# design 1

## config.mk

```make
export PLATFORM = sky130hd
export DESIGN_NAME = cnn_window_feeder_flat
export DESIGN_NICKNAME = d
export VERILOG_FILES = /design/src/rtl/cnn_window_feeder_if.sv /design/src/rtl/cnn_window_feeder.sv /design/src/flat_wrapper.sv
export SDC_FILE = /design/constraint.sdc
export NUM_CORES = 1
export LEC_CHECK = 0
export CORE_MARGIN = 4
export CORE_UTILIZATION = 25
export DETAILED_ROUTE_END_ITERATION = 8
export GPL_ROUTABILITY_DRIVEN = 0
export MAX_ROUTING_LAYER = met4
export PLACE_DENSITY = 0.39
export SLEW_MARGIN = 10
export SYNTH_ARGS = -nofsm -noshare
export SYNTH_HDL_FRONTEND = slang
export SYNTH_SLANG_ARGS = --single-unit
```

## constraint.sdc

```tcl
create_clock -name clk -period 8.8 [get_ports clk]
set_clock_uncertainty 0.05 [all_clocks]
set_input_delay 1.32 -clock clk [delete_from_list [all_inputs] [get_ports clk]]
set_output_delay 1.32 -clock clk [all_outputs]
set_load 0.005 [all_outputs]
```

## src/rtl/cnn_window_feeder_if.sv

```systemverilog
// cnn_window_feeder_if: pixel-in / 3x3-window-out handshake bundle for the CNN window feeder.
// The frame_done/frame_cnt signals exist only when CNN_WIN_STATS_EN is defined.
interface cnn_window_feeder_if #(parameter int DATA_W = 9);
  logic in_valid, in_ready, out_valid, out_ready, out_last;
  logic signed [DATA_W-1:0] in_data, W1, W2, W3, W4, W5, W6, W7, W8, W9;
`ifdef CNN_WIN_STATS_EN
  logic frame_done;
  logic [15:0] frame_cnt;
  modport master(input in_valid, in_data, out_ready,
                 output in_ready, out_valid, out_last, W1, W2, W3, W4, W5, W6, W7, W8, W9,
                 frame_done, frame_cnt);
  modport slave(output in_valid, in_data, out_ready,
                input in_ready, out_valid, out_last, W1, W2, W3, W4, W5, W6, W7, W8, W9,
                frame_done, frame_cnt);
`else
  modport master(input in_valid, in_data, out_ready,
                 output in_ready, out_valid, out_last, W1, W2, W3, W4, W5, W6, W7, W8, W9);
  modport slave(output in_valid, in_data, out_ready,
                input in_ready, out_valid, out_last, W1, W2, W3, W4, W5, W6, W7, W8, W9);
`endif
endinterface

```

## src/rtl/cnn_window_feeder.sv

```systemverilog
// cnn_window_feeder: raster pixel stream to zero-padded 3x3 windows via two line buffers.
// Optional CNN_WIN_STATS_EN adds frame_done pulse and 16-bit frame_cnt.
module cnn_window_feeder #(
  parameter int IMG_W  = 16,
  parameter int IMG_H  = 16,
  parameter int DATA_W = 9
) (
  input logic clk,
  input logic rst_n,
  cnn_window_feeder_if.master bus
);
  localparam int N    = IMG_W * IMG_H;
  localparam int LAST = N + IMG_W;
  localparam int PW   = $clog2(LAST + 1);
  localparam int CW   = $clog2(IMG_W);
  localparam int RW   = $clog2(IMG_H);
  typedef enum logic [1:0] {FILL, RUN, FLUSH} state_t;
  state_t state_q, state_d;
  logic [PW-1:0] p_q, p_d;
  logic [CW-1:0] pc_q, pc_d, cc_q, cc_d;
  logic [RW-1:0] cr_q, cr_d;
  logic alive_q, ov_q, ov_d, last_q, last_d;
  logic free, take, emit, fin, top, bot, lft, rgt;
  logic signed [DATA_W-1:0] din;
  logic signed [DATA_W-1:0] lb_a [IMG_W];
  logic signed [DATA_W-1:0] lb_b [IMG_W];
  logic signed [DATA_W-1:0] s_q [9];
  logic signed [DATA_W-1:0] n [9];
  logic signed [DATA_W-1:0] m [9];
  logic signed [DATA_W-1:0] w_q [9];
  assign free = !ov_q || bus.out_ready;
  assign bus.in_ready = alive_q && state_q != FLUSH && free;
  assign take = state_q == FLUSH ? free : bus.in_valid && bus.in_ready;
  assign emit = take && state_q != FILL;
  assign fin = take && state_q == FLUSH && p_q == PW'(LAST);
  assign din = state_q == FLUSH ? '0 : bus.in_data;
  // Raw window shifts left; new right column is (row-2, row-1, incoming) at the input column
  assign n = '{s_q[1], s_q[2], lb_b[pc_q], s_q[4], s_q[5], lb_a[pc_q], s_q[7], s_q[8], din};
  assign top = cr_q == '0;
  assign bot = cr_q == RW'(IMG_H - 1);
  assign lft = cc_q == '0;
  assign rgt = cc_q == CW'(IMG_W - 1);
  always_comb begin
    for (int i = 0; i < 9; i++)
      m[i] = ((i < 3 && top) || (i > 5 && bot) || (i % 3 == 0 && lft) || (i % 3 == 2 && rgt)) ? '0 : n[i];
  end
  always_comb begin
    state_d = !take ? state_q :
              (state_q == FILL && p_q == PW'(IMG_W)) ? RUN :
              (state_q == RUN && p_q == PW'(N - 1)) ? FLUSH :
              fin ? FILL : state_q;
    p_d     = !take ? p_q : fin ? '0 : p_q + 1'b1;
    pc_d    = !take ? pc_q : (fin || pc_q == CW'(IMG_W - 1)) ? '0 : pc_q + 1'b1;
    cc_d    = fin ? '0 : !emit ? cc_q : rgt ? '0 : cc_q + 1'b1;
    cr_d    = fin ? '0 : (emit && rgt) ? cr_q + 1'b1 : cr_q;
    ov_d    = emit || (ov_q && !bus.out_ready);
    last_d  = emit ? fin : last_q && ov_d;
  end
  always_ff @(posedge clk or negedge rst_n) begin
    if (!rst_n) begin
      state_q <= FILL;
      p_q     <= '0;
      pc_q    <= '0;
      cc_q    <= '0;
      cr_q    <= '0;
      alive_q <= 1'b0;
      ov_q    <= 1'b0;
      last_q  <= 1'b0;
      w_q     <= '{default: '0};
    end else begin
      state_q <= state_d;
      p_q     <= p_d;
      pc_q    <= pc_d;
      cc_q    <= cc_d;
      cr_q    <= cr_d;
      alive_q <= 1'b1;
      ov_q    <= ov_d;
      last_q  <= last_d;
      if (emit) w_q <= m;
    end
  end
  // Line buffers and raw window are never reset; padding masks hide stale data
  always_ff @(posedge clk) begin
    if (take) begin
      lb_b[pc_q] <= lb_a[pc_q];
      lb_a[pc_q] <= din;
      s_q        <= n;
    end
  end
  assign bus.out_valid = ov_q;
  assign bus.out_last  = last_q;
  assign bus.W1 = w_q[0];
  assign bus.W2 = w_q[1];
  assign bus.W3 = w_q[2];
  assign bus.W4 = w_q[3];
  assign bus.W5 = w_q[4];
  assign bus.W6 = w_q[5];
  assign bus.W7 = w_q[6];
  assign bus.W8 = w_q[7];
  assign bus.W9 = w_q[8];
`ifdef CNN_WIN_STATS_EN
  logic [15:0] frame_cnt_q;
  assign bus.frame_done = ov_q && bus.out_ready && last_q;
  assign bus.frame_cnt  = frame_cnt_q;
  always_ff @(posedge clk or negedge rst_n) begin
    if (!rst_n) frame_cnt_q <= '0;
    else if (bus.frame_done) frame_cnt_q <= frame_cnt_q + 1'b1;
  end
`endif
endmodule

```

## src/flat_wrapper.sv

```systemverilog
// flat-port wrapper written by rule: the top's interface ports become plain ports
module cnn_window_feeder_flat 
#(
  parameter int IMG_W  = 16,
  parameter int IMG_H  = 16,
  parameter int DATA_W = 9
)
  (clk, rst_n, bus_in_valid, bus_in_data, bus_out_ready, bus_in_ready, bus_out_valid, bus_out_last, bus_W1, bus_W2, bus_W3, bus_W4, bus_W5, bus_W6, bus_W7, bus_W8, bus_W9);
  cnn_window_feeder_if #(.DATA_W(DATA_W)) bus_i ();
  input logic clk;
  input logic rst_n;
  input wire logic [$bits(bus_i.in_valid)-1:0] bus_in_valid;
  input wire logic [$bits(bus_i.in_data)-1:0] bus_in_data;
  input wire logic [$bits(bus_i.out_ready)-1:0] bus_out_ready;
  output wire logic [$bits(bus_i.in_ready)-1:0] bus_in_ready;
  output wire logic [$bits(bus_i.out_valid)-1:0] bus_out_valid;
  output wire logic [$bits(bus_i.out_last)-1:0] bus_out_last;
  output wire logic [$bits(bus_i.W1)-1:0] bus_W1;
  output wire logic [$bits(bus_i.W2)-1:0] bus_W2;
  output wire logic [$bits(bus_i.W3)-1:0] bus_W3;
  output wire logic [$bits(bus_i.W4)-1:0] bus_W4;
  output wire logic [$bits(bus_i.W5)-1:0] bus_W5;
  output wire logic [$bits(bus_i.W6)-1:0] bus_W6;
  output wire logic [$bits(bus_i.W7)-1:0] bus_W7;
  output wire logic [$bits(bus_i.W8)-1:0] bus_W8;
  output wire logic [$bits(bus_i.W9)-1:0] bus_W9;
  assign bus_i.in_valid = bus_in_valid;
  assign bus_i.in_data = bus_in_data;
  assign bus_i.out_ready = bus_out_ready;
  assign bus_in_ready = bus_i.in_ready;
  assign bus_out_valid = bus_i.out_valid;
  assign bus_out_last = bus_i.out_last;
  assign bus_W1 = bus_i.W1;
  assign bus_W2 = bus_i.W2;
  assign bus_W3 = bus_i.W3;
  assign bus_W4 = bus_i.W4;
  assign bus_W5 = bus_i.W5;
  assign bus_W6 = bus_i.W6;
  assign bus_W7 = bus_i.W7;
  assign bus_W8 = bus_i.W8;
  assign bus_W9 = bus_i.W9;
  cnn_window_feeder #(.IMG_W(IMG_W), .IMG_H(IMG_H), .DATA_W(DATA_W)) u_core (.clk(clk), .rst_n(rst_n), .bus(bus_i));
endmodule
```

# design 2

**config.mk**
```make
export PLATFORM = sky130hd
export DESIGN_NAME = pico_port_fifo_flat
export DESIGN_NICKNAME = d
export VERILOG_FILES = /design/src/rtl/pico_port_fifo_if.sv /design/src/rtl/pico_port_fifo.sv /design/src/flat_wrapper.sv
export SDC_FILE = /design/constraint.sdc
export NUM_CORES = 1
export LEC_CHECK = 0
export ABC_CLOCK_PERIOD_IN_PS = 3700
export CAP_MARGIN = 20
export CORE_MARGIN = 2
export CORE_UTILIZATION = 58
export CTS_CLUSTER_DIAMETER = 100
export DETAILED_ROUTE_END_ITERATION = 10
export PLACE_DENSITY = 0.76
export REMOVE_ABC_BUFFERS = 1
export SYNTH_ARGS = -nofsm -noshare
export SYNTH_HDL_FRONTEND = slang
export SYNTH_SLANG_ARGS = --single-unit
```
**constraint.sdc**
```tcl
create_clock -name clk -period 3.7 [get_ports clk]
set_clock_uncertainty 0.2 [all_clocks]
set_input_delay 0.555 -clock clk [delete_from_list [all_inputs] [get_ports clk]]
set_output_delay 0.555 -clock clk [all_outputs]
set_load 0.02 [all_outputs]
```
**src/rtl/pico_port_fifo_if.sv**
```systemverilog
// pico_port_fifo_if: processor port bus, RX producer stream and TX consumer
// stream of pico_port_fifo, grouped as one bundle. Signal names follow the
// original port list so existing processor-side wiring maps one-to-one.
interface pico_port_fifo_if;
  // Processor port bus
  logic [7:0] port_id;
  logic       write_strobe;
  logic       read_strobe;
  logic [7:0] out_port;
  logic [7:0] in_port;
  logic       interrupt;
  logic       interrupt_ack;
  // RX producer stream
  logic [7:0] rx_data;
  logic       rx_valid;
  logic       rx_ready;
  // TX consumer stream
  logic [7:0] tx_data;
  logic       tx_valid;
  logic       tx_ready;

  // Processor, producer and consumer side
  modport master (
    output port_id, write_strobe, read_strobe, out_port, interrupt_ack,
    output rx_data, rx_valid, tx_ready,
    input  in_port, interrupt, rx_ready, tx_data, tx_valid
  );

  // Peripheral side
  modport slave (
    input  port_id, write_strobe, read_strobe, out_port, interrupt_ack,
    input  rx_data, rx_valid, tx_ready,
    output in_port, interrupt, rx_ready, tx_data, tx_valid
  );
endinterface

```
**src/rtl/pico_port_fifo.sv**
```systemverilog
// pico_port_fifo: three-port processor peripheral.
//   BASE_ADDR+0 : read pops the RX FIFO head (8'h00 when empty)
//   BASE_ADDR+1 : read status {4'b0, tx_valid, interrupt, full, empty};
//                 write control {bit1 flush (self-clearing), bit0 irq_en}
//   BASE_ADDR+2 : write loads the single-byte TX holding register
// The TX path is built only when macro PICO_PORT_TX_EN is defined; without it
// tx_valid/tx_data are tied low and BASE_ADDR+2 writes are ignored.
module pico_port_fifo #(
  parameter logic [7:0]  BASE_ADDR  = 8'h10,
  parameter int unsigned DEPTH_LOG2 = 4
) (
  input  logic            clk,
  input  logic            reset,
  pico_port_fifo_if.slave bus
);

  localparam int unsigned            DEPTH     = 1 << DEPTH_LOG2;
  localparam logic [7:0]             ADDR_DATA = BASE_ADDR;
  localparam logic [7:0]             ADDR_CTRL = BASE_ADDR + 8'd1;
  localparam logic [7:0]             ADDR_TX   = BASE_ADDR + 8'd2;
  localparam logic [DEPTH_LOG2-1:0]  PTR_ONE   = DEPTH_LOG2'(1);
  localparam logic [DEPTH_LOG2:0]    CNT_ONE   = (DEPTH_LOG2 + 1)'(1);
  localparam logic [DEPTH_LOG2:0]    CNT_FULL  = (DEPTH_LOG2 + 1)'(DEPTH);

  logic [7:0]            mem_q [DEPTH];
  logic [DEPTH_LOG2-1:0] wr_ptr_q, wr_ptr_d;
  logic [DEPTH_LOG2-1:0] rd_ptr_q, rd_ptr_d;
  logic [DEPTH_LOG2:0]   count_q, count_d;
  logic                  irq_en_q, irq_en_d;
  logic                  int_q, int_d;
  logic [7:0]            in_port_q, in_port_d;
  logic                  tx_valid_q, tx_valid_d;
  logic [7:0]            tx_data_q, tx_data_d;

  logic full, empty, ctrl_wr, flush, push, pop;

  // Strobe decode; a flush suppresses any push or pop in the same cycle
  always_comb begin
    full    = (count_q == CNT_FULL);
    empty   = (count_q == '0);
    ctrl_wr = bus.write_strobe && (bus.port_id == ADDR_CTRL);
    flush   = ctrl_wr && bus.out_port[1];
    push    = bus.rx_valid && !full && !flush;
    pop     = bus.read_strobe && (bus.port_id == ADDR_DATA) && !empty && !flush;
  end

  // Next-state for FIFO pointers/count, control, interrupt, read mux and TX
  always_comb begin
    wr_ptr_d = wr_ptr_q;
    rd_ptr_d = rd_ptr_q;
    count_d  = count_q;
    if (flush) begin
      wr_ptr_d = '0;
      rd_ptr_d = '0;
      count_d  = '0;
    end else begin
      if (push) wr_ptr_d = wr_ptr_q + PTR_ONE;
      if (pop)  rd_ptr_d = rd_ptr_q + PTR_ONE;
      case ({push, pop})
        2'b10:   count_d = count_q + CNT_ONE;
        2'b01:   count_d = count_q - CNT_ONE;
        default: count_d = count_q;
      endcase
    end

    irq_en_d = ctrl_wr ? bus.out_port[0] : irq_en_q;

    // Set has priority over acknowledge
    int_d = int_q;
    if (push && irq_en_q)       int_d = 1'b1;
    else if (bus.interrupt_ack) int_d = 1'b0;

    // Read data reflects state before this edge's pop
    case (bus.port_id)
      ADDR_DATA: in_port_d = empty ? '0 : mem_q[rd_ptr_q];
      ADDR_CTRL: in_port_d = {4'b0000, tx_valid_q, int_q, full, empty};
      default:   in_port_d = '0;
    endcase

`ifdef PICO_PORT_TX_EN
    tx_valid_d = tx_valid_q;
    tx_data_d  = tx_data_q;
    if (tx_valid_q && bus.tx_ready) tx_valid_d = 1'b0;
    if (bus.write_strobe && (bus.port_id == ADDR_TX) && !tx_valid_q) begin
      tx_valid_d = 1'b1;
      tx_data_d  = bus.out_port;
    end
`else
    tx_valid_d = 1'b0;
    tx_data_d  = '0;
`endif
  end

`ifndef PICO_PORT_TX_EN
  // Inputs only the TX path consumes
  logic unused_tx_inputs;
  assign unused_tx_inputs = &{1'b0, bus.out_port[7:2], bus.tx_ready};
`endif

  // State registers with synchronous reset
  always_ff @(posedge clk) begin
    if (reset) begin
      wr_ptr_q   <= '0;
      rd_ptr_q   <= '0;
      count_q    <= '0;
      irq_en_q   <= 1'b0;
      int_q      <= 1'b0;
      in_port_q  <= '0;
      tx_valid_q <= 1'b0;
      tx_data_q  <= '0;
    end else begin
      wr_ptr_q   <= wr_ptr_d;
      rd_ptr_q   <= rd_ptr_d;
      count_q    <= count_d;
      irq_en_q   <= irq_en_d;
      int_q      <= int_d;
      in_port_q  <= in_port_d;
      tx_valid_q <= tx_valid_d;
      tx_data_q  <= tx_data_d;
    end
  end

  // FIFO storage; contents need no reset since the count gates visibility
  always_ff @(posedge clk) begin
    if (push && !reset) mem_q[wr_ptr_q] <= bus.rx_data;
  end

  assign bus.in_port   = in_port_q;
  assign bus.interrupt = int_q;
  assign bus.rx_ready  = !full;
  assign bus.tx_data   = tx_data_q;
  assign bus.tx_valid  = tx_valid_q;

endmodule

```
**src/flat_wrapper.sv**
```systemverilog
// flat-port wrapper written by rule: the top's interface ports become plain ports
module pico_port_fifo_flat 
#(
  parameter logic [7:0]  BASE_ADDR  = 8'h10,
  parameter int unsigned DEPTH_LOG2 = 4
)
  (clk, reset, bus_port_id, bus_write_strobe, bus_read_strobe, bus_out_port, bus_interrupt_ack, bus_rx_data, bus_rx_valid, bus_tx_ready, bus_in_port, bus_interrupt, bus_rx_ready, bus_tx_data, bus_tx_valid);
  pico_port_fifo_if bus_i ();
  input  logic clk;
  input  logic reset;
  input wire logic [$bits(bus_i.port_id)-1:0] bus_port_id;
  input wire logic [$bits(bus_i.write_strobe)-1:0] bus_write_strobe;
  input wire logic [$bits(bus_i.read_strobe)-1:0] bus_read_strobe;
  input wire logic [$bits(bus_i.out_port)-1:0] bus_out_port;
  input wire logic [$bits(bus_i.interrupt_ack)-1:0] bus_interrupt_ack;
  input wire logic [$bits(bus_i.rx_data)-1:0] bus_rx_data;
  input wire logic [$bits(bus_i.rx_valid)-1:0] bus_rx_valid;
  input wire logic [$bits(bus_i.tx_ready)-1:0] bus_tx_ready;
  output wire logic [$bits(bus_i.in_port)-1:0] bus_in_port;
  output wire logic [$bits(bus_i.interrupt)-1:0] bus_interrupt;
  output wire logic [$bits(bus_i.rx_ready)-1:0] bus_rx_ready;
  output wire logic [$bits(bus_i.tx_data)-1:0] bus_tx_data;
  output wire logic [$bits(bus_i.tx_valid)-1:0] bus_tx_valid;
  assign bus_i.port_id = bus_port_id;
  assign bus_i.write_strobe = bus_write_strobe;
  assign bus_i.read_strobe = bus_read_strobe;
  assign bus_i.out_port = bus_out_port;
  assign bus_i.interrupt_ack = bus_interrupt_ack;
  assign bus_i.rx_data = bus_rx_data;
  assign bus_i.rx_valid = bus_rx_valid;
  assign bus_i.tx_ready = bus_tx_ready;
  assign bus_in_port = bus_i.in_port;
  assign bus_interrupt = bus_i.interrupt;
  assign bus_rx_ready = bus_i.rx_ready;
  assign bus_tx_data = bus_i.tx_data;
  assign bus_tx_valid = bus_i.tx_valid;
  pico_port_fifo #(.BASE_ADDR(BASE_ADDR), .DEPTH_LOG2(DEPTH_LOG2)) u_core (.clk(clk), .reset(reset), .bus(bus_i));
endmodule
```
design_2/drive_strength.png
The bar under the picture is 20 um long.
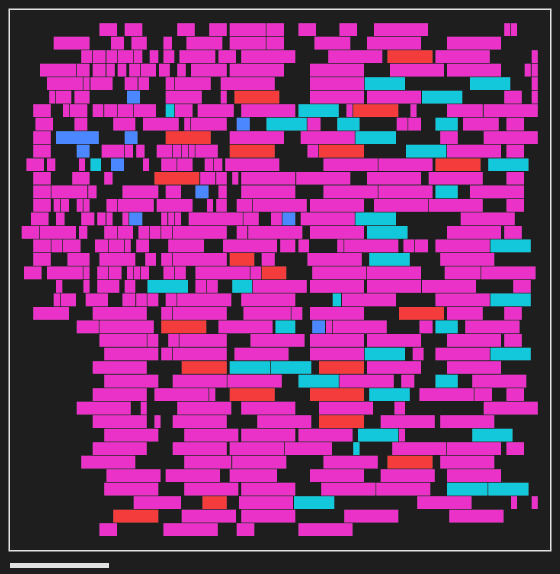
- magenta: drive 1 or less (cells 351; share 84%)
- red: drive 6 and up (cells 20; share 4.8%)
- cyan: drive 2 (cells 36; share 8.6%)
- blue: drive 3 to 4 (cells 10; share 2.4%)

==> flow_results.xml, design 2 <==
<?xml version="1.0" encoding="UTF-8"?>
<metrics>
  <group name="floorplanning">
    <metric name="die.size.x" unit="um">108.7</metric>
    <metric name="initial_core_util" unit="%">59.12</metric>
  </group>
  <group name="yosys">
    <metric name="yosys-mux-area-fraction" unit="%">13.37</metric>
    <metric name="netlist-cell-type-count" unit="">49</metric>
    <metric name="synth_top_cell_by_area" unit="">edfxtp_1</metric>
    <metric name="yosys_cells" unit="">363</metric>
    <metric name="post_synth_inst_count" unit="">363</metric>
    <metric name="yosysChipArea" unit="mm2">0.006352</metric>
  </group>
  <group name="status">
    <metric name="run_status" unit="">finished, final reports clean</metric>
  </group>
  <group name="drt">
    <metric name="route.detailed.vias_per_inst" unit="">5.883</metric>
    <metric name="drt_wl_total" unit="mm">12.23</metric>
    <metric name="drc" unit="">0</metric>
  </group>
  <group name="layout">
    <metric name="filler_cell_count" unit="">748</metric>
    <metric name="comb.multi_input.count" unit="">184</metric>
    <metric name="registers.top_by_ff_count" unit="">u_core.mem_q</metric>
    <metric name="buffers_excl_clock" unit="">42</metric>
    <metric name="layout.nets" unit="">445</metric>
    <metric name="clkbuf_count" unit="">27</metric>
  </group>
  <group name="clocking">
    <metric name="late_pin_clk_latency" unit="ns">0.52</metric>
  </group>
  <group name="worst_setup_path">
    <metric name="cp.required" unit="ns">3.95</metric>
    <metric name="timing.setup.critical_path_class" unit="">reg -&gt; reg</metric>
    <metric name="crit_end" unit="">u_core.count_q[4]</metric>
  </group>
  <group name="power_and_ir_drop">
    <metric name="clkPwrFrac" unit="%">42.7</metric>
    <metric name="switchingPower" unit="mW">0.6859</metric>
  </group>
  <group name="final_timing">
    <metric name="slew-limit-headroom" unit="%">50.16</metric>
    <metric name="tns" unit="ns">0</metric>
    <metric name="transition_at_the_pin_with_the_smallest_max_transition_slack" unit="ns">0.7466</metric>
  </group>
  <group name="placed_design">
    <metric name="placed_cells" unit="">526</metric>
  </group>
  <group name="global_routing">
    <metric name="gr-total-overflow" unit="">0</metric>
  </group>
</metrics>
design 2: through the flow:
step | area (um2) | power, mW | setup slack [ns] | hold slack [ns]
final | 7300 | 3.561 | 0.5350 | 0.2933
after global routing | 7300 | 3.674 | 0.2977 | 0.3105
after CTS | 7300 | 3.582 | 0.5317 | 0.2943
after detailed placement | 6784 | 2.073 | 0.2956 | 0.2826
after global placement | 6784 | 2.068 | 0.3563 | 0.2643
after floorplan | 6211 | 2.006 | 0.5350 | 0.2479
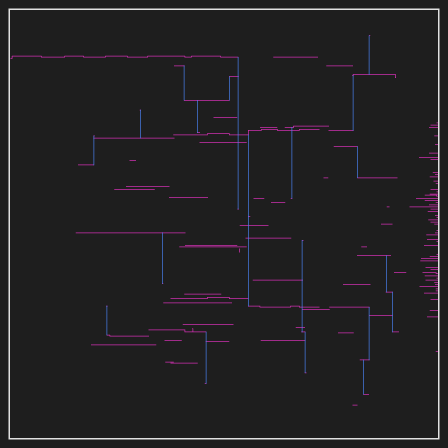
design_1/metal_stack.png
Two of the layers only.
- blue: met4 (wire length 691 um)
- magenta: met3 (wire length 1,690 um)

==> flow_results.xml, design 1 <==
<?xml version="1.0" encoding="UTF-8"?>
<metrics>
  <group name="global_routing">
    <metric name="grt_start_max_net_pins" unit="">87</metric>
  </group>
  <group name="yosys">
    <metric name="enable_flop_cells" unit="">342</metric>
    <metric name="synth_top_area_share" unit="%">59.75</metric>
    <metric name="synth.ff_latch_count" unit="">449</metric>
    <metric name="synth.area.top_cells" unit="">edfxtp_1 (60%), dfrtp_1 (16%), mux4_2 (9.0%)</metric>
    <metric name="post_synth_inst_count" unit="">949</metric>
    <metric name="syn-cell-area" unit="mm2">0.01719</metric>
  </group>
  <group name="worst_setup_path">
    <metric name="cp.arrival" unit="ns">2.72</metric>
    <metric name="timing.critical_path.slowest_stage_cell" unit="">clkdlybuf4s50_1</metric>
    <metric name="timing.critical_path.max_delay_family" unit="">buffers and inverters</metric>
  </group>
  <group name="layout">
    <metric name="clkbuf_count" unit="">69</metric>
    <metric name="antenna_cells_inserted" unit="">0</metric>
    <metric name="comb.multi_input.count" unit="">438</metric>
    <metric name="top_area_cell_class" unit="">flip-flops and latches</metric>
    <metric name="logic_share_of_the_area" unit="%">19.18</metric>
    <metric name="clock_cell_share_of_area" unit="%">7.976</metric>
  </group>
  <group name="clocking">
    <metric name="maximum_buffer_depth_of_the_clock_tree" unit="">3</metric>
    <metric name="post_cts.resized_instances" unit="">0</metric>
    <metric name="postCtsSetupBuffers" unit="">0</metric>
  </group>
  <group name="drt">
    <metric name="drc" unit="">0</metric>
  </group>
  <group name="floorplanning">
    <metric name="rows" unit="">95</metric>
  </group>
  <group name="hold_path">
    <metric name="hold_depth" unit="">0</metric>
    <metric name="worst_hold_path_type" unit="">reg -&gt; reg</metric>
  </group>
  <group name="status">
    <metric name="run_status" unit="">finished, final reports clean</metric>
  </group>
  <group name="final_timing">
    <metric name="tns" unit="ns">0</metric>
  </group>
</metrics>
## design 1: power by group
| group | total [mW] | internal, mW | leakage (nW) | switching (mW) |
|---|---|---|---|---|
| Sequential | 2.86 | 2.66 | 4.47 | 0.195 |
| Combinational | 1.58 | 0.662 | 2.11 | 0.920 |
| Clock | 2.12 | 1.28 | 0.814 | 0.844 |
| Total | 6.56 | 4.60 | 7.39 | 1.96 |
## design 1: routing by layer
layer	vias up	wire (um)	GRT usage, %
met5	-	0	-
met4	0	690	2.710
met3	49	1693	2.265
met2	180	22500	20.90
met1	4675	20980	17.12
li1	3940	-	-

# design 3

design_3/met2.png
Cells faint in the background.
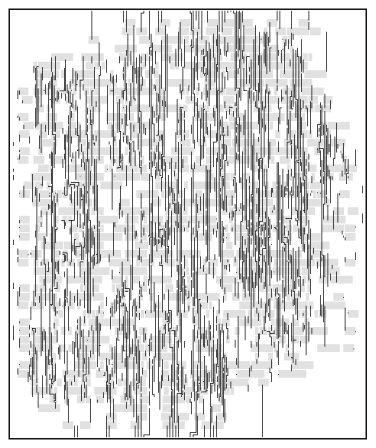

[config.mk]
export PLATFORM = sky130hd
export DESIGN_NAME = spi_mcu_master_flat
export DESIGN_NICKNAME = d
export VERILOG_FILES = /design/src/rtl/ndn_spi_pkg.sv /design/src/rtl/spi_mcu_master_if.sv /design/src/rtl/spi_sclk_gen.sv /design/src/rtl/spi_mcu_master.sv /design/src/flat_wrapper.sv
export SDC_FILE = /design/constraint.sdc
export NUM_CORES = 1
export LEC_CHECK = 0
export ABC_CLOCK_PERIOD_IN_PS = 6800
export CORE_AREA = 2 2 111 134
export CTS_CLUSTER_SIZE = 28
export DETAILED_ROUTE_END_ITERATION = 7
export DIE_AREA = 0 0 113 136
export GPL_TIMING_DRIVEN = 0
export PLACE_DENSITY_LB_ADDON = 0.2
export SETUP_SLACK_MARGIN = 0.5
export SKIP_CTS_REPAIR_TIMING = 1
export SLEW_MARGIN = 0
export SYNTH_ARGS = -nofsm -noshare
export SYNTH_HDL_FRONTEND = slang
export SYNTH_SLANG_ARGS = --single-unit
[constraint.sdc]
create_clock -name clk -period 6.8 [get_ports clk]
set_input_delay 1.36 -clock clk [delete_from_list [all_inputs] [get_ports clk]]
set_output_delay 1.36 -clock clk [all_outputs]
set_load 0.02 [all_outputs]
[src/rtl/ndn_spi_pkg.sv]
// Shared NDN SPI framing constants and state encoding, common to spi_mcu
// and its MCU-side master.
package ndn_spi_pkg;

  localparam int LENGTH_SZ   = 6;
  localparam int PREFIX_SZ   = 64;
  localparam int HEADER_BITS = 1 + LENGTH_SZ + PREFIX_SZ;

  localparam logic TYPE_INTEREST = 1'b0;
  localparam logic TYPE_DATA     = 1'b1;

  typedef enum logic [1:0] {
    IDLE,
    HEADER,
    PAYLOAD,
    HOLD
  } spi_state_e;

endpackage

[src/rtl/spi_mcu_master_if.sv]
// Host-side request/stream signals plus the SPI pins of the MCU master.
interface spi_mcu_master_if;
  import ndn_spi_pkg::*;

  logic                 start;
  logic                 tx_type;
  logic [LENGTH_SZ-1:0] tx_length;
  logic [PREFIX_SZ-1:0] tx_prefix;
  logic [7:0]           tx_data;
  logic                 tx_data_valid;
  logic                 tx_data_ready;
  logic                 sclk;
  logic                 mosi;
  logic                 miso;
  logic                 cs;
  logic [7:0]           rx_byte;
  logic                 rx_valid;
  logic                 busy;
  logic                 done;

  modport master (
    input  start, tx_type, tx_length, tx_prefix, tx_data, tx_data_valid, miso,
    output tx_data_ready, sclk, mosi, cs, rx_byte, rx_valid, busy, done
  );

  modport slave (
    output start, tx_type, tx_length, tx_prefix, tx_data, tx_data_valid, miso,
    input  tx_data_ready, sclk, mosi, cs, rx_byte, rx_valid, busy, done
  );

endinterface

[src/rtl/spi_sclk_gen.sv]
// Mode-0 SPI clock divider: toggles sclk every CLK_DIV cycles while enabled,
// parks low with the phase counter cleared otherwise.
module spi_sclk_gen #(
  parameter int CLK_DIV = 4
) (
  input  logic clk,
  input  logic rst,
  input  logic en,
  output logic sclk,
  output logic rise_stb,
  output logic fall_stb
);
  localparam int CNT_W = (CLK_DIV > 2) ? $clog2(CLK_DIV) : 1;

  logic [CNT_W-1:0] cnt_q, cnt_d;
  logic             sclk_q, sclk_d;
  logic             wrap;

  assign wrap = en && (cnt_q == CNT_W'(CLK_DIV - 1));

  // Strobes lead the sclk register by one cycle, so the FSM acts on the
  // same edge at which sclk changes.
  assign rise_stb = wrap && !sclk_q;
  assign fall_stb = wrap &&  sclk_q;
  assign sclk     = sclk_q;

  always_comb begin
    cnt_d  = cnt_q;
    sclk_d = sclk_q;
    if (!en) begin
      cnt_d  = '0;
      sclk_d = 1'b0;
    end else if (wrap) begin
      cnt_d  = '0;
      sclk_d = ~sclk_q;
    end else begin
      cnt_d  = cnt_q + 1'b1;
    end
  end

  always_ff @(posedge clk) begin
    if (rst) begin
      cnt_q  <= '0;
      sclk_q <= 1'b0;
    end else begin
      cnt_q  <= cnt_d;
      sclk_q <= sclk_d;
    end
  end

endmodule

[src/rtl/spi_mcu_master.sv]
// MCU-side SPI master for the NDN router: sends {type, length, prefix} then
// length payload bytes MSB first, capturing miso bytes during the payload.
module spi_mcu_master
  import ndn_spi_pkg::*;
#(
  parameter int CLK_DIV = 4,
  parameter int CS_GAP  = 4
) (
  input  logic             clk,
  input  logic             rst,
  spi_mcu_master_if.master bus
);
  localparam int BC_W = $clog2(HEADER_BITS);
  localparam int HC_W = $clog2(CLK_DIV + CS_GAP + 1);

  spi_state_e             state_q, state_d;
  logic [HEADER_BITS-1:0] sh_q, sh_d;
  logic [6:0]             rx_sh_q, rx_sh_d;
  logic [7:0]             rx_byte_q, rx_byte_d;
  logic [LENGTH_SZ-1:0]   len_q, len_d;
  logic [LENGTH_SZ-1:0]   byte_cnt_q, byte_cnt_d;
  logic [BC_W-1:0]        bit_cnt_q, bit_cnt_d;
  logic [HC_W-1:0]        hold_cnt_q, hold_cnt_d;
  logic                   need_load_q, need_load_d;
  logic                   stall_q, stall_d;
  logic                   cs_q, cs_d;
  logic                   busy_q, busy_d;
  logic                   done_q, done_d;
  logic                   rx_valid_q, rx_valid_d;
  logic                   tx_ready_q, tx_ready_d;

  logic sclk, sclk_en, rise_stb, fall_stb;

  // In HOLD the divider runs only long enough to finish the last high phase.
  assign sclk_en = (state_q == HEADER) ||
                   (state_q == PAYLOAD && !stall_q) ||
                   (state_q == HOLD && sclk);

  spi_sclk_gen #(.CLK_DIV(CLK_DIV)) u_sclk (
    .clk      (clk),
    .rst      (rst),
    .en       (sclk_en),
    .sclk     (sclk),
    .rise_stb (rise_stb),
    .fall_stb (fall_stb)
  );

  assign bus.sclk          = sclk;
  assign bus.mosi          = sh_q[HEADER_BITS-1];
  assign bus.cs            = cs_q;
  assign bus.busy          = busy_q;
  assign bus.done          = done_q;
  assign bus.rx_byte       = rx_byte_q;
  assign bus.rx_valid      = rx_valid_q;
  assign bus.tx_data_ready = tx_ready_q;

  always_comb begin
    state_d     = state_q;
    sh_d        = sh_q;
    rx_sh_d     = rx_sh_q;
    rx_byte_d   = rx_byte_q;
    len_d       = len_q;
    byte_cnt_d  = byte_cnt_q;
    bit_cnt_d   = bit_cnt_q;
    hold_cnt_d  = hold_cnt_q;
    need_load_d = need_load_q;
    stall_d     = stall_q;
    cs_d        = cs_q;
    busy_d      = busy_q;
    done_d      = 1'b0;
    rx_valid_d  = 1'b0;
    tx_ready_d  = 1'b0;
    unique case (state_q)
      IDLE: begin
        if (bus.start) begin
          state_d     = HEADER;
          sh_d        = {bus.tx_type, bus.tx_length, bus.tx_prefix};
          len_d       = bus.tx_length;
          bit_cnt_d   = '0;
          byte_cnt_d  = '0;
          hold_cnt_d  = '0;
          need_load_d = 1'b0;
          stall_d     = 1'b0;
          cs_d        = 1'b0;
          busy_d      = 1'b1;
        end
      end
      HEADER: begin
        if (rise_stb) begin
          if (bit_cnt_q == BC_W'(HEADER_BITS - 1)) begin
            bit_cnt_d = '0;
            if (len_q != '0) begin
              state_d     = PAYLOAD;
              need_load_d = 1'b1;
            end else begin
              state_d = HOLD;
            end
          end else begin
            bit_cnt_d = bit_cnt_q + 1'b1;
          end
        end else if (fall_stb) begin
          sh_d = sh_q << 1;
        end
      end
      PAYLOAD: begin
        // Byte boundary: load on the falling edge, or park with sclk low
        // until the host offers the next byte.
        if (stall_q || (fall_stb && need_load_q)) begin
          if (bus.tx_data_valid) begin
            sh_d        = {bus.tx_data, {(HEADER_BITS-8){1'b0}}};
            tx_ready_d  = 1'b1;
            need_load_d = 1'b0;
            stall_d     = 1'b0;
          end else begin
            stall_d = 1'b1;
          end
        end else if (fall_stb) begin
          sh_d = sh_q << 1;
        end else if (rise_stb) begin
          rx_sh_d = {rx_sh_q[5:0], bus.miso};
          if (bit_cnt_q[2:0] == 3'd7) begin
            bit_cnt_d  = '0;
            rx_byte_d  = {rx_sh_q, bus.miso};
            rx_valid_d = 1'b1;
            if (byte_cnt_q == len_q - LENGTH_SZ'(1)) begin
              state_d = HOLD;
            end else begin
              byte_cnt_d  = byte_cnt_q + 1'b1;
              need_load_d = 1'b1;
            end
          end else begin
            bit_cnt_d = bit_cnt_q + 1'b1;
          end
        end
      end
      HOLD: begin
        if (!sclk) begin
          hold_cnt_d = hold_cnt_q + 1'b1;
          if (hold_cnt_q == HC_W'(CLK_DIV - 1)) begin
            cs_d = 1'b1;
            sh_d = '0;
          end
          if (hold_cnt_q == HC_W'(CLK_DIV + CS_GAP - 1)) begin
            done_d  = 1'b1;
            busy_d  = 1'b0;
            state_d = IDLE;
          end
        end
      end
      default: state_d = IDLE;
    endcase
  end

  always_ff @(posedge clk) begin
    if (rst) begin
      state_q     <= IDLE;
      sh_q        <= '0;
      rx_sh_q     <= '0;
      rx_byte_q   <= '0;
      len_q       <= '0;
      byte_cnt_q  <= '0;
      bit_cnt_q   <= '0;
      hold_cnt_q  <= '0;
      need_load_q <= 1'b0;
      stall_q     <= 1'b0;
      cs_q        <= 1'b1;
      busy_q      <= 1'b0;
      done_q      <= 1'b0;
      rx_valid_q  <= 1'b0;
      tx_ready_q  <= 1'b0;
    end else begin
      state_q     <= state_d;
      sh_q        <= sh_d;
      rx_sh_q     <= rx_sh_d;
      rx_byte_q   <= rx_byte_d;
      len_q       <= len_d;
      byte_cnt_q  <= byte_cnt_d;
      bit_cnt_q   <= bit_cnt_d;
      hold_cnt_q  <= hold_cnt_d;
      need_load_q <= need_load_d;
      stall_q     <= stall_d;
      cs_q        <= cs_d;
      busy_q      <= busy_d;
      done_q      <= done_d;
      rx_valid_q  <= rx_valid_d;
      tx_ready_q  <= tx_ready_d;
    end
  end

endmodule
[src/flat_wrapper.sv]
// flat-port wrapper written by rule: the top's interface ports become plain ports
module spi_mcu_master_flat import ndn_spi_pkg::*;
#(
  parameter int CLK_DIV = 4,
  parameter int CS_GAP  = 4
)
  (clk, rst, bus_start, bus_tx_type, bus_tx_length, bus_tx_prefix, bus_tx_data, bus_tx_data_valid, bus_miso, bus_tx_data_ready, bus_sclk, bus_mosi, bus_cs, bus_rx_byte, bus_rx_valid, bus_busy, bus_done);
  spi_mcu_master_if bus_i ();
  input  logic clk;
  input  logic rst;
  input wire logic [$bits(bus_i.start)-1:0] bus_start;
  input wire logic [$bits(bus_i.tx_type)-1:0] bus_tx_type;
  input wire logic [$bits(bus_i.tx_length)-1:0] bus_tx_length;
  input wire logic [$bits(bus_i.tx_prefix)-1:0] bus_tx_prefix;
  input wire logic [$bits(bus_i.tx_data)-1:0] bus_tx_data;
  input wire logic [$bits(bus_i.tx_data_valid)-1:0] bus_tx_data_valid;
  input wire logic [$bits(bus_i.miso)-1:0] bus_miso;
  output wire logic [$bits(bus_i.tx_data_ready)-1:0] bus_tx_data_ready;
  output wire logic [$bits(bus_i.sclk)-1:0] bus_sclk;
  output wire logic [$bits(bus_i.mosi)-1:0] bus_mosi;
  output wire logic [$bits(bus_i.cs)-1:0] bus_cs;
  output wire logic [$bits(bus_i.rx_byte)-1:0] bus_rx_byte;
  output wire logic [$bits(bus_i.rx_valid)-1:0] bus_rx_valid;
  output wire logic [$bits(bus_i.busy)-1:0] bus_busy;
  output wire logic [$bits(bus_i.done)-1:0] bus_done;
  assign bus_i.start = bus_start;
  assign bus_i.tx_type = bus_tx_type;
  assign bus_i.tx_length = bus_tx_length;
  assign bus_i.tx_prefix = bus_tx_prefix;
  assign bus_i.tx_data = bus_tx_data;
  assign bus_i.tx_data_valid = bus_tx_data_valid;
  assign bus_i.miso = bus_miso;
  assign bus_tx_data_ready = bus_i.tx_data_ready;
  assign bus_sclk = bus_i.sclk;
  assign bus_mosi = bus_i.mosi;
  assign bus_cs = bus_i.cs;
  assign bus_rx_byte = bus_i.rx_byte;
  assign bus_rx_valid = bus_i.rx_valid;
  assign bus_busy = bus_i.busy;
  assign bus_done = bus_i.done;
  spi_mcu_master #(.CLK_DIV(CLK_DIV), .CS_GAP(CS_GAP)) u_core (.clk(clk), .rst(rst), .bus(bus_i));
endmodule
# design 4

## config.mk

```make
export PLATFORM = sky130hd
export DESIGN_NAME = index_allocator_flat
export DESIGN_NICKNAME = d
export VERILOG_FILES = /design/src/rtl/index_allocator_if.sv /design/src/rtl/index_allocator.sv /design/src/flat_wrapper.sv
export SDC_FILE = /design/constraint.sdc
export NUM_CORES = 1
export LEC_CHECK = 0
export ABC_AREA = 1
export CORE_MARGIN = 2
export CORE_UTILIZATION = 49
export CTS_CLUSTER_SIZE = 8
export DETAILED_ROUTE_END_ITERATION = 10
export PLACE_DENSITY_LB_ADDON = 0.2
export REMOVE_ABC_BUFFERS = 1
export SLEW_MARGIN = 5
export SYNTH_ARGS = -nofsm -noshare
export SYNTH_HDL_FRONTEND = slang
export SYNTH_SLANG_ARGS = --single-unit
```

## constraint.sdc

```tcl
create_clock -name clk -period 3.11 [get_ports clk]
set_input_delay 0.622 -clock clk [delete_from_list [all_inputs] [get_ports clk]]
set_output_delay 0.622 -clock clk [all_outputs]
set_load 0.01 [all_outputs]
```

## src/rtl/index_allocator_if.sv

```systemverilog
// Allocate/free bundle for index_allocator.
// The master side requests and returns slots; the slave side is the allocator.
interface index_allocator_if #(
  parameter int INDEX_WIDTH = 3,
  parameter int NUM_SLOTS   = 1 << INDEX_WIDTH
);
  logic                   alloc_req;
  logic                   alloc_gnt;
  logic [INDEX_WIDTH-1:0] alloc_index;
  logic                   free_en;
  logic [INDEX_WIDTH-1:0] free_index;
  logic [NUM_SLOTS-1:0]   slot_busy;
  logic [INDEX_WIDTH:0]   free_count;
  logic                   full;
  logic                   empty;
  logic                   free_error;

  modport master (
    output alloc_req, free_en, free_index,
    input  alloc_gnt, alloc_index, slot_busy, free_count, full, empty, free_error
  );

  modport slave (
    input  alloc_req, free_en, free_index,
    output alloc_gnt, alloc_index, slot_busy, free_count, full, empty, free_error
  );
endinterface

```

## src/rtl/index_allocator.sv

```systemverilog
// Slot index allocator: hands out the lowest free slot of a busy bitmap and
// takes returned indices back. Every output is a flop.
module index_allocator #(
  parameter int INDEX_WIDTH = 3,
  parameter int NUM_SLOTS   = 1 << INDEX_WIDTH
) (
  input logic              clk,
  input logic              reset,
  index_allocator_if.slave bus
);

  localparam int CW = INDEX_WIDTH + 1;

  logic [NUM_SLOTS-1:0]   busy_r;
  logic [CW-1:0]          count_r;
  logic                   gnt_r;
  logic [INDEX_WIDTH-1:0] index_r;
  logic                   full_r;
  logic                   empty_r;
  logic                   ferr_r;

  logic                   found_s;
  logic [INDEX_WIDTH-1:0] pick_s;
  logic                   grant_s;
  logic [NUM_SLOTS-1:0]   free_dec_s;
  logic                   free_legal_s;
  logic [NUM_SLOTS-1:0]   busy_nxt_s;
  logic [CW-1:0]          count_nxt_s;

  // Index -> one-hot over the existing slots; indices past the last slot decode to zero.
  function automatic logic [NUM_SLOTS-1:0] decode_onehot(input logic [INDEX_WIDTH-1:0] idx);
    logic [NUM_SLOTS-1:0] dec;
    dec = {NUM_SLOTS{1'b0}};
    for (int i = 0; i < NUM_SLOTS; i++) begin
      dec[i] = (INDEX_WIDTH'(i) == idx);
    end
    return dec;
  endfunction

  // Lowest free slot of the pre-edge bitmap; the first free slot seen locks the choice.
  always_comb begin
    found_s = 1'b0;
    pick_s  = {INDEX_WIDTH{1'b0}};
    for (int i = 0; i < NUM_SLOTS; i++) begin
      pick_s  = (!busy_r[i] && !found_s) ? INDEX_WIDTH'(i) : pick_s;
      found_s = found_s | ~busy_r[i];
    end
  end

  // Next bitmap and count from the grant and a legal free (never the same slot).
  always_comb begin
    grant_s      = bus.alloc_req & found_s;
    free_dec_s   = decode_onehot(bus.free_index);
    free_legal_s = bus.free_en & (|(free_dec_s & busy_r));
    busy_nxt_s   = busy_r;
    if (grant_s) begin
      busy_nxt_s = busy_nxt_s | decode_onehot(pick_s);
    end else begin
      busy_nxt_s = busy_nxt_s;
    end
    if (free_legal_s) begin
      busy_nxt_s = busy_nxt_s & ~free_dec_s;
    end else begin
      busy_nxt_s = busy_nxt_s;
    end
    count_nxt_s = count_r - CW'(grant_s) + CW'(free_legal_s);
  end

  // State and output registers; reset wins over any request or free.
  always_ff @(posedge clk) begin
    if (!reset) begin
      busy_r  <= {NUM_SLOTS{1'b0}};
      count_r <= CW'(NUM_SLOTS);
      gnt_r   <= 1'b0;
      index_r <= {INDEX_WIDTH{1'b0}};
      full_r  <= 1'b0;
      empty_r <= 1'b1;
      ferr_r  <= 1'b0;
    end else begin
      busy_r  <= busy_nxt_s;
      count_r <= count_nxt_s;
      gnt_r   <= grant_s;
      if (grant_s) begin
        index_r <= pick_s;
      end else begin
        index_r <= index_r;
      end
      full_r  <= (count_nxt_s == {CW{1'b0}});
      empty_r <= (count_nxt_s == CW'(NUM_SLOTS));
      ferr_r  <= bus.free_en & ~free_legal_s;
    end
  end

  assign bus.slot_busy   = busy_r;
  assign bus.free_count  = count_r;
  assign bus.alloc_gnt   = gnt_r;
  assign bus.alloc_index = index_r;
  assign bus.full        = full_r;
  assign bus.empty       = empty_r;
  assign bus.free_error  = ferr_r;

endmodule
```

## src/flat_wrapper.sv

```systemverilog
// flat-port wrapper written by rule: the top's interface ports become plain ports
module index_allocator_flat 
#(
  parameter int INDEX_WIDTH = 3,
  parameter int NUM_SLOTS   = 1 << INDEX_WIDTH
)
  (clk, reset, bus_alloc_req, bus_free_en, bus_free_index, bus_alloc_gnt, bus_alloc_index, bus_slot_busy, bus_free_count, bus_full, bus_empty, bus_free_error);
  index_allocator_if #(.INDEX_WIDTH(INDEX_WIDTH), .NUM_SLOTS(NUM_SLOTS)) bus_i ();
  input logic clk;
  input logic reset;
  input wire logic [$bits(bus_i.alloc_req)-1:0] bus_alloc_req;
  input wire logic [$bits(bus_i.free_en)-1:0] bus_free_en;
  input wire logic [$bits(bus_i.free_index)-1:0] bus_free_index;
  output wire logic [$bits(bus_i.alloc_gnt)-1:0] bus_alloc_gnt;
  output wire logic [$bits(bus_i.alloc_index)-1:0] bus_alloc_index;
  output wire logic [$bits(bus_i.slot_busy)-1:0] bus_slot_busy;
  output wire logic [$bits(bus_i.free_count)-1:0] bus_free_count;
  output wire logic [$bits(bus_i.full)-1:0] bus_full;
  output wire logic [$bits(bus_i.empty)-1:0] bus_empty;
  output wire logic [$bits(bus_i.free_error)-1:0] bus_free_error;
  assign bus_i.alloc_req = bus_alloc_req;
  assign bus_i.free_en = bus_free_en;
  assign bus_i.free_index = bus_free_index;
  assign bus_alloc_gnt = bus_i.alloc_gnt;
  assign bus_alloc_index = bus_i.alloc_index;
  assign bus_slot_busy = bus_i.slot_busy;
  assign bus_free_count = bus_i.free_count;
  assign bus_full = bus_i.full;
  assign bus_empty = bus_i.empty;
  assign bus_free_error = bus_i.free_error;
  index_allocator #(.INDEX_WIDTH(INDEX_WIDTH), .NUM_SLOTS(NUM_SLOTS)) u_core (.clk(clk), .reset(reset), .bus(bus_i));
endmodule
```

design_3/final_clocks.png
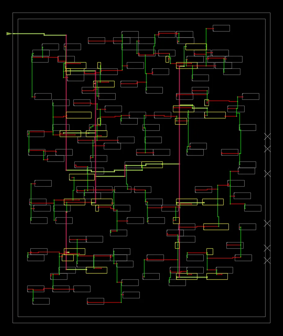
P_clk: 0.907 mW
Setup Skew: 0.007660 ns

Notes on design_3/met2.png above:
- nets with wire on the layer: 794
- wire length on this layer: 7,960 um
- main direction: vertical
- longest straight run: 52.4 um
via count: 6,006
met2 GRT Util: 36.33%
Routed Wire Length: 16.94 mm

==> flow_results.xml, design 3 <==
<?xml version="1.0" encoding="UTF-8"?>
<metrics>
  <group name="power_and_ir_drop">
    <metric name="p_int" unit="mW">2.103</metric>
  </group>
  <group name="drt">
    <metric name="drc" unit="">6</metric>
    <metric name="drt-wirelength-per-cell" unit="um">15.47</metric>
    <metric name="top_metal_used" unit="">met4</metric>
    <metric name="initialDrtViolationCount" unit="">307</metric>
  </group>
  <group name="status">
    <metric name="run_status" unit="">complete, but fails checks</metric>
    <metric name="violated_checks" unit="">design-rule violations</metric>
  </group>
  <group name="yosys">
    <metric name="synthMostInstantiatedCell" unit="">nor2_1</metric>
    <metric name="count_of_synthesis_stage_warnings_from_yosys" unit="">0</metric>
  </group>
  <group name="placed_design">
    <metric name="hpwl" unit="mm">11.74</metric>
  </group>
  <group name="worst_setup_path">
    <metric name="timing.setup.critical_path_class" unit="">in -&gt; reg</metric>
    <metric name="regToRegStartpoint" unit="">u_core.state_q[0]</metric>
  </group>
  <group name="flow_run">
    <metric name="timing.max_cap.violations" unit="">0</metric>
  </group>
  <group name="global_routing">
    <metric name="grt_antenna_before_repair" unit="">0</metric>
    <metric name="gr_usage_total" unit="%">22.88</metric>
  </group>
  <group name="final_timing">
    <metric name="report.final.hold_viol_count" unit="">0</metric>
  </group>
  <group name="layout">
    <metric name="drive_gt1_share" unit="%">4.783</metric>
  </group>
</metrics>
## design 3: critical path, delay by kind of cell
family | cells | cell delay (ns)
buffers and inverters | 2 | 0.75
AND/OR/NAND/NOR | 2 | 0.15
AND-OR/OR-AND | 3 | 1.39
## design 3: cells by family (layout without fill, tap and decap cells)
logic type	count (synthesis)	after routing	synth area share, %
AOI/OAI and AO/OA	219	219	23.14
xor gates and xnor gates	17	17	2.445
adders and majority gates	12	12	2.466
buffers and inverters	74	202	5.014
DFF	121	121	39.79
muxes	19	19	3.144
and+or+nand+nor	330	330	24.00
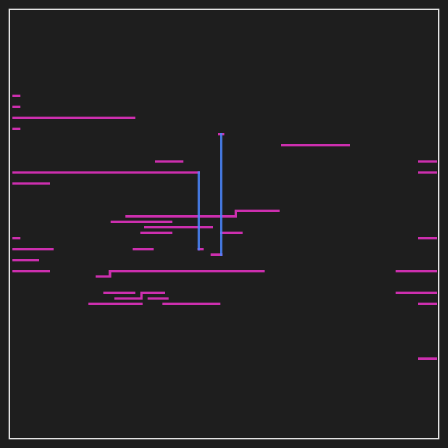
design_4/metal_stack.png
Two of the layers only.
- blue: met4 (wire length 24.5 um)
- magenta: met3 (wire length 181 um)
via count: 1,197
gr usage total: 23.31%
WL per Instance: 11.31 um
Routed Wire Length: 2.659 mm

==> flow_results.xml, design 4 <==
<?xml version="1.0" encoding="UTF-8"?>
<metrics>
  <group name="final_timing">
    <metric name="worst_slack" unit="ns">0.4940</metric>
    <metric name="transition_at_the_pin_with_the_smallest_max_transition_slack" unit="ns">0.5687</metric>
    <metric name="hold-worst-slack" unit="ns">0.5231</metric>
  </group>
  <group name="worst_setup_path">
    <metric name="critical_path.max_stage_delay" unit="ns">0.56</metric>
    <metric name="timing.critical_path.cells" unit="">clkdlybuf4s50_1 &gt; inv_1 &gt; nand4_1 &gt; nand2_1 &gt; nor2_1 &gt; a21oi_1 &gt; ha_1 &gt; inv_1 &gt; fa_1 &gt; xor2_1 &gt; nand3b_1 &gt; o21ai_0</metric>
    <metric name="cp.required" unit="ns">3.34</metric>
  </group>
  <group name="floorplanning">
    <metric name="initial_core_util" unit="%">52.55</metric>
    <metric name="core" unit="mm2">0.002255</metric>
  </group>
  <group name="clocking">
    <metric name="maximum_buffer_depth_of_the_clock_tree" unit="">2</metric>
    <metric name="late_pin_clk_latency" unit="ns">0.29</metric>
  </group>
  <group name="yosys">
    <metric name="netlist-cell-type-count" unit="">23</metric>
    <metric name="synthMostInstantiatedCell" unit="">nand2_1</metric>
  </group>
  <group name="power_and_ir_drop">
    <metric name="finalPower" unit="mW">0.6164</metric>
  </group>
  <group name="layout">
    <metric name="layout.nets" unit="">220</metric>
    <metric name="finish.instance_area" unit="mm2">0.001481</metric>
  </group>
  <group name="hold_path">
    <metric name="whs_endpoint" unit="">u_core.bus.alloc_index[1]</metric>
  </group>
  <group name="status">
    <metric name="run_status" unit="">finished, final reports clean</metric>
  </group>
</metrics>
## design 4: area by class of cell
cell class / instances / area, um2 / area share (%)
multi-input combinational: 125 / 649.4 / 43.83
sequential: 19 / 380.4 / 25.68
timing repair buffer: 28 / 272.8 / 18.41
inverter: 31 / 116.4 / 7.855
tap: 28 / 35.03 / 2.365
clock buffer: 3 / 22.52 / 1.520
clock inverter: 1 / 5.005 / 0.3378
## design 4: cells by family after synthesis
family / share of synthesized area, %
and+or+nand+nor: 41.71
AOI/OAI and AO/OA: 4.963
DFF: 32.10
adders and majority gates: 5.914
buffers and inverters: 13.09
xor gates and xnor gates: 2.218

# design 5

design_5/metal_stack.png
Two of the layers only.
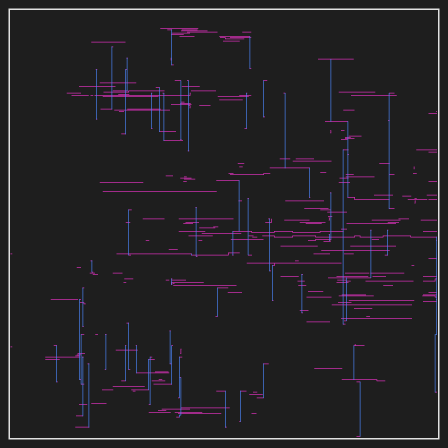

===== config.mk =====
export PLATFORM = sky130hd
export DESIGN_NAME = mag_sq_framer
export DESIGN_NICKNAME = d
export VERILOG_FILES = /design/src/rtl/mag_sq_framer.sv
export SDC_FILE = /design/constraint.sdc
export NUM_CORES = 2
export LEC_CHECK = 0
export CAP_MARGIN = 20
export CORE_MARGIN = 5
export CORE_UTILIZATION = 55
export CTS_CLUSTER_SIZE = 14
export DETAILED_ROUTE_END_ITERATION = 6
export PLACE_DENSITY = 0.72
export SYNTH_ARGS = -nofsm -noshare
export SYNTH_HDL_FRONTEND = slang
export SYNTH_SLANG_ARGS = --single-unit

===== constraint.sdc =====
create_clock -name clk -period 11 [get_ports clk]
set_clock_uncertainty 0.05 [all_clocks]
set_input_delay 2.2 -clock clk [delete_from_list [all_inputs] [get_ports clk]]
set_output_delay 2.2 -clock clk [all_outputs]
set_load 0.01 [all_outputs]

===== src/rtl/mag_sq_framer.sv =====
// Squares complex FFT bins (re^2+im^2), shifts and saturates them, collects whole
// frames in a ping-pong buffer and re-emits each frame contiguously with an idle gap.
module mag_sq_framer #(
    parameter int N     = 8,
    parameter int W     = 16,
    parameter int IN_W  = 16,
    parameter int SHIFT = 0,
    parameter int GAP   = 2
) (
    input  logic                   clk,
    input  logic                   reset,
    input  logic                   bin_valid,
    output logic                   bin_ready,
    input  logic signed [IN_W-1:0] bin_re,
    input  logic signed [IN_W-1:0] bin_im,
    input  logic                   bin_last,
    output logic                   mag_valid,
    output logic [W-1:0]           mag_sq,
    output logic                   frame_start,
    output logic                   frame_err,
    output logic [15:0]            sat_count,
    output logic [15:0]            frame_count
);
    localparam int PROD_W = 2 * IN_W;
    localparam int SUM_W  = PROD_W + 1;
    localparam int IDX_W  = $clog2(N);
    localparam logic [IDX_W-1:0] LAST_IDX = IDX_W'(N - 1);
    localparam logic [SUM_W-1:0] MAX_MAG  = SUM_W'({W{1'b1}});
    localparam logic [3:0]       GAP_LAST = 4'((GAP > 0) ? GAP - 1 : 0);

    typedef enum logic [1:0] {S_IDLE, S_EMIT, S_GAP} state_t;

    logic signed [PROD_W-1:0] re_ext, im_ext;
    logic                     accept;
    logic                     s1_valid, s1_last;
    logic [PROD_W-1:0]        s1_re2, s1_im2;
    logic [SUM_W-1:0]         sum, shifted;
    logic                     s2_valid, s2_last, s2_sat;
    logic [W-1:0]             s2_mag;
    logic [IDX_W-1:0]         wr_idx, rd_idx, s1_idx;
    logic                     fill_bank, emit_bank;
    logic [1:0]               full;
    logic                     s2_at_end, frame_done, frame_bad, final_pending;
    logic [W-1:0]             bank [2][N];
    state_t                   state, next_state;
    logic                     emit_done;
    logic [3:0]               gap_cnt;

    assign re_ext = PROD_W'(bin_re);
    assign im_ext = PROD_W'(bin_im);
    assign accept = bin_valid && bin_ready;

    always_ff @(posedge clk) begin
        if (reset) begin
            s1_valid <= 1'b0;
            s1_last  <= 1'b0;
            s1_re2   <= '0;
            s1_im2   <= '0;
        end else begin
            s1_valid <= accept;
            s1_last  <= bin_last;
            s1_re2   <= $unsigned(re_ext * re_ext);
            s1_im2   <= $unsigned(im_ext * im_ext);
        end
    end

    assign sum     = {1'b0, s1_re2} + {1'b0, s1_im2};
    assign shifted = sum >> SHIFT;

    always_ff @(posedge clk) begin
        if (reset) begin
            s2_valid <= 1'b0;
            s2_last  <= 1'b0;
            s2_sat   <= 1'b0;
            s2_mag   <= '0;
        end else begin
            s2_valid <= s1_valid;
            s2_last  <= s1_last;
            s2_sat   <= (shifted > MAX_MAG);
            s2_mag   <= (shifted > MAX_MAG) ? '1 : shifted[W-1:0];
        end
    end

    // Any write at index N-1, or any write flagged last, ends the current fill attempt.
    assign s2_at_end  = (wr_idx == LAST_IDX);
    assign frame_done = s2_valid && s2_last && s2_at_end;
    assign frame_bad  = s2_valid && (s2_last != s2_at_end);

    always_ff @(posedge clk) begin
        if (reset) begin
            wr_idx    <= '0;
            fill_bank <= 1'b0;
            frame_err <= 1'b0;
            sat_count <= '0;
        end else begin
            frame_err <= frame_bad;
            if (s2_valid) begin
                sat_count <= sat_count + 16'(s2_sat);
                wr_idx    <= (s2_last || s2_at_end) ? '0 : wr_idx + IDX_W'(1);
            end
            if (frame_done)
                fill_bank <= ~fill_bank;
        end
    end

    always_ff @(posedge clk) begin
        if (s2_valid)
            bank[fill_bank][wr_idx] <= s2_mag;
    end

    always_ff @(posedge clk) begin
        if (reset) begin
            full <= '0;
        end else begin
            if (emit_done)
                full[emit_bank] <= 1'b0;
            if (frame_done)
                full[fill_bank] <= 1'b1;
        end
    end

    // A completing bin still in the pipe will flip the fill side onto the other bank,
    // so stop accepting while that bank is still occupied.
    assign s1_idx        = !s2_valid ? wr_idx :
                           (s2_last || s2_at_end) ? '0 : wr_idx + IDX_W'(1);
    assign final_pending = frame_done || (s1_valid && s1_last && (s1_idx == LAST_IDX));
    assign bin_ready     = !reset && !full[fill_bank] && !(final_pending && full[~fill_bank]);

    always_ff @(posedge clk) begin
        if (reset)
            state <= S_IDLE;
        else
            state <= next_state;
    end

    always_comb begin
        next_state  = state;
        mag_valid   = 1'b0;
        mag_sq      = '0;
        frame_start = 1'b0;
        emit_done   = 1'b0;
        unique case (state)
            S_IDLE: begin
                if (full[emit_bank])
                    next_state = S_EMIT;
            end
            S_EMIT: begin
                mag_valid   = 1'b1;
                mag_sq      = bank[emit_bank][rd_idx];
                frame_start = (rd_idx == '0);
                if (rd_idx == LAST_IDX) begin
                    emit_done  = 1'b1;
                    next_state = (GAP > 0) ? S_GAP : S_IDLE;
                end
            end
            S_GAP: begin
                if (gap_cnt == GAP_LAST)
                    next_state = S_IDLE;
            end
            default: next_state = S_IDLE;
        endcase
    end

    always_ff @(posedge clk) begin
        if (reset) begin
            rd_idx      <= '0;
            gap_cnt     <= '0;
            emit_bank   <= 1'b0;
            frame_count <= '0;
        end else begin
            if (state == S_EMIT && !emit_done)
                rd_idx <= rd_idx + IDX_W'(1);
            else
                rd_idx <= '0;
            gap_cnt <= (state == S_GAP) ? gap_cnt + 4'd1 : 4'd0;
            if (emit_done) begin
                emit_bank   <= ~emit_bank;
                frame_count <= frame_count + 16'd1;
            end
        end
    end
endmodule


# design 6

<file path="src/rtl/logisim_counter_bank.sv">
// Bank of independent up/down counters with a shared terminal mode,
// runtime terminal values, optional cascading, pulse and sticky overflow flags.
module logisim_counter_bank #(
    parameter int WIDTH    = 8,
    parameter int CHANNELS = 4,
    parameter int MODE     = 0,
    parameter int CASCADE  = 0
) (
    input  logic                      GlobalClock,
    input  logic                      clear_n,
    input  logic                      ClockEnable,
    input  logic [CHANNELS-1:0]       Enable,
    input  logic [CHANNELS-1:0]       Up_n_Down,
    input  logic [CHANNELS-1:0]       load,
    input  logic [CHANNELS*WIDTH-1:0] LoadData,
    input  logic [CHANNELS*WIDTH-1:0] MaxVal,
    input  logic [CHANNELS-1:0]       ovf_clr,
    output logic [CHANNELS*WIDTH-1:0] CountValue,
    output logic [CHANNELS-1:0]       CompareOut,
    output logic [CHANNELS-1:0]       WrapPulse,
    output logic [CHANNELS-1:0]       Overflow
);

    typedef enum logic [1:0] {
        M_WRAP   = 2'd0,
        M_HALT   = 2'd1,
        M_CONT   = 2'd2,
        M_RELOAD = 2'd3
    } mode_t;

    localparam mode_t            TERM_MODE = mode_t'(MODE[1:0]);
    localparam logic [WIDTH-1:0] ONE       = WIDTH'(1);

    logic [CHANNELS*WIDTH-1:0] count_next;
    logic [CHANNELS-1:0]       term;
    logic [WIDTH-1:0]          cur;
    logic [WIDTH-1:0]          lim;
    logic [WIDTH-1:0]          step;
    logic                      adv;
    logic                      chain;

    always_comb begin
        count_next = CountValue;
        CompareOut = '0;
        term       = '0;
        cur        = '0;
        lim        = '0;
        step       = '0;
        adv        = 1'b0;
        chain      = 1'b1;
        for (int unsigned k = 0; k < CHANNELS; k++) begin
            cur  = CountValue[k*WIDTH +: WIDTH];
            lim  = MaxVal[k*WIDTH +: WIDTH];
            step = Up_n_Down[k] ? cur + ONE : cur - ONE;
            CompareOut[k] = Up_n_Down[k] ? (cur == lim) : (cur == '0);
            // chain carries the previous channel's terminal event down the cascade
            adv     = ClockEnable & Enable[k] & ((CASCADE != 0) ? chain : 1'b1) & ~load[k];
            term[k] = adv & CompareOut[k] & (TERM_MODE != M_HALT);
            chain   = term[k];
            if (ClockEnable & load[k]) begin
                count_next[k*WIDTH +: WIDTH] = LoadData[k*WIDTH +: WIDTH];
            end else if (adv) begin
                if (!CompareOut[k]) begin
                    count_next[k*WIDTH +: WIDTH] = step;
                end else begin
                    case (TERM_MODE)
                        M_WRAP:  count_next[k*WIDTH +: WIDTH] = Up_n_Down[k] ? '0 : lim;
                        M_HALT:  count_next[k*WIDTH +: WIDTH] = cur;
                        M_CONT:  count_next[k*WIDTH +: WIDTH] = step;
                        default: count_next[k*WIDTH +: WIDTH] = LoadData[k*WIDTH +: WIDTH];
                    endcase
                end
            end
        end
    end

    always_ff @(posedge GlobalClock or negedge clear_n) begin
        if (!clear_n) begin
            CountValue <= '0;
            WrapPulse  <= '0;
            Overflow   <= '0;
        end else begin
            CountValue <= count_next;
            WrapPulse  <= term;
            Overflow   <= term | (Overflow & ~ovf_clr);
        end
    end

endmodule

</file>
<file path="config.mk">
export PLATFORM = sky130hd
export DESIGN_NAME = logisim_counter_bank
export DESIGN_NICKNAME = d
export VERILOG_FILES = /design/src/rtl/logisim_counter_bank.sv
export SDC_FILE = /design/constraint.sdc
export NUM_CORES = 1
export LEC_CHECK = 0
export ABC_CLOCK_PERIOD_IN_PS = 2100
export CAP_MARGIN = 10
export CORE_MARGIN = 5
export CORE_UTILIZATION = 42
export DETAILED_ROUTE_END_ITERATION = 8
export GPL_ROUTABILITY_DRIVEN = 0
export HOLD_SLACK_MARGIN = 0.08
export PLACE_DENSITY = 0.78
export SYNTH_ARGS = -nofsm -noshare
export SYNTH_HDL_FRONTEND = slang
export SYNTH_SLANG_ARGS = --single-unit
</file>
<file path="constraint.sdc">
create_clock -name GlobalClock -period 2.1 [get_ports GlobalClock]
set_clock_uncertainty 0.15 [all_clocks]
set_input_delay 0.42 -clock GlobalClock [delete_from_list [all_inputs] [get_ports GlobalClock]]
set_output_delay 0.42 -clock GlobalClock [all_outputs]
set_load 0.01 [all_outputs]
</file>
# design 7

`src/rtl/even_counter_sequencer_if.sv`:
```
// Control/status bundle for the parity step counter sequencer.
interface even_counter_sequencer_if #(
  parameter int unsigned WIDTH = 4
);
  logic             start;
  logic             stop;
  logic             hold;
  logic [1:0]       mode;
  logic             dir;
  logic             auto_reload;
  logic [WIDTH-1:0] limit;
  logic [WIDTH-1:0] count;
  logic             busy;
  logic             done;
  logic             wrap;

  modport master (
    output start, stop, hold, mode, dir, auto_reload, limit,
    input  count, busy, done, wrap
  );

  modport slave (
    input  start, stop, hold, mode, dir, auto_reload, limit,
    output count, busy, done, wrap
  );
endinterface

```
`src/rtl/even_counter_sequencer.sv`:
```
// Parity step counter sequencer: latches a run config on start and steps the
// count between a parity-aligned base and terminal, one-shot or auto-reload.
module even_counter_sequencer #(
  parameter int unsigned WIDTH = 4
) (
  input logic                     clk,
  input logic                     rst,
  even_counter_sequencer_if.slave bus
);

  typedef enum logic [1:0] {
    IDLE = 2'd0,
    RUN  = 2'd1,
    HOLD = 2'd2,
    DONE = 2'd3
  } state_t;

  state_t           state_q, state_d;
  logic [WIDTH-1:0] count_q, count_d;
  logic             done_q, done_d;
  logic             wrap_q, wrap_d;

  // Latched run configuration
  logic [WIDTH-1:0] first_q, term_q, step_q;
  logic             dir_q, auto_q;
  logic             cfg_load;

  // Decoded configuration from the live inputs
  logic             odd_sel, even_sel, cfg_valid;
  logic [WIDTH-1:0] new_lo, new_hi, new_step, new_first, new_term;

  always_comb begin
    odd_sel   = (bus.mode == 2'b10);
    even_sel  = (bus.mode == 2'b01);
    new_lo    = odd_sel ? WIDTH'(1) : '0;
    new_step  = (odd_sel || even_sel) ? WIDTH'(2) : WIDTH'(1);
    cfg_valid = !(odd_sel && (bus.limit == '0));
    if (even_sel) begin
      new_hi = {bus.limit[WIDTH-1:1], 1'b0};
    end else if (odd_sel) begin
      new_hi = bus.limit[0] ? bus.limit : (bus.limit - WIDTH'(1));
    end else begin
      new_hi = bus.limit;
    end
    new_first = bus.dir ? new_hi : new_lo;
    new_term  = bus.dir ? new_lo : new_hi;
  end

  always_ff @(posedge clk) begin
    if (rst) begin
      state_q <= IDLE;
      count_q <= '0;
      done_q  <= 1'b0;
      wrap_q  <= 1'b0;
    end else begin
      state_q <= state_d;
      count_q <= count_d;
      done_q  <= done_d;
      wrap_q  <= wrap_d;
    end
  end

  always_ff @(posedge clk) begin
    if (rst) begin
      first_q <= '0;
      term_q  <= '0;
      step_q  <= WIDTH'(1);
      dir_q   <= 1'b0;
      auto_q  <= 1'b0;
    end else if (cfg_load) begin
      first_q <= new_first;
      term_q  <= new_term;
      step_q  <= new_step;
      dir_q   <= bus.dir;
      auto_q  <= bus.auto_reload;
    end
  end

  // Priority within RUN/HOLD: stop, then hold, then terminal/advance.
  always_comb begin
    state_d  = state_q;
    count_d  = count_q;
    done_d   = 1'b0;
    wrap_d   = 1'b0;
    cfg_load = 1'b0;
    case (state_q)
      IDLE, DONE: begin
        if (bus.start && cfg_valid) begin
          state_d  = RUN;
          count_d  = new_first;
          cfg_load = 1'b1;
        end
      end
      RUN: begin
        if (bus.stop) begin
          state_d = IDLE;
        end else if (bus.hold) begin
          state_d = HOLD;
        end else if (count_q == term_q) begin
          if (auto_q) begin
            count_d = first_q;
            wrap_d  = 1'b1;
          end else begin
            state_d = DONE;
            done_d  = 1'b1;
          end
        end else begin
          count_d = dir_q ? (count_q - step_q) : (count_q + step_q);
        end
      end
      HOLD: begin
        if (bus.stop) begin
          state_d = IDLE;
        end else if (!bus.hold) begin
          state_d = RUN;
        end
      end
      default: state_d = IDLE;
    endcase
  end

  assign bus.count = count_q;
  assign bus.busy  = (state_q == RUN) || (state_q == HOLD);
  assign bus.done  = done_q;
  assign bus.wrap  = wrap_q;

endmodule

```
`src/flat_wrapper.sv`:
```
// flat-port wrapper written by rule: the top's interface ports become plain ports
module even_counter_sequencer_flat 
#(
  parameter int unsigned WIDTH = 4
)
  (clk, rst, bus_start, bus_stop, bus_hold, bus_mode, bus_dir, bus_auto_reload, bus_limit, bus_count, bus_busy, bus_done, bus_wrap);
  even_counter_sequencer_if #(.WIDTH(WIDTH)) bus_i ();
  input logic clk;
  input logic rst;
  input wire logic [$bits(bus_i.start)-1:0] bus_start;
  input wire logic [$bits(bus_i.stop)-1:0] bus_stop;
  input wire logic [$bits(bus_i.hold)-1:0] bus_hold;
  input wire logic [$bits(bus_i.mode)-1:0] bus_mode;
  input wire logic [$bits(bus_i.dir)-1:0] bus_dir;
  input wire logic [$bits(bus_i.auto_reload)-1:0] bus_auto_reload;
  input wire logic [$bits(bus_i.limit)-1:0] bus_limit;
  output wire logic [$bits(bus_i.count)-1:0] bus_count;
  output wire logic [$bits(bus_i.busy)-1:0] bus_busy;
  output wire logic [$bits(bus_i.done)-1:0] bus_done;
  output wire logic [$bits(bus_i.wrap)-1:0] bus_wrap;
  assign bus_i.start = bus_start;
  assign bus_i.stop = bus_stop;
  assign bus_i.hold = bus_hold;
  assign bus_i.mode = bus_mode;
  assign bus_i.dir = bus_dir;
  assign bus_i.auto_reload = bus_auto_reload;
  assign bus_i.limit = bus_limit;
  assign bus_count = bus_i.count;
  assign bus_busy = bus_i.busy;
  assign bus_done = bus_i.done;
  assign bus_wrap = bus_i.wrap;
  even_counter_sequencer #(.WIDTH(WIDTH)) u_core (.clk(clk), .rst(rst), .bus(bus_i));
endmodule
```
`config.mk`:
```
export PLATFORM = sky130hd
export DESIGN_NAME = even_counter_sequencer_flat
export DESIGN_NICKNAME = d
export VERILOG_FILES = /design/src/rtl/even_counter_sequencer_if.sv /design/src/rtl/even_counter_sequencer.sv /design/src/flat_wrapper.sv
export SDC_FILE = /design/constraint.sdc
export NUM_CORES = 1
export LEC_CHECK = 0
export ABC_CLOCK_PERIOD_IN_PS = 3400
export CORE_UTILIZATION = 56
export DETAILED_ROUTE_END_ITERATION = 10
export PLACE_DENSITY = 0.83
export SLEW_MARGIN = 40
export SYNTH_ARGS = -nofsm -noshare
export SYNTH_HDL_FRONTEND = slang
export SYNTH_SLANG_ARGS = --single-unit
```
`constraint.sdc`:
```
create_clock -name clk -period 3.4 [get_ports clk]
set_input_delay 0.68 -clock clk [delete_from_list [all_inputs] [get_ports clk]]
set_output_delay 0.68 -clock clk [all_outputs]
set_load 0.02 [all_outputs]
```
design_7/met2.png
Cells faint in the background.
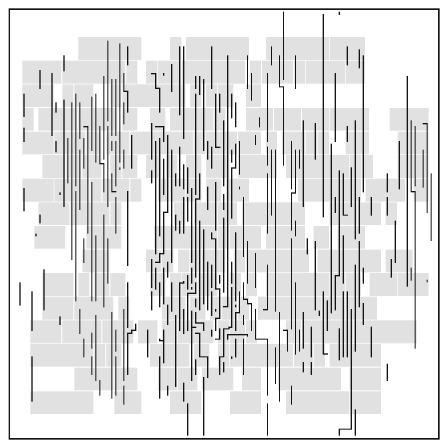
- share of all routed wire: 47%
- wire length on this layer: 1,270 um
- longest straight run: 28.9 um
- nets with wire on the layer: 159
- main direction: vertical
met2 GRT Util: 41.78%
via count: 1,108
Routed Wire Length: 2.681 mm

==> flow_results.xml, design 7 <==
<?xml version="1.0" encoding="UTF-8"?>
<metrics>
  <group name="clocking">
    <metric name="tritoncts_clock_tree" unit="">done</metric>
    <metric name="clockRootBuffer" unit="">clkbuf_4</metric>
    <metric name="ctsHtreeMaxLevel" unit="">1</metric>
    <metric name="cts_hold_buf" unit="">0</metric>
    <metric name="number_of_sinks_driven_by_the_clock_tree" unit="">20</metric>
  </group>
  <group name="layout">
    <metric name="finish.instance_area" unit="mm2">0.001494</metric>
    <metric name="antenna_cells_inserted" unit="">0</metric>
    <metric name="buffer_area_share" unit="%">13.23</metric>
    <metric name="mostFrequentLayoutCell" unit="">dfxtp_1</metric>
  </group>
  <group name="hold_path">
    <metric name="min_from" unit="">u_core.auto_q</metric>
    <metric name="hold_depth" unit="">2</metric>
    <metric name="worst_hold_path_type" unit="">reg -&gt; reg</metric>
  </group>
  <group name="final_timing">
    <metric name="tns" unit="ns">0</metric>
    <metric name="worst_slack" unit="ns">0.8749</metric>
  </group>
  <group name="floorplanning">
    <metric name="floorplan.tapcells" unit="">27</metric>
  </group>
  <group name="status">
    <metric name="run_status" unit="">finished, final reports clean</metric>
  </group>
  <group name="global_routing">
    <metric name="grt_antenna_before_repair" unit="">0</metric>
  </group>
  <group name="placed_design">
    <metric name="numPortBuffers" unit="">19</metric>
  </group>
  <group name="yosys">
    <metric name="yosys_most_used_dff" unit="">dfxtp_1</metric>
  </group>
</metrics>
## design 7: cell families (layout without fill, tap and decap cells)
| kind of cell | after synthesis | after routing | synth area share [%] |
|---|---|---|---|
| XOR/XNOR | 9 | 9 | 6.288 |
| multiplexers | 4 | 4 | 3.393 |
| adder cells (fa/ha/maj) | 11 | 11 | 11.58 |
| AND-OR/OR-AND | 33 | 33 | 18.06 |
| flip-flops | 20 | 20 | 31.94 |
| AND/OR/NAND/NOR | 48 | 48 | 20.86 |
| buffers and inverters | 25 | 43 | 7.884 |
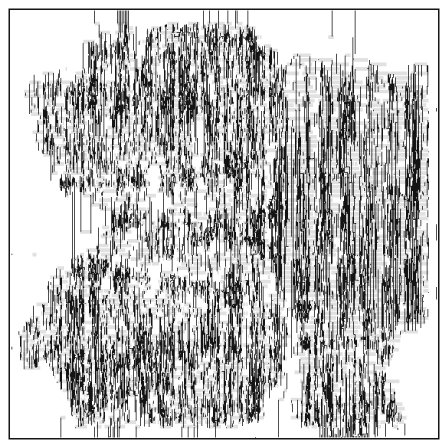
design_5/met2.png
Cells faint in the background.
- nets with wire on the layer: 3,409
- share of all routed wire: 54%
- main direction: vertical
- longest straight run: 85.0 um

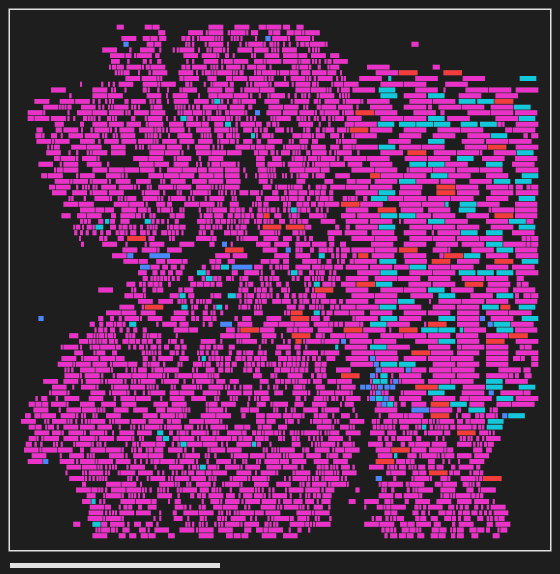
design_5/drive_strength.png
The bar under the picture is 100 um long.
- magenta: drive 1 or less (cells 2,916; share 93%)
- blue: drive 3 to 4 (cells 34; share 1.1%)
- cyan: drive 2 (cells 121; share 3.9%)
- red: drive 6 and up (cells 48; share 1.5%)

## Picture notes: design_5/metal_stack.png
- magenta: met3 (wire length 2,810 um)
- blue: met4 (wire length 1,650 um)

==> flow_results.xml, design 5 <==
<?xml version="1.0" encoding="UTF-8"?>
<metrics>
  <group name="status">
    <metric name="run_status" unit="">finished, final reports clean</metric>
  </group>
  <group name="placed_design">
    <metric name="placed_cells" unit="">3829</metric>
    <metric name="post_place_instance_area" unit="mm2">0.03523</metric>
  </group>
  <group name="drt">
    <metric name="route.detailed.vias_per_inst" unit="">5.541</metric>
    <metric name="drc" unit="">0</metric>
    <metric name="initialDrtViolationCount" unit="">1370</metric>
    <metric name="drt-wirelength-per-cell" unit="um">18.13</metric>
    <metric name="dr_wl_met3" unit="mm">2.812</metric>
  </group>
  <group name="clocking">
    <metric name="cts_buf_count" unit="">39</metric>
  </group>
  <group name="worst_setup_path">
    <metric name="crit_fanout" unit="">16</metric>
    <metric name="regToRegStartpoint" unit="">s1_re2[3]</metric>
    <metric name="critical_path.max_stage_delay" unit="ns">0.86</metric>
  </group>
  <group name="yosys">
    <metric name="async_reset_ff_share" unit="%">0</metric>
  </group>
  <group name="hold_path">
    <metric name="whs_endpoint" unit="">gap_cnt[0]</metric>
  </group>
  <group name="layout">
    <metric name="logic_share_of_the_area" unit="%">55.74</metric>
    <metric name="mostFrequentLayoutCell" unit="">inv_1</metric>
    <metric name="postLayoutCoreUtil" unit="%">60.43</metric>
    <metric name="filler_cell_count" unit="">4807</metric>
    <metric name="final_cells" unit="">3901</metric>
    <metric name="drive_gt1_share" unit="%">6.508</metric>
  </group>
  <group name="global_routing">
    <metric name="grt_met1_use" unit="%">27.94</metric>
    <metric name="grtUsageMet3" unit="%">2.137</metric>
    <metric name="gr-max-usage-layer" unit="">met2</metric>
    <metric name="grt_antenna_before_repair" unit="">0</metric>
    <metric name="gr-total-overflow" unit="">0</metric>
  </group>
  <group name="final_timing">
    <metric name="hold-worst-slack" unit="ns">0.4280</metric>
  </group>
  <group name="floorplanning">
    <metric name="die.size.x" unit="um">257.0</metric>
  </group>
</metrics>
==> design 5: cells by family (layout without fill, tap and decap cells) <==
kind of cell | Yosys count | in the layout | synth area share, %
XOR/XNOR | 110 | 110 | 2.871
AND-OR/OR-AND | 304 | 304 | 6.070
adder cells (fa/ha/maj) | 686 | 686 | 36.05
buffers and inverters | 763 | 853 | 8.631
AND/OR/NAND/NOR | 688 | 688 | 9.891
flip-flops | 389 | 389 | 30.84
multiplexers | 89 | 89 | 5.652
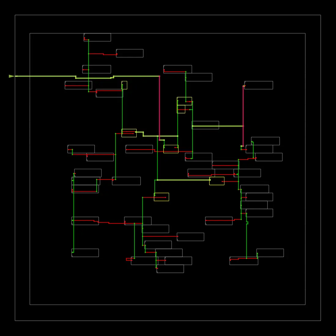
design_6/final_clocks.png
CTS Buf Count: 5
Late-Pin Clk Latency: 0.29 ns
count of flip-flops and latches: 40
number of clock-tree buffers in the layout: 5

==> flow_results.xml, design 6 <==
<?xml version="1.0" encoding="UTF-8"?>
<metrics>
  <group name="layout">
    <metric name="logic_share_of_the_area" unit="%">45.42</metric>
    <metric name="comb.multi_input.count" unit="">357</metric>
    <metric name="final-comb-area" unit="mm2">0.003030</metric>
  </group>
  <group name="status">
    <metric name="run_status" unit="">complete, but fails checks</metric>
    <metric name="violated_checks" unit="">negative setup slack</metric>
  </group>
  <group name="yosys">
    <metric name="synthesis.nets" unit="">534</metric>
    <metric name="yosys_cells" unit="">423</metric>
    <metric name="syn-cell-area" unit="mm2">0.003724</metric>
    <metric name="synth_top_area_share" unit="%">26.88</metric>
  </group>
  <group name="hold_path">
    <metric name="min_from" unit="">Overflow[0]</metric>
    <metric name="hold_depth" unit="">2</metric>
  </group>
  <group name="final_timing">
    <metric name="report.final.hold_viol_count" unit="">0</metric>
    <metric name="maxClockFrequency" unit="GHz">0.4038</metric>
    <metric name="worst_slack" unit="ns">-0.3765</metric>
    <metric name="finalCritPeriodShare" unit="%">117.9</metric>
    <metric name="setup_violations" unit="">26</metric>
  </group>
  <group name="placed_design">
    <metric name="dpl_worst_slack" unit="ns">-0.7473</metric>
    <metric name="numPortBuffers" unit="">126</metric>
  </group>
  <group name="floorplanning">
    <metric name="core" unit="mm2">0.008678</metric>
    <metric name="initial_core_util" unit="%">42.91</metric>
    <metric name="rows" unit="">34</metric>
    <metric name="die-area" unit="mm2">0.01085</metric>
    <metric name="die.size.x" unit="um">104.2</metric>
  </group>
  <group name="clocking">
    <metric name="post_cts.resized_instances" unit="">72</metric>
    <metric name="postCtsSetupBuffers" unit="">15</metric>
    <metric name="cts_hold_buf" unit="">1</metric>
  </group>
  <group name="global_routing">
    <metric name="gr-total-overflow" unit="">0</metric>
  </group>
  <group name="worst_setup_path">
    <metric name="reg2regPathDepth" unit="">8</metric>
  </group>
</metrics>
design 6: worst reg2reg max path, delay by kind of cell (launching register included):
family | cells | cell delay (ns)
XOR/XNOR | 1 | 0.16
buffers and inverters | 3 | 0.56
flip-flops | 1 | 0.43
AND/OR/NAND/NOR | 1 | 0.33
AND-OR/OR-AND | 3 | 0.47
design 6: routing by layer:
metal  global-route usage [%]  vias up  wire length, um  share of wire [%]
met5                        0        -                0                  0
met4                    6.013        0              393                2.5
met3                    5.400       41             1128                7.2
met2                    45.99      252             7987                 51
met1                    31.09     2249             6089                 39
li1                         -     2126                -                  -

# design 8

design_8/metal_stack.png
Two of the layers only.
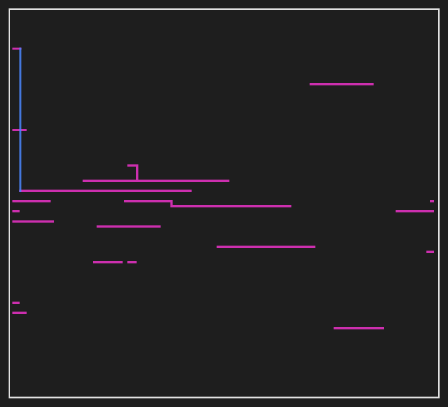

==> config.mk <==
export PLATFORM = sky130hd
export DESIGN_NAME = gain_ramp_flat
export DESIGN_NICKNAME = d
export VERILOG_FILES = /design/src/rtl/gain_ramp_if.sv /design/src/rtl/gain_ramp.sv /design/src/flat_wrapper.sv
export SDC_FILE = /design/constraint.sdc
export NUM_CORES = 1
export LEC_CHECK = 0
export ABC_AREA = 1
export CAP_MARGIN = 20
export CORE_ASPECT_RATIO = 0.9
export CORE_UTILIZATION = 60
export CTS_CLUSTER_DIAMETER = 80
export DETAILED_ROUTE_END_ITERATION = 8
export PLACE_DENSITY = 0.84
export SLEW_MARGIN = 10
export SYNTH_ARGS = -nofsm -noshare
export SYNTH_HDL_FRONTEND = slang
export SYNTH_SLANG_ARGS = --single-unit
==> constraint.sdc <==
create_clock -name clk -period 5.9 [get_ports clk]
set_clock_uncertainty 0.15 [all_clocks]
set_input_delay 0.885 -clock clk [delete_from_list [all_inputs] [get_ports clk]]
set_output_delay 0.885 -clock clk [all_outputs]
set_load 0.02 [all_outputs]
==> src/rtl/gain_ramp_if.sv <==
// Host-side control and amplifier-side status bundle for the gain ramp stage.
// The host owns strobes/targets/mute; the ramp owns gain, busy, done and its debug state.
interface gain_ramp_if;
   logic       sample_strobe;
   logic       sample_sign;
   logic [3:0] target_gain;
   logic       target_valid;
   logic       mute;
   logic [3:0] gain;
   logic       busy;
   logic       done;
   logic [1:0] dbg_state;

   // No valid/ready handshake: target_valid and sample_strobe are single-cycle
   // qualifiers that are always accepted; done is a one-cycle completion pulse.
   modport master (
      output sample_strobe, sample_sign, target_gain, target_valid, mute,
      input  gain, busy, done, dbg_state
   );

   modport slave (
      input  sample_strobe, sample_sign, target_gain, target_valid, mute,
      output gain, busy, done, dbg_state
   );
endinterface

==> src/rtl/gain_ramp.sv <==
// Rate-limited 4-bit gain ramp: steps the amplifier gain code one LSB at a time toward
// the (possibly muted) target, optionally deferring each step to an audio zero crossing.
module gain_ramp #(
   parameter int STEP_SAMPLES = 64,
   parameter int ZERO_CROSS   = 1,
   parameter int ZC_TIMEOUT   = 256
) (
   input logic         clk,
   input logic         reset,
   gain_ramp_if.slave  bus
);
   localparam int SW = $clog2(STEP_SAMPLES + 1);
   localparam int TW = $clog2(ZC_TIMEOUT + 1);

   typedef enum logic [1:0] {
      IDLE  = 2'd0,
      COUNT = 2'd1,
      ARM   = 2'd2
   } state_t;

   state_t        r_state;
   logic [3:0]    r_gain;
   logic [3:0]    r_target;
   logic [SW-1:0] r_step_cnt;
   logic [TW-1:0] r_zc_cnt;
   logic          r_prev_sign;
   logic          r_done;

   logic [3:0]    w_eff;
   logic          w_match;
   logic          w_up;
   logic [3:0]    w_next;
   logic          w_step_end;
   logic          w_take;

   assign w_eff      = bus.mute ? 4'b1000 : r_target;
   assign w_match    = (r_gain == w_eff);
   assign w_up       = ($signed(w_eff) > $signed(r_gain));
   assign w_next     = w_up ? (r_gain + 4'd1) : (r_gain - 4'd1);
   assign w_step_end = (r_step_cnt == SW'(STEP_SAMPLES - 1));

   // A step is only ever taken while gain differs from the effective target, so w_next never wraps.
   always_comb begin
      w_take = 1'b0;
      case (r_state)
         COUNT:   w_take = bus.sample_strobe && w_step_end && (ZERO_CROSS == 0);
         ARM:     w_take = bus.sample_strobe &&
                           ((bus.sample_sign != r_prev_sign) || (r_zc_cnt == TW'(ZC_TIMEOUT - 1)));
         default: w_take = 1'b0;
      endcase
   end

   always_ff @(posedge clk) begin
      if (reset) begin
         r_state     <= IDLE;
         r_gain      <= 4'b1000;
         r_target    <= 4'b1000;
         r_step_cnt  <= '0;
         r_zc_cnt    <= '0;
         r_prev_sign <= 1'b0;
         r_done      <= 1'b0;
      end else begin
         r_done <= 1'b0;
         if (bus.target_valid) r_target <= bus.target_gain;
         if (bus.sample_strobe) r_prev_sign <= bus.sample_sign;

         case (r_state)
            IDLE: begin
               r_step_cnt <= '0;
               r_zc_cnt   <= '0;
               if (!w_match) r_state <= COUNT;
            end
            COUNT, ARM: begin
               if (w_match) begin
                  r_state    <= IDLE;
                  r_done     <= 1'b1;
                  r_step_cnt <= '0;
                  r_zc_cnt   <= '0;
               end else if (w_take) begin
                  r_gain     <= w_next;
                  r_step_cnt <= '0;
                  r_zc_cnt   <= '0;
                  if (w_next == w_eff) begin
                     r_state <= IDLE;
                     r_done  <= 1'b1;
                  end else begin
                     r_state <= COUNT;
                  end
               end else if (bus.sample_strobe) begin
                  if (r_state == ARM) begin
                     r_zc_cnt <= r_zc_cnt + TW'(1);
                  end else if (w_step_end) begin
                     r_state    <= ARM;
                     r_step_cnt <= '0;
                     r_zc_cnt   <= '0;
                  end else begin
                     r_step_cnt <= r_step_cnt + SW'(1);
                  end
               end
            end
            default: r_state <= IDLE;
         endcase
      end
   end

   assign bus.gain      = r_gain;
   assign bus.busy      = (r_state != IDLE);
   assign bus.done      = r_done;
   assign bus.dbg_state = r_state;
endmodule
==> src/flat_wrapper.sv <==
// flat-port wrapper written by rule: the top's interface ports become plain ports
module gain_ramp_flat 
#(
   parameter int STEP_SAMPLES = 64,
   parameter int ZERO_CROSS   = 1,
   parameter int ZC_TIMEOUT   = 256
)
  (clk, reset, bus_sample_strobe, bus_sample_sign, bus_target_gain, bus_target_valid, bus_mute, bus_gain, bus_busy, bus_done, bus_dbg_state);
  gain_ramp_if bus_i ();
  input logic clk;
  input logic reset;
  input wire logic [$bits(bus_i.sample_strobe)-1:0] bus_sample_strobe;
  input wire logic [$bits(bus_i.sample_sign)-1:0] bus_sample_sign;
  input wire logic [$bits(bus_i.target_gain)-1:0] bus_target_gain;
  input wire logic [$bits(bus_i.target_valid)-1:0] bus_target_valid;
  input wire logic [$bits(bus_i.mute)-1:0] bus_mute;
  output wire logic [$bits(bus_i.gain)-1:0] bus_gain;
  output wire logic [$bits(bus_i.busy)-1:0] bus_busy;
  output wire logic [$bits(bus_i.done)-1:0] bus_done;
  output wire logic [$bits(bus_i.dbg_state)-1:0] bus_dbg_state;
  assign bus_i.sample_strobe = bus_sample_strobe;
  assign bus_i.sample_sign = bus_sample_sign;
  assign bus_i.target_gain = bus_target_gain;
  assign bus_i.target_valid = bus_target_valid;
  assign bus_i.mute = bus_mute;
  assign bus_gain = bus_i.gain;
  assign bus_busy = bus_i.busy;
  assign bus_done = bus_i.done;
  assign bus_dbg_state = bus_i.dbg_state;
  gain_ramp #(.STEP_SAMPLES(STEP_SAMPLES), .ZERO_CROSS(ZERO_CROSS), .ZC_TIMEOUT(ZC_TIMEOUT)) u_core (.clk(clk), .reset(reset), .bus(bus_i));
endmodule
# design 9

`src/rtl/alu_rsv_station_if.sv`:
```
// Dispatch, CDB snoop, issue and status signals of the ALU reservation station.
// The station connects through the slave modport.
interface alu_rsv_station_if #(
    parameter int unsigned DEPTH = 4,
    parameter int unsigned TAG_W = 6
);
    localparam int unsigned OCC_W = $clog2(DEPTH + 1);

    logic              flush;
    logic              disp_valid;
    logic              disp_ready;
    logic [4:0]        disp_func;
    logic [31:0]       disp_src1_data;
    logic              disp_src1_rdy;
    logic [TAG_W-1:0]  disp_src1_tag;
    logic [31:0]       disp_src2_data;
    logic              disp_src2_rdy;
    logic [TAG_W-1:0]  disp_src2_tag;
    logic [TAG_W-1:0]  disp_dst_tag;
    logic              cdb0_valid;
    logic [TAG_W-1:0]  cdb0_tag;
    logic [31:0]       cdb0_data;
    logic              cdb1_valid;
    logic [TAG_W-1:0]  cdb1_tag;
    logic [31:0]       cdb1_data;
    logic              iss_valid;
    logic              iss_ready;
    logic [4:0]        iss_func;
    logic [31:0]       iss_src1;
    logic [31:0]       iss_src2;
    logic [TAG_W-1:0]  iss_dst_tag;
    logic [OCC_W-1:0]  occupancy;

    modport master (
        output flush, disp_valid, disp_func, disp_src1_data, disp_src1_rdy, disp_src1_tag,
               disp_src2_data, disp_src2_rdy, disp_src2_tag, disp_dst_tag,
               cdb0_valid, cdb0_tag, cdb0_data, cdb1_valid, cdb1_tag, cdb1_data, iss_ready,
        input  disp_ready, iss_valid, iss_func, iss_src1, iss_src2, iss_dst_tag, occupancy
    );

    modport slave (
        input  flush, disp_valid, disp_func, disp_src1_data, disp_src1_rdy, disp_src1_tag,
               disp_src2_data, disp_src2_rdy, disp_src2_tag, disp_dst_tag,
               cdb0_valid, cdb0_tag, cdb0_data, cdb1_valid, cdb1_tag, cdb1_data, iss_ready,
        output disp_ready, iss_valid, iss_func, iss_src1, iss_src2, iss_dst_tag, occupancy
    );
endinterface

```
`src/rtl/alu_rsv_station.sv`:
```
// Reservation station ahead of the integer ALU: holds micro-ops until both
// operands are captured from dispatch or the two CDB ports, then issues in index order.
module alu_rsv_station #(
    parameter int unsigned DEPTH = 4,
    parameter int unsigned TAG_W = 6
) (
    input  logic              clk,
    input  logic              rst_n,
    alu_rsv_station_if.slave  rs
);
    localparam int unsigned IDX_W = $clog2(DEPTH);
    localparam int unsigned OCC_W = $clog2(DEPTH + 1);

    logic              valid_q   [DEPTH];
    logic [4:0]        func_q    [DEPTH];
    logic [TAG_W-1:0]  dst_q     [DEPTH];
    logic              s1_rdy_q  [DEPTH];
    logic [TAG_W-1:0]  s1_tag_q  [DEPTH];
    logic [31:0]       s1_data_q [DEPTH];
    logic              s2_rdy_q  [DEPTH];
    logic [TAG_W-1:0]  s2_tag_q  [DEPTH];
    logic [31:0]       s2_data_q [DEPTH];
    logic [OCC_W-1:0]  occ_q;

    logic              free_found, sel_found;
    logic [IDX_W-1:0]  free_idx, sel_idx;
    logic              disp_ready, disp_fire, iss_fire;
    logic [32:0]       w1 [DEPTH];
    logic [32:0]       w2 [DEPTH];
    logic [32:0]       dw1, dw2;

    // Returns {hit, data}; cdb0 has priority when both ports carry the tag.
    function automatic logic [32:0] snoop(
        input logic [TAG_W-1:0] tag,
        input logic v0, input logic [TAG_W-1:0] t0, input logic [31:0] d0,
        input logic v1, input logic [TAG_W-1:0] t1, input logic [31:0] d1
    );
        if (v0 && (t0 == tag)) return {1'b1, d0};
        if (v1 && (t1 == tag)) return {1'b1, d1};
        return {1'b0, 32'h0};
    endfunction

    always_comb begin
        free_found = 1'b0;
        free_idx   = '0;
        sel_found  = 1'b0;
        sel_idx    = '0;
        for (int unsigned i = 0; i < DEPTH; i++) begin
            if (!free_found && !valid_q[i]) begin
                free_found = 1'b1;
                free_idx   = IDX_W'(i);
            end
            if (!sel_found && valid_q[i] && s1_rdy_q[i] && s2_rdy_q[i]) begin
                sel_found = 1'b1;
                sel_idx   = IDX_W'(i);
            end
            w1[i] = snoop(s1_tag_q[i], rs.cdb0_valid, rs.cdb0_tag, rs.cdb0_data,
                          rs.cdb1_valid, rs.cdb1_tag, rs.cdb1_data);
            w2[i] = snoop(s2_tag_q[i], rs.cdb0_valid, rs.cdb0_tag, rs.cdb0_data,
                          rs.cdb1_valid, rs.cdb1_tag, rs.cdb1_data);
        end
        dw1 = snoop(rs.disp_src1_tag, rs.cdb0_valid, rs.cdb0_tag, rs.cdb0_data,
                    rs.cdb1_valid, rs.cdb1_tag, rs.cdb1_data);
        dw2 = snoop(rs.disp_src2_tag, rs.cdb0_valid, rs.cdb0_tag, rs.cdb0_data,
                    rs.cdb1_valid, rs.cdb1_tag, rs.cdb1_data);
    end

    // Registered occupancy only: a slot freed by this cycle's issue is not reusable yet.
    assign disp_ready = (occ_q != OCC_W'(DEPTH));
    assign disp_fire  = rs.disp_valid && disp_ready && free_found;
    assign iss_fire   = sel_found && rs.iss_ready;

    always_ff @(posedge clk or negedge rst_n) begin
        if (!rst_n) begin
            for (int unsigned i = 0; i < DEPTH; i++) begin
                valid_q[i]   <= 1'b0;
                func_q[i]    <= '0;
                dst_q[i]     <= '0;
                s1_rdy_q[i]  <= 1'b0;
                s1_tag_q[i]  <= '0;
                s1_data_q[i] <= '0;
                s2_rdy_q[i]  <= 1'b0;
                s2_tag_q[i]  <= '0;
                s2_data_q[i] <= '0;
            end
            occ_q <= '0;
        end else if (rs.flush) begin
            for (int unsigned i = 0; i < DEPTH; i++) valid_q[i] <= 1'b0;
            occ_q <= '0;
        end else begin
            for (int unsigned i = 0; i < DEPTH; i++) begin
                if (valid_q[i]) begin
                    if (!s1_rdy_q[i] && w1[i][32]) begin
                        s1_rdy_q[i]  <= 1'b1;
                        s1_data_q[i] <= w1[i][31:0];
                    end
                    if (!s2_rdy_q[i] && w2[i][32]) begin
                        s2_rdy_q[i]  <= 1'b1;
                        s2_data_q[i] <= w2[i][31:0];
                    end
                    if (iss_fire && (sel_idx == IDX_W'(i))) valid_q[i] <= 1'b0;
                end else if (disp_fire && (free_idx == IDX_W'(i))) begin
                    valid_q[i]   <= 1'b1;
                    func_q[i]    <= rs.disp_func;
                    dst_q[i]     <= rs.disp_dst_tag;
                    s1_tag_q[i]  <= rs.disp_src1_tag;
                    s1_rdy_q[i]  <= rs.disp_src1_rdy || dw1[32];
                    s1_data_q[i] <= rs.disp_src1_rdy ? rs.disp_src1_data : dw1[31:0];
                    s2_tag_q[i]  <= rs.disp_src2_tag;
                    s2_rdy_q[i]  <= rs.disp_src2_rdy || dw2[32];
                    s2_data_q[i] <= rs.disp_src2_rdy ? rs.disp_src2_data : dw2[31:0];
                end
            end
            case ({disp_fire, iss_fire})
                2'b10:   occ_q <= occ_q + 1'b1;
                2'b01:   occ_q <= occ_q - 1'b1;
                default: occ_q <= occ_q;
            endcase
        end
    end

    assign rs.disp_ready  = disp_ready;
    assign rs.occupancy   = occ_q;
    assign rs.iss_valid   = sel_found;
    assign rs.iss_func    = sel_found ? func_q[sel_idx]    : '0;
    assign rs.iss_src1    = sel_found ? s1_data_q[sel_idx] : '0;
    assign rs.iss_src2    = sel_found ? s2_data_q[sel_idx] : '0;
    assign rs.iss_dst_tag = sel_found ? dst_q[sel_idx]     : '0;
endmodule

```
`src/flat_wrapper.sv`:
```
// flat-port wrapper written by rule: the top's interface ports become plain ports
module alu_rsv_station_flat 
#(
    parameter int unsigned DEPTH = 4,
    parameter int unsigned TAG_W = 6
)
  (clk, rst_n, rs_flush, rs_disp_valid, rs_disp_func, rs_disp_src1_data, rs_disp_src1_rdy, rs_disp_src1_tag, rs_disp_src2_data, rs_disp_src2_rdy, rs_disp_src2_tag, rs_disp_dst_tag, rs_cdb0_valid, rs_cdb0_tag, rs_cdb0_data, rs_cdb1_valid, rs_cdb1_tag, rs_cdb1_data, rs_iss_ready, rs_disp_ready, rs_iss_valid, rs_iss_func, rs_iss_src1, rs_iss_src2, rs_iss_dst_tag, rs_occupancy);
  alu_rsv_station_if #(.DEPTH(DEPTH), .TAG_W(TAG_W)) rs_i ();
  input  logic clk;
  input  logic rst_n;
  input wire logic [$bits(rs_i.flush)-1:0] rs_flush;
  input wire logic [$bits(rs_i.disp_valid)-1:0] rs_disp_valid;
  input wire logic [$bits(rs_i.disp_func)-1:0] rs_disp_func;
  input wire logic [$bits(rs_i.disp_src1_data)-1:0] rs_disp_src1_data;
  input wire logic [$bits(rs_i.disp_src1_rdy)-1:0] rs_disp_src1_rdy;
  input wire logic [$bits(rs_i.disp_src1_tag)-1:0] rs_disp_src1_tag;
  input wire logic [$bits(rs_i.disp_src2_data)-1:0] rs_disp_src2_data;
  input wire logic [$bits(rs_i.disp_src2_rdy)-1:0] rs_disp_src2_rdy;
  input wire logic [$bits(rs_i.disp_src2_tag)-1:0] rs_disp_src2_tag;
  input wire logic [$bits(rs_i.disp_dst_tag)-1:0] rs_disp_dst_tag;
  input wire logic [$bits(rs_i.cdb0_valid)-1:0] rs_cdb0_valid;
  input wire logic [$bits(rs_i.cdb0_tag)-1:0] rs_cdb0_tag;
  input wire logic [$bits(rs_i.cdb0_data)-1:0] rs_cdb0_data;
  input wire logic [$bits(rs_i.cdb1_valid)-1:0] rs_cdb1_valid;
  input wire logic [$bits(rs_i.cdb1_tag)-1:0] rs_cdb1_tag;
  input wire logic [$bits(rs_i.cdb1_data)-1:0] rs_cdb1_data;
  input wire logic [$bits(rs_i.iss_ready)-1:0] rs_iss_ready;
  output wire logic [$bits(rs_i.disp_ready)-1:0] rs_disp_ready;
  output wire logic [$bits(rs_i.iss_valid)-1:0] rs_iss_valid;
  output wire logic [$bits(rs_i.iss_func)-1:0] rs_iss_func;
  output wire logic [$bits(rs_i.iss_src1)-1:0] rs_iss_src1;
  output wire logic [$bits(rs_i.iss_src2)-1:0] rs_iss_src2;
  output wire logic [$bits(rs_i.iss_dst_tag)-1:0] rs_iss_dst_tag;
  output wire logic [$bits(rs_i.occupancy)-1:0] rs_occupancy;
  assign rs_i.flush = rs_flush;
  assign rs_i.disp_valid = rs_disp_valid;
  assign rs_i.disp_func = rs_disp_func;
  assign rs_i.disp_src1_data = rs_disp_src1_data;
  assign rs_i.disp_src1_rdy = rs_disp_src1_rdy;
  assign rs_i.disp_src1_tag = rs_disp_src1_tag;
  assign rs_i.disp_src2_data = rs_disp_src2_data;
  assign rs_i.disp_src2_rdy = rs_disp_src2_rdy;
  assign rs_i.disp_src2_tag = rs_disp_src2_tag;
  assign rs_i.disp_dst_tag = rs_disp_dst_tag;
  assign rs_i.cdb0_valid = rs_cdb0_valid;
  assign rs_i.cdb0_tag = rs_cdb0_tag;
  assign rs_i.cdb0_data = rs_cdb0_data;
  assign rs_i.cdb1_valid = rs_cdb1_valid;
  assign rs_i.cdb1_tag = rs_cdb1_tag;
  assign rs_i.cdb1_data = rs_cdb1_data;
  assign rs_i.iss_ready = rs_iss_ready;
  assign rs_disp_ready = rs_i.disp_ready;
  assign rs_iss_valid = rs_i.iss_valid;
  assign rs_iss_func = rs_i.iss_func;
  assign rs_iss_src1 = rs_i.iss_src1;
  assign rs_iss_src2 = rs_i.iss_src2;
  assign rs_iss_dst_tag = rs_i.iss_dst_tag;
  assign rs_occupancy = rs_i.occupancy;
  alu_rsv_station #(.DEPTH(DEPTH), .TAG_W(TAG_W)) u_core (.clk(clk), .rst_n(rst_n), .rs(rs_i));
endmodule
```
`config.mk`:
```
export PLATFORM = sky130hd
export DESIGN_NAME = alu_rsv_station_flat
export DESIGN_NICKNAME = d
export VERILOG_FILES = /design/src/rtl/alu_rsv_station_if.sv /design/src/rtl/alu_rsv_station.sv /design/src/flat_wrapper.sv
export SDC_FILE = /design/constraint.sdc
export NUM_CORES = 1
export LEC_CHECK = 0
export CAP_MARGIN = 20
export CELL_PAD_IN_SITES_DETAIL_PLACEMENT = 1
export CELL_PAD_IN_SITES_GLOBAL_PLACEMENT = 2
export CORE_MARGIN = 4
export CORE_UTILIZATION = 36
export CTS_BUF_LIST = sky130_fd_sc_hd__clkbuf_8
export DETAILED_ROUTE_END_ITERATION = 10
export PLACE_DENSITY_LB_ADDON = 0.1
export RECOVER_POWER = 100
export SYNTH_ARGS = -nofsm -noshare
export SYNTH_HDL_FRONTEND = slang
export SYNTH_SLANG_ARGS = --single-unit
```
`constraint.sdc`:
```
create_clock -name clk -period 3.4 [get_ports clk]
set_clock_uncertainty 0.1 [all_clocks]
set_input_delay 0.68 -clock clk [delete_from_list [all_inputs] [get_ports clk]]
set_output_delay 0.68 -clock clk [all_outputs]
set_load 0.02 [all_outputs]
```
# design 10

## config.mk

```make
export PLATFORM = sky130hd
export DESIGN_NAME = muldiv_32
export DESIGN_NICKNAME = d
export VERILOG_FILES = /design/src/rtl/muldiv_pkg.sv /design/src/rtl/sign_fix_32.sv /design/src/rtl/muldiv_32.sv
export SDC_FILE = /design/constraint.sdc
export NUM_CORES = 1
export LEC_CHECK = 0
export CAP_MARGIN = 40
export CORE_MARGIN = 2
export CORE_UTILIZATION = 62
export CTS_BUF_LIST = sky130_fd_sc_hd__clkbuf_8
export CTS_CLUSTER_DIAMETER = 100
export DETAILED_ROUTE_END_ITERATION = 16
export HOLD_SLACK_MARGIN = 0.08
export PLACE_DENSITY = 0.84
export SYNTH_ARGS = -nofsm -noshare
export SYNTH_HDL_FRONTEND = slang
export SYNTH_HIERARCHICAL = 1
export SYNTH_SLANG_ARGS = --single-unit
```

## constraint.sdc

```tcl
create_clock -name clk -period 6.2 [get_ports clk]
set_clock_uncertainty 0.2 [all_clocks]
set_input_delay 1.24 -clock clk [delete_from_list [all_inputs] [get_ports clk]]
set_output_delay 1.24 -clock clk [all_outputs]
set_load 0.01 [all_outputs]
```

## src/rtl/muldiv_pkg.sv

```systemverilog
// Shared constants, function codes and FSM state type for the
// 32-bit signed multiply/divide unit.
package muldiv_pkg;

    localparam int WIDTH = 32;
    localparam int ITERS = 32;

    // Function-select codes, matching the ALU function table
    localparam logic [4:0] FS_MUL = 5'h1E;
    localparam logic [4:0] FS_DIV = 5'h1F;

    typedef enum logic [1:0] {
        IDLE = 2'd0,
        CALC = 2'd1,
        FIX  = 2'd2
    } state_t;

endpackage

```

## src/rtl/sign_fix_32.sv

```systemverilog
// Combinational sign helpers for muldiv_32.
// Ports:
//   s, t           raw signed operands -> abs_s, abs_t magnitudes
//   hi, lo         unsigned iteration result
//   is_div         selects quotient/remainder fixup vs 64-bit product fixup
//   sgn_s, sgn_t   operand signs latched at start
//   fix_hi, fix_lo sign-corrected result
module sign_fix_32 (
    input  logic [31:0] s,
    input  logic [31:0] t,
    input  logic [31:0] hi,
    input  logic [31:0] lo,
    input  logic        is_div,
    input  logic        sgn_s,
    input  logic        sgn_t,
    output logic [31:0] abs_s,
    output logic [31:0] abs_t,
    output logic [31:0] fix_hi,
    output logic [31:0] fix_lo
);

    logic [63:0] neg_prod;

    always_comb begin
        // |0x80000000| stays 0x80000000, which is correct read as unsigned
        abs_s    = s[31] ? -s : s;
        abs_t    = t[31] ? -t : t;
        neg_prod = -{hi, lo};
        fix_hi   = hi;
        fix_lo   = lo;
        if (is_div) begin
            // quotient takes the product sign, remainder the dividend sign
            if (sgn_s ^ sgn_t) fix_lo = -lo;
            if (sgn_s) fix_hi = -hi;
        end else if (sgn_s ^ sgn_t) begin
            fix_hi = neg_prod[63:32];
            fix_lo = neg_prod[31:0];
        end
    end

endmodule

```

## src/rtl/muldiv_32.sv

```systemverilog
// Sequential 32-bit signed multiply (shift-add) and divide (restoring).
// Ports: clk, reset (sync, active-low), start, FS (5'h1E MUL, 5'h1F DIV),
//   S, T operands; busy, done pulse, div0 flag, Y_hi/Y_lo results.
// Macro MULDIV_DIV_EN enables the divide path; without it FS=1F is ignored.
module muldiv_32
    import muldiv_pkg::*;
#(
    parameter int WIDTH = 32
) (
    input  logic             clk,
    input  logic             reset,
    input  logic             start,
    input  logic [4:0]       FS,
    input  logic [WIDTH-1:0] S,
    input  logic [WIDTH-1:0] T,
    output logic             busy,
    output logic             done,
    output logic             div0,
    output logic [WIDTH-1:0] Y_hi,
    output logic [WIDTH-1:0] Y_lo
);

    localparam logic [4:0] LAST = 5'(ITERS - 1);

    state_t      state;
    state_t      next_state;
    logic [4:0]  cnt;
    logic [31:0] mcand;
    logic [31:0] hi;
    logic [31:0] lo;
    logic        is_div;
    logic        sgn_s;
    logic        sgn_t;

    logic        mul_req;
    logic        div_req;
    logic        div_zero;
    logic        accept;
    logic [31:0] abs_s;
    logic [31:0] abs_t;
    logic [31:0] fix_hi;
    logic [31:0] fix_lo;
    logic [31:0] hi_step;
    logic [31:0] lo_step;
    logic [32:0] add;

    assign mul_req = start && (FS == FS_MUL);
`ifdef MULDIV_DIV_EN
    logic [32:0] sub;
    assign div_req  = start && (FS == FS_DIV);
    assign div_zero = div_req && (T == '0);
`else
    assign div_req  = 1'b0;
    assign div_zero = 1'b0;
`endif
    assign accept = (state == IDLE) && (mul_req || div_req);
    assign busy   = (state != IDLE);

    sign_fix_32 u_sign (
        .s      (S),
        .t      (T),
        .hi     (hi),
        .lo     (lo),
        .is_div (is_div),
        .sgn_s  (sgn_s),
        .sgn_t  (sgn_t),
        .abs_s  (abs_s),
        .abs_t  (abs_t),
        .fix_hi (fix_hi),
        .fix_lo (fix_lo)
    );

    always_ff @(posedge clk) begin
        if (!reset) state <= IDLE;
        else        state <= next_state;
    end

    always_comb begin
        next_state = state;
        unique case (state)
            IDLE:    if (accept && !div_zero) next_state = CALC;
            CALC:    if (cnt == LAST) next_state = FIX;
            FIX:     next_state = IDLE;
            default: next_state = IDLE;
        endcase
    end

    // One iteration step. MUL: {hi,lo} shifts right, adding mcand to hi
    // when the multiplier bit in lo[0] is set. DIV: {hi,lo} shifts left,
    // hi is the partial remainder and quotient bits enter at lo[0].
    always_comb begin
        add     = {1'b0, hi} + {1'b0, mcand};
        hi_step = {1'b0, hi[31:1]};
        lo_step = {hi[0], lo[31:1]};
        if (lo[0]) begin
            hi_step = add[32:1];
            lo_step = {add[0], lo[31:1]};
        end
`ifdef MULDIV_DIV_EN
        sub = {hi, lo[31]} - {1'b0, mcand};
        if (is_div) begin
            if (!sub[32]) begin
                hi_step = sub[31:0];
                lo_step = {lo[30:0], 1'b1};
            end else begin
                hi_step = {hi[30:0], lo[31]};
                lo_step = {lo[30:0], 1'b0};
            end
        end
`endif
    end

    always_ff @(posedge clk) begin
        if (!reset) begin
            cnt    <= '0;
            mcand  <= '0;
            hi     <= '0;
            lo     <= '0;
            is_div <= 1'b0;
            sgn_s  <= 1'b0;
            sgn_t  <= 1'b0;
            Y_hi   <= '0;
            Y_lo   <= '0;
            done   <= 1'b0;
            div0   <= 1'b0;
        end else begin
            done <= 1'b0;
            div0 <= 1'b0;
            if (accept && div_zero) begin
                Y_hi <= S;
                Y_lo <= '1;
                done <= 1'b1;
                div0 <= 1'b1;
            end else if (accept) begin
                cnt    <= '0;
                is_div <= div_req;
                sgn_s  <= S[31];
                sgn_t  <= T[31];
                hi     <= '0;
                mcand  <= div_req ? abs_t : abs_s;
                lo     <= div_req ? abs_s : abs_t;
            end
            if (state == CALC) begin
                hi  <= hi_step;
                lo  <= lo_step;
                cnt <= cnt + 5'd1;
            end
            if (state == FIX) begin
                Y_hi <= fix_hi;
                Y_lo <= fix_lo;
                done <= 1'b1;
            end
        end
    end

endmodule
```


## Gallery

Sizing map.
image #1
The bar under the picture is 50 um long.
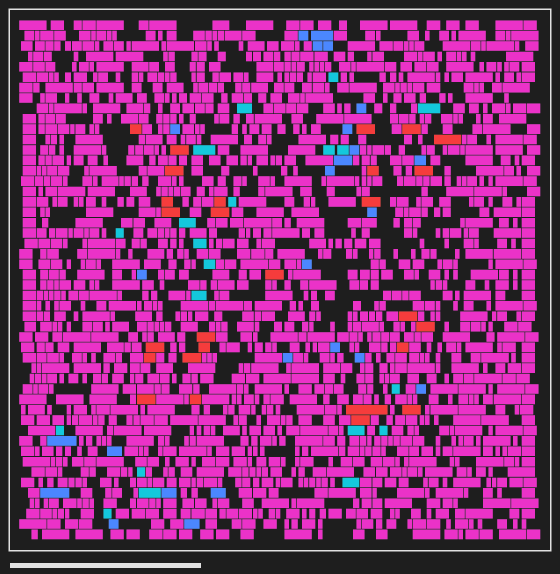
image #2
The bar under the picture is 100 um long.
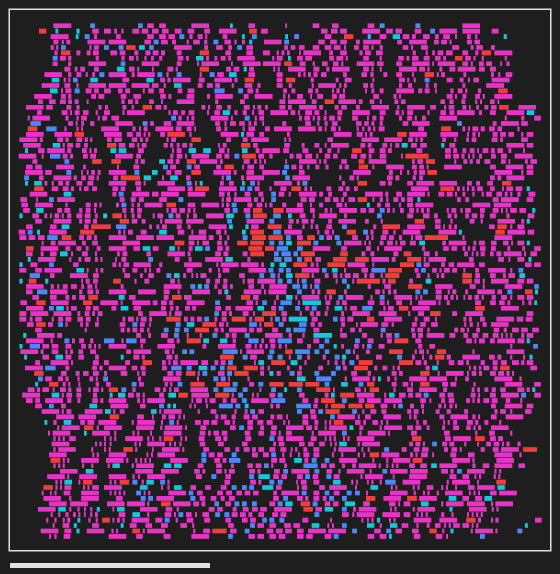
image #3
The bar under the picture is 20 um long.
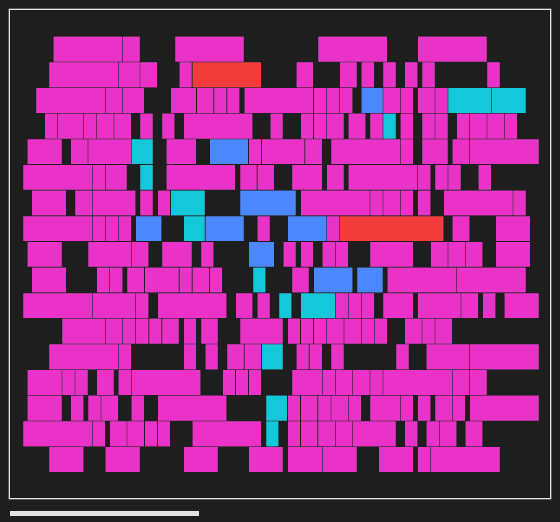
image #1: design 10
image #2: design 9
image #3: design 8
- most cells: image #2

design_10/final_clocks.png
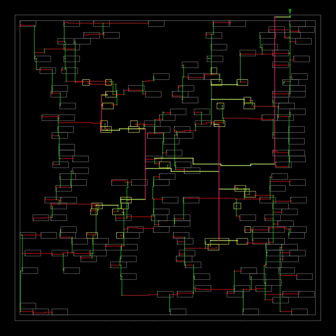
count of flip-flops and latches: 170
P_clk: 0.766 mW

==> flow_results.xml, design 10 <==
<?xml version="1.0" encoding="UTF-8"?>
<metrics>
  <group name="status">
    <metric name="run_status" unit="">finished, final reports clean</metric>
  </group>
  <group name="global_routing">
    <metric name="gr-total-overflow" unit="">0</metric>
    <metric name="grtUsageMet3" unit="%">3.847</metric>
  </group>
  <group name="power_and_ir_drop">
    <metric name="finalPower" unit="mW">2.139</metric>
    <metric name="comb-power" unit="mW">0.262</metric>
    <metric name="ir_drop" unit="mV">0.1291</metric>
    <metric name="top_power_group" unit="">registers</metric>
    <metric name="combPwrFrac" unit="%">12.3</metric>
  </group>
  <group name="placed_design">
    <metric name="dpl_worst_slack" unit="ns">1.839</metric>
    <metric name="post_place_instance_area" unit="mm2">0.01309</metric>
  </group>
  <group name="worst_setup_path">
    <metric name="timing.critical_path.slowest_stage_cell" unit="">or4_4</metric>
    <metric name="timing.critical_path.max_delay_family" unit="">simple AND/OR/NAND/NOR gates</metric>
    <metric name="cp.required" unit="ns">6.36</metric>
    <metric name="crit_fanout" unit="">4</metric>
  </group>
  <group name="layout">
    <metric name="drive_gt1_share" unit="%">4.409</metric>
    <metric name="layout.nets" unit="">1733</metric>
    <metric name="final_cells" unit="">1867</metric>
  </group>
  <group name="drt">
    <metric name="drt-met1-wl" unit="mm">15.28</metric>
    <metric name="drt_wl_total" unit="mm">31.74</metric>
    <metric name="top_metal_used" unit="">met4</metric>
  </group>
  <group name="final_timing">
    <metric name="transition_at_the_pin_with_the_smallest_max_transition_slack" unit="ns">0.8511</metric>
    <metric name="hold-worst-slack" unit="ns">0.2654</metric>
    <metric name="unrepaired_setup_endpoints_after_global_routing" unit="">no</metric>
    <metric name="slew_violations" unit="">0</metric>
  </group>
  <group name="yosys">
    <metric name="adder_share" unit="%">4.236</metric>
    <metric name="yosys_most_used_dff" unit="">dfxtp_1</metric>
    <metric name="synth_top_cell_by_area" unit="">dfxtp_1</metric>
  </group>
  <group name="clocking">
    <metric name="ctsHtreeMaxLevel" unit="">4</metric>
    <metric name="number_of_sinks_driven_by_the_clock_tree" unit="">170</metric>
  </group>
</metrics>
[design 10: area by class of cell]
class                      count  area, um2  area share (%)
sequential                   170       3403           25.29
timing repair buffer         150       1479           10.99
multi-input combinational   1262       7840           58.25
clock buffer                  17      234.0           1.738
tap                          234      292.8           2.175
inverter                      21      78.83          0.5857
clock inverter                13      131.4          0.9761
[design 10: path summary, 6_finish.rpt]
path	from	to	slack, ns	depth (start not counted)
setup / recovery	T[12]	lo[20]	2.28	10
hold / removal	Y_hi[5]	Y_hi[5]	0.27	2
hold reg to reg	Y_hi[5]	Y_hi[5]	0.27	2
setup reg to reg	lo[10]	Y_hi[21]	3.07	8
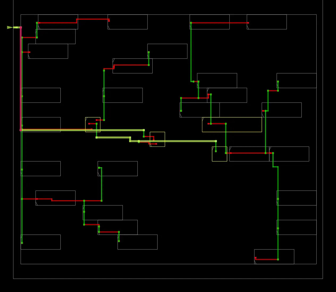
design_8/final_clocks.png
count of flip-flops and latches: 28
CTS Buf Count: 3
Late-Pin Clk Latency: 0.33 ns
number of clock-tree buffers in the layout: 3

## Picture notes: design_8/metal_stack.png
- blue: met4 (wire length 19.0 um)
- magenta: met3 (wire length 130 um)
gr usage total: 23.92%
via count: 1,420
WL per Instance: 11.05 um
Routed Wire Length: 3.072 mm

==> flow_results.xml, design 8 <==
<?xml version="1.0" encoding="UTF-8"?>
<metrics>
  <group name="layout">
    <metric name="seqAreaFraction" unit="%">29.43</metric>
    <metric name="clock_cell_share_of_area" unit="%">2.760</metric>
    <metric name="layout-area-overhead-vs-synth" unit="%">15.39</metric>
    <metric name="buffers_excl_clock" unit="">17</metric>
    <metric name="most_numerous_logic_cells_after_layout" unit="">nand2_1 (39), inv_1 (33), nor2_1 (28), dfxtp_1 (28), a21oi_1 (22)</metric>
  </group>
  <group name="drt">
    <metric name="initialDrtViolationCount" unit="">68</metric>
  </group>
  <group name="yosys">
    <metric name="enable_flop_cells" unit="">0</metric>
    <metric name="synth_seq_share" unit="%">33.97</metric>
    <metric name="yosysChipArea" unit="mm2">0.001650</metric>
  </group>
  <group name="floorplanning">
    <metric name="die-area" unit="mm2">0.002965</metric>
  </group>
  <group name="clocking">
    <metric name="number_of_sinks_driven_by_the_clock_tree" unit="">28</metric>
  </group>
  <group name="worst_setup_path">
    <metric name="cp.arrival" unit="ns">3.66</metric>
  </group>
  <group name="power_and_ir_drop">
    <metric name="ir_drop" unit="mV">0.2665</metric>
  </group>
  <group name="status">
    <metric name="run_status" unit="">finished, final reports clean</metric>
  </group>
  <group name="hold_path">
    <metric name="min_from" unit="">u_core.r_step_cnt[6]</metric>
  </group>
  <group name="global_routing">
    <metric name="grtUsageMet3" unit="%">4.478</metric>
    <metric name="gr-total-overflow" unit="">0</metric>
  </group>
  <group name="placed_design">
    <metric name="dpl_worst_slack" unit="ns">2.032</metric>
  </group>
</metrics>
-- design 8: worst register-to-register path: stages, from the launching register on --
cell     delay [ns]
dfxtp_1        0.40
ha_1           0.19
inv_1          0.05
nor3_1         0.13
inv_1          0.07
nor2_1         0.12
inv_1          0.05
nor2_1         0.11
nand2_1        0.09
nor2_1         0.12
ha_1           0.16
a21oi_1        0.04
o21ai_0        0.08
nand2_1        0.13
nor3_1         0.67
inv_1          0.16
o21ai_0        0.19
a21oi_1        0.05
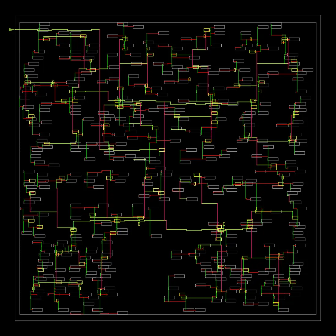
design_9/final_clocks.png
CTS Buf Count: 75
number of clock-tree buffers in the layout: 92

==> flow_results.xml, design 9 <==
<?xml version="1.0" encoding="UTF-8"?>
<metrics>
  <group name="final_timing">
    <metric name="setup_violations" unit="">39</metric>
    <metric name="slew_violations" unit="">63</metric>
    <metric name="worst_slack" unit="ns">-0.07399</metric>
  </group>
  <group name="layout">
    <metric name="finish.instance_area" unit="mm2">0.03162</metric>
    <metric name="most_numerous_logic_cells_after_layout" unit="">nand2_1 (422), dfrtp_1 (360), buf_4 (238)</metric>
  </group>
  <group name="global_routing">
    <metric name="grt_met1_use" unit="%">47.02</metric>
    <metric name="gr_usage_total" unit="%">35.69</metric>
  </group>
  <group name="worst_setup_path">
    <metric name="worstReg2RegEnd" unit="">u_core.s1_data_q[31]</metric>
    <metric name="crit_fanout" unit="">42</metric>
    <metric name="timing.setup.critical_path_class" unit="">reg -&gt; reg</metric>
  </group>
  <group name="status">
    <metric name="run_status" unit="">complete, but fails checks</metric>
    <metric name="violated_checks" unit="">max-capacitance violations, max-slew violations, negative setup slack</metric>
  </group>
  <group name="power_and_ir_drop">
    <metric name="power_leakage" unit="nW">13.68</metric>
  </group>
  <group name="floorplanning">
    <metric name="die-height" unit="um">270.3</metric>
  </group>
  <group name="drt">
    <metric name="dr_wl_met3" unit="mm">13.86</metric>
  </group>
  <group name="hold_path">
    <metric name="min_from" unit="">u_core.func_q[16]</metric>
    <metric name="worst_hold_path_type" unit="">reg -&gt; reg</metric>
  </group>
  <group name="yosys">
    <metric name="xor_share" unit="%">4.373</metric>
    <metric name="yosysChipArea" unit="mm2">0.02478</metric>
    <metric name="post_synth_inst_count" unit="">2943</metric>
    <metric name="syn-cell-area" unit="mm2">0.02478</metric>
  </group>
  <group name="placed_design">
    <metric name="dpl_worst_slack" unit="ns">-0.1587</metric>
  </group>
  <group name="flow_run">
    <metric name="timing.max_cap.violations" unit="">1</metric>
  </group>
</metrics>
==> design 9: critical path, stage by stage, from the launching register on <==
cell	delay, ns
dfrtp_1	0.37
clkbuf_4	0.64
clkinv_1	0.27
clkbuf_2	0.54
or3_1	0.56
a21oi_2	0.17
buf_6	0.32
nor2_1	0.16
o31ai_1	0.25
==> design 9: area by class of cell <==
type | count | area share, %
flip-flops and latches | 363 | 28.74
clock buffers | 92 | 4.005
diodes | 4 | 0.03166
well taps | 873 | 3.455
clock inverters | 35 | 0.5105
inverters | 82 | 0.9736
multi-input cells | 2135 | 45.06
repair buffers | 566 | 17.22


## Gallery

Clock routing.
shot_01.png
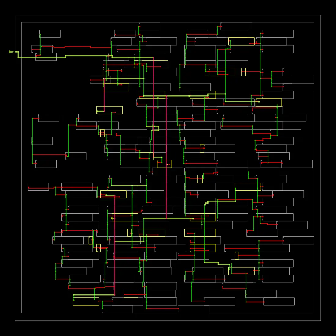
shot_02.png
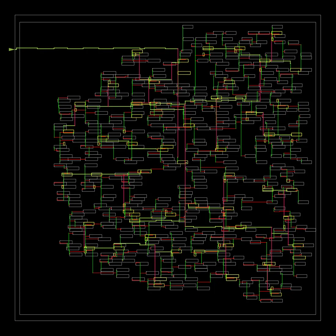
shot_03.png
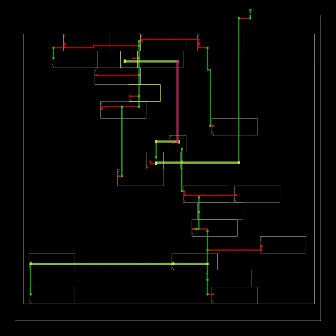
shot_04.png
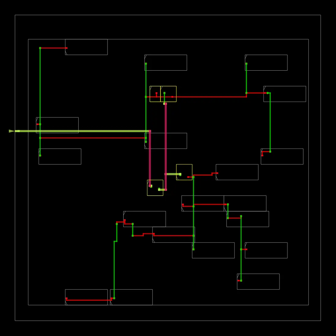
shot_05.png
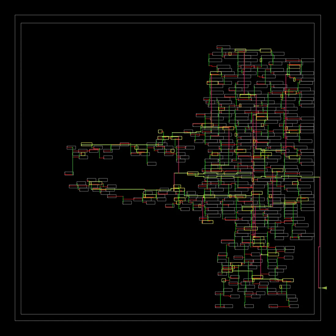
- most clock buffers: shot_02.png
Design 4 is shot_04.png.
Design 5 is shot_05.png.
Design 2 is shot_01.png.
Design 1 is shot_02.png.
Design 7 is shot_03.png.


==> screenshots <==
M4 wires.
(a)
The bar under the picture is 20 um long. Cells faint in the background.
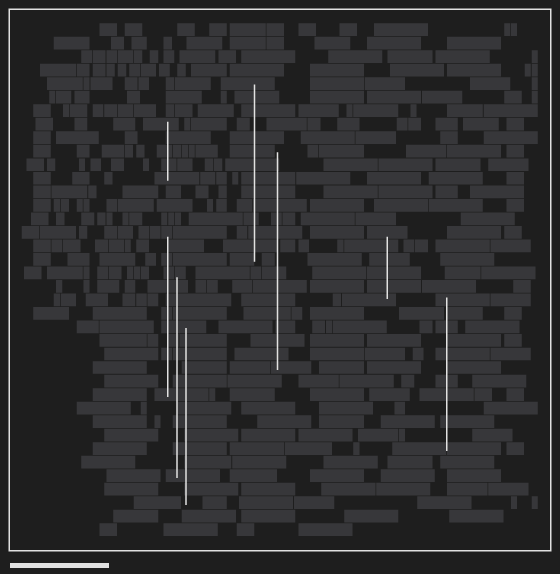
(b)
The bar under the picture is 100 um long. Cells faint in the background.
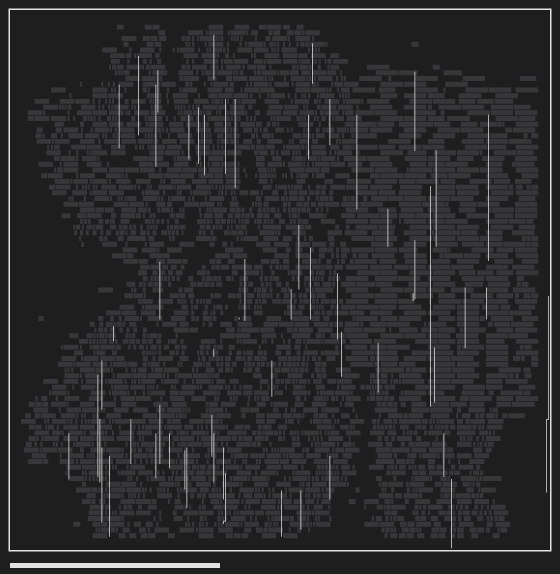
(c)
The bar under the picture is 100 um long. Cells faint in the background.
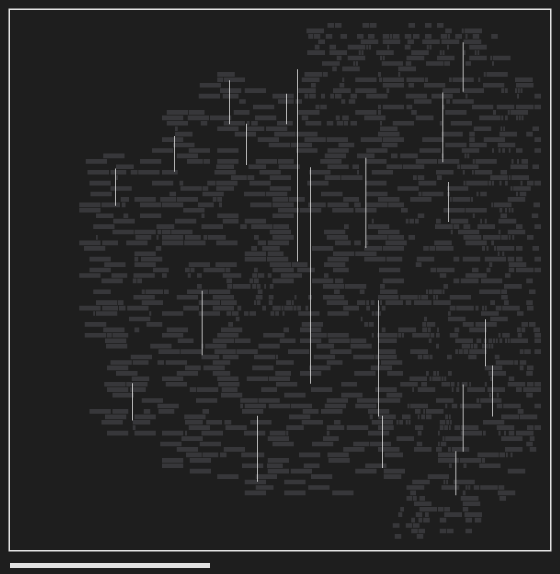
(d)
The bar under the picture is 20 um long. Cells faint in the background.
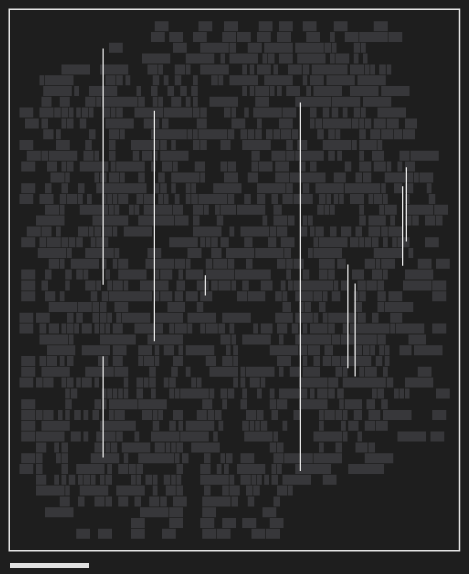
(e)
The bar under the picture is 50 um long. Cells faint in the background.
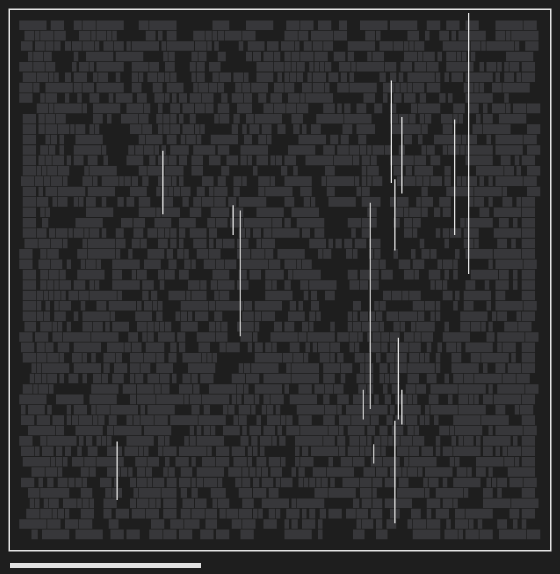
(f)
The bar under the picture is 20 um long. Cells faint in the background.
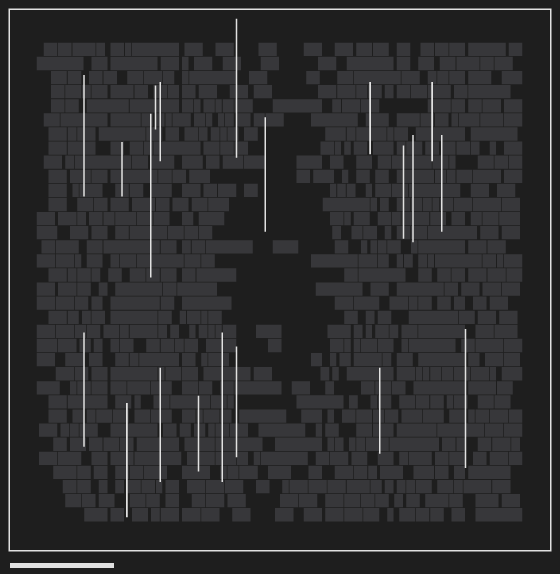
design 3: (d)
design 10: (e)
design 5: (b)
design 6: (f)
design 1: (c)
design 2: (a)

Key to (b):
- nets with wire on the layer: 50
- share of all routed wire: 2.3%
- main direction: vertical
- wire length on this layer: 1,650 um

Power and IR drop assume default switching activity.
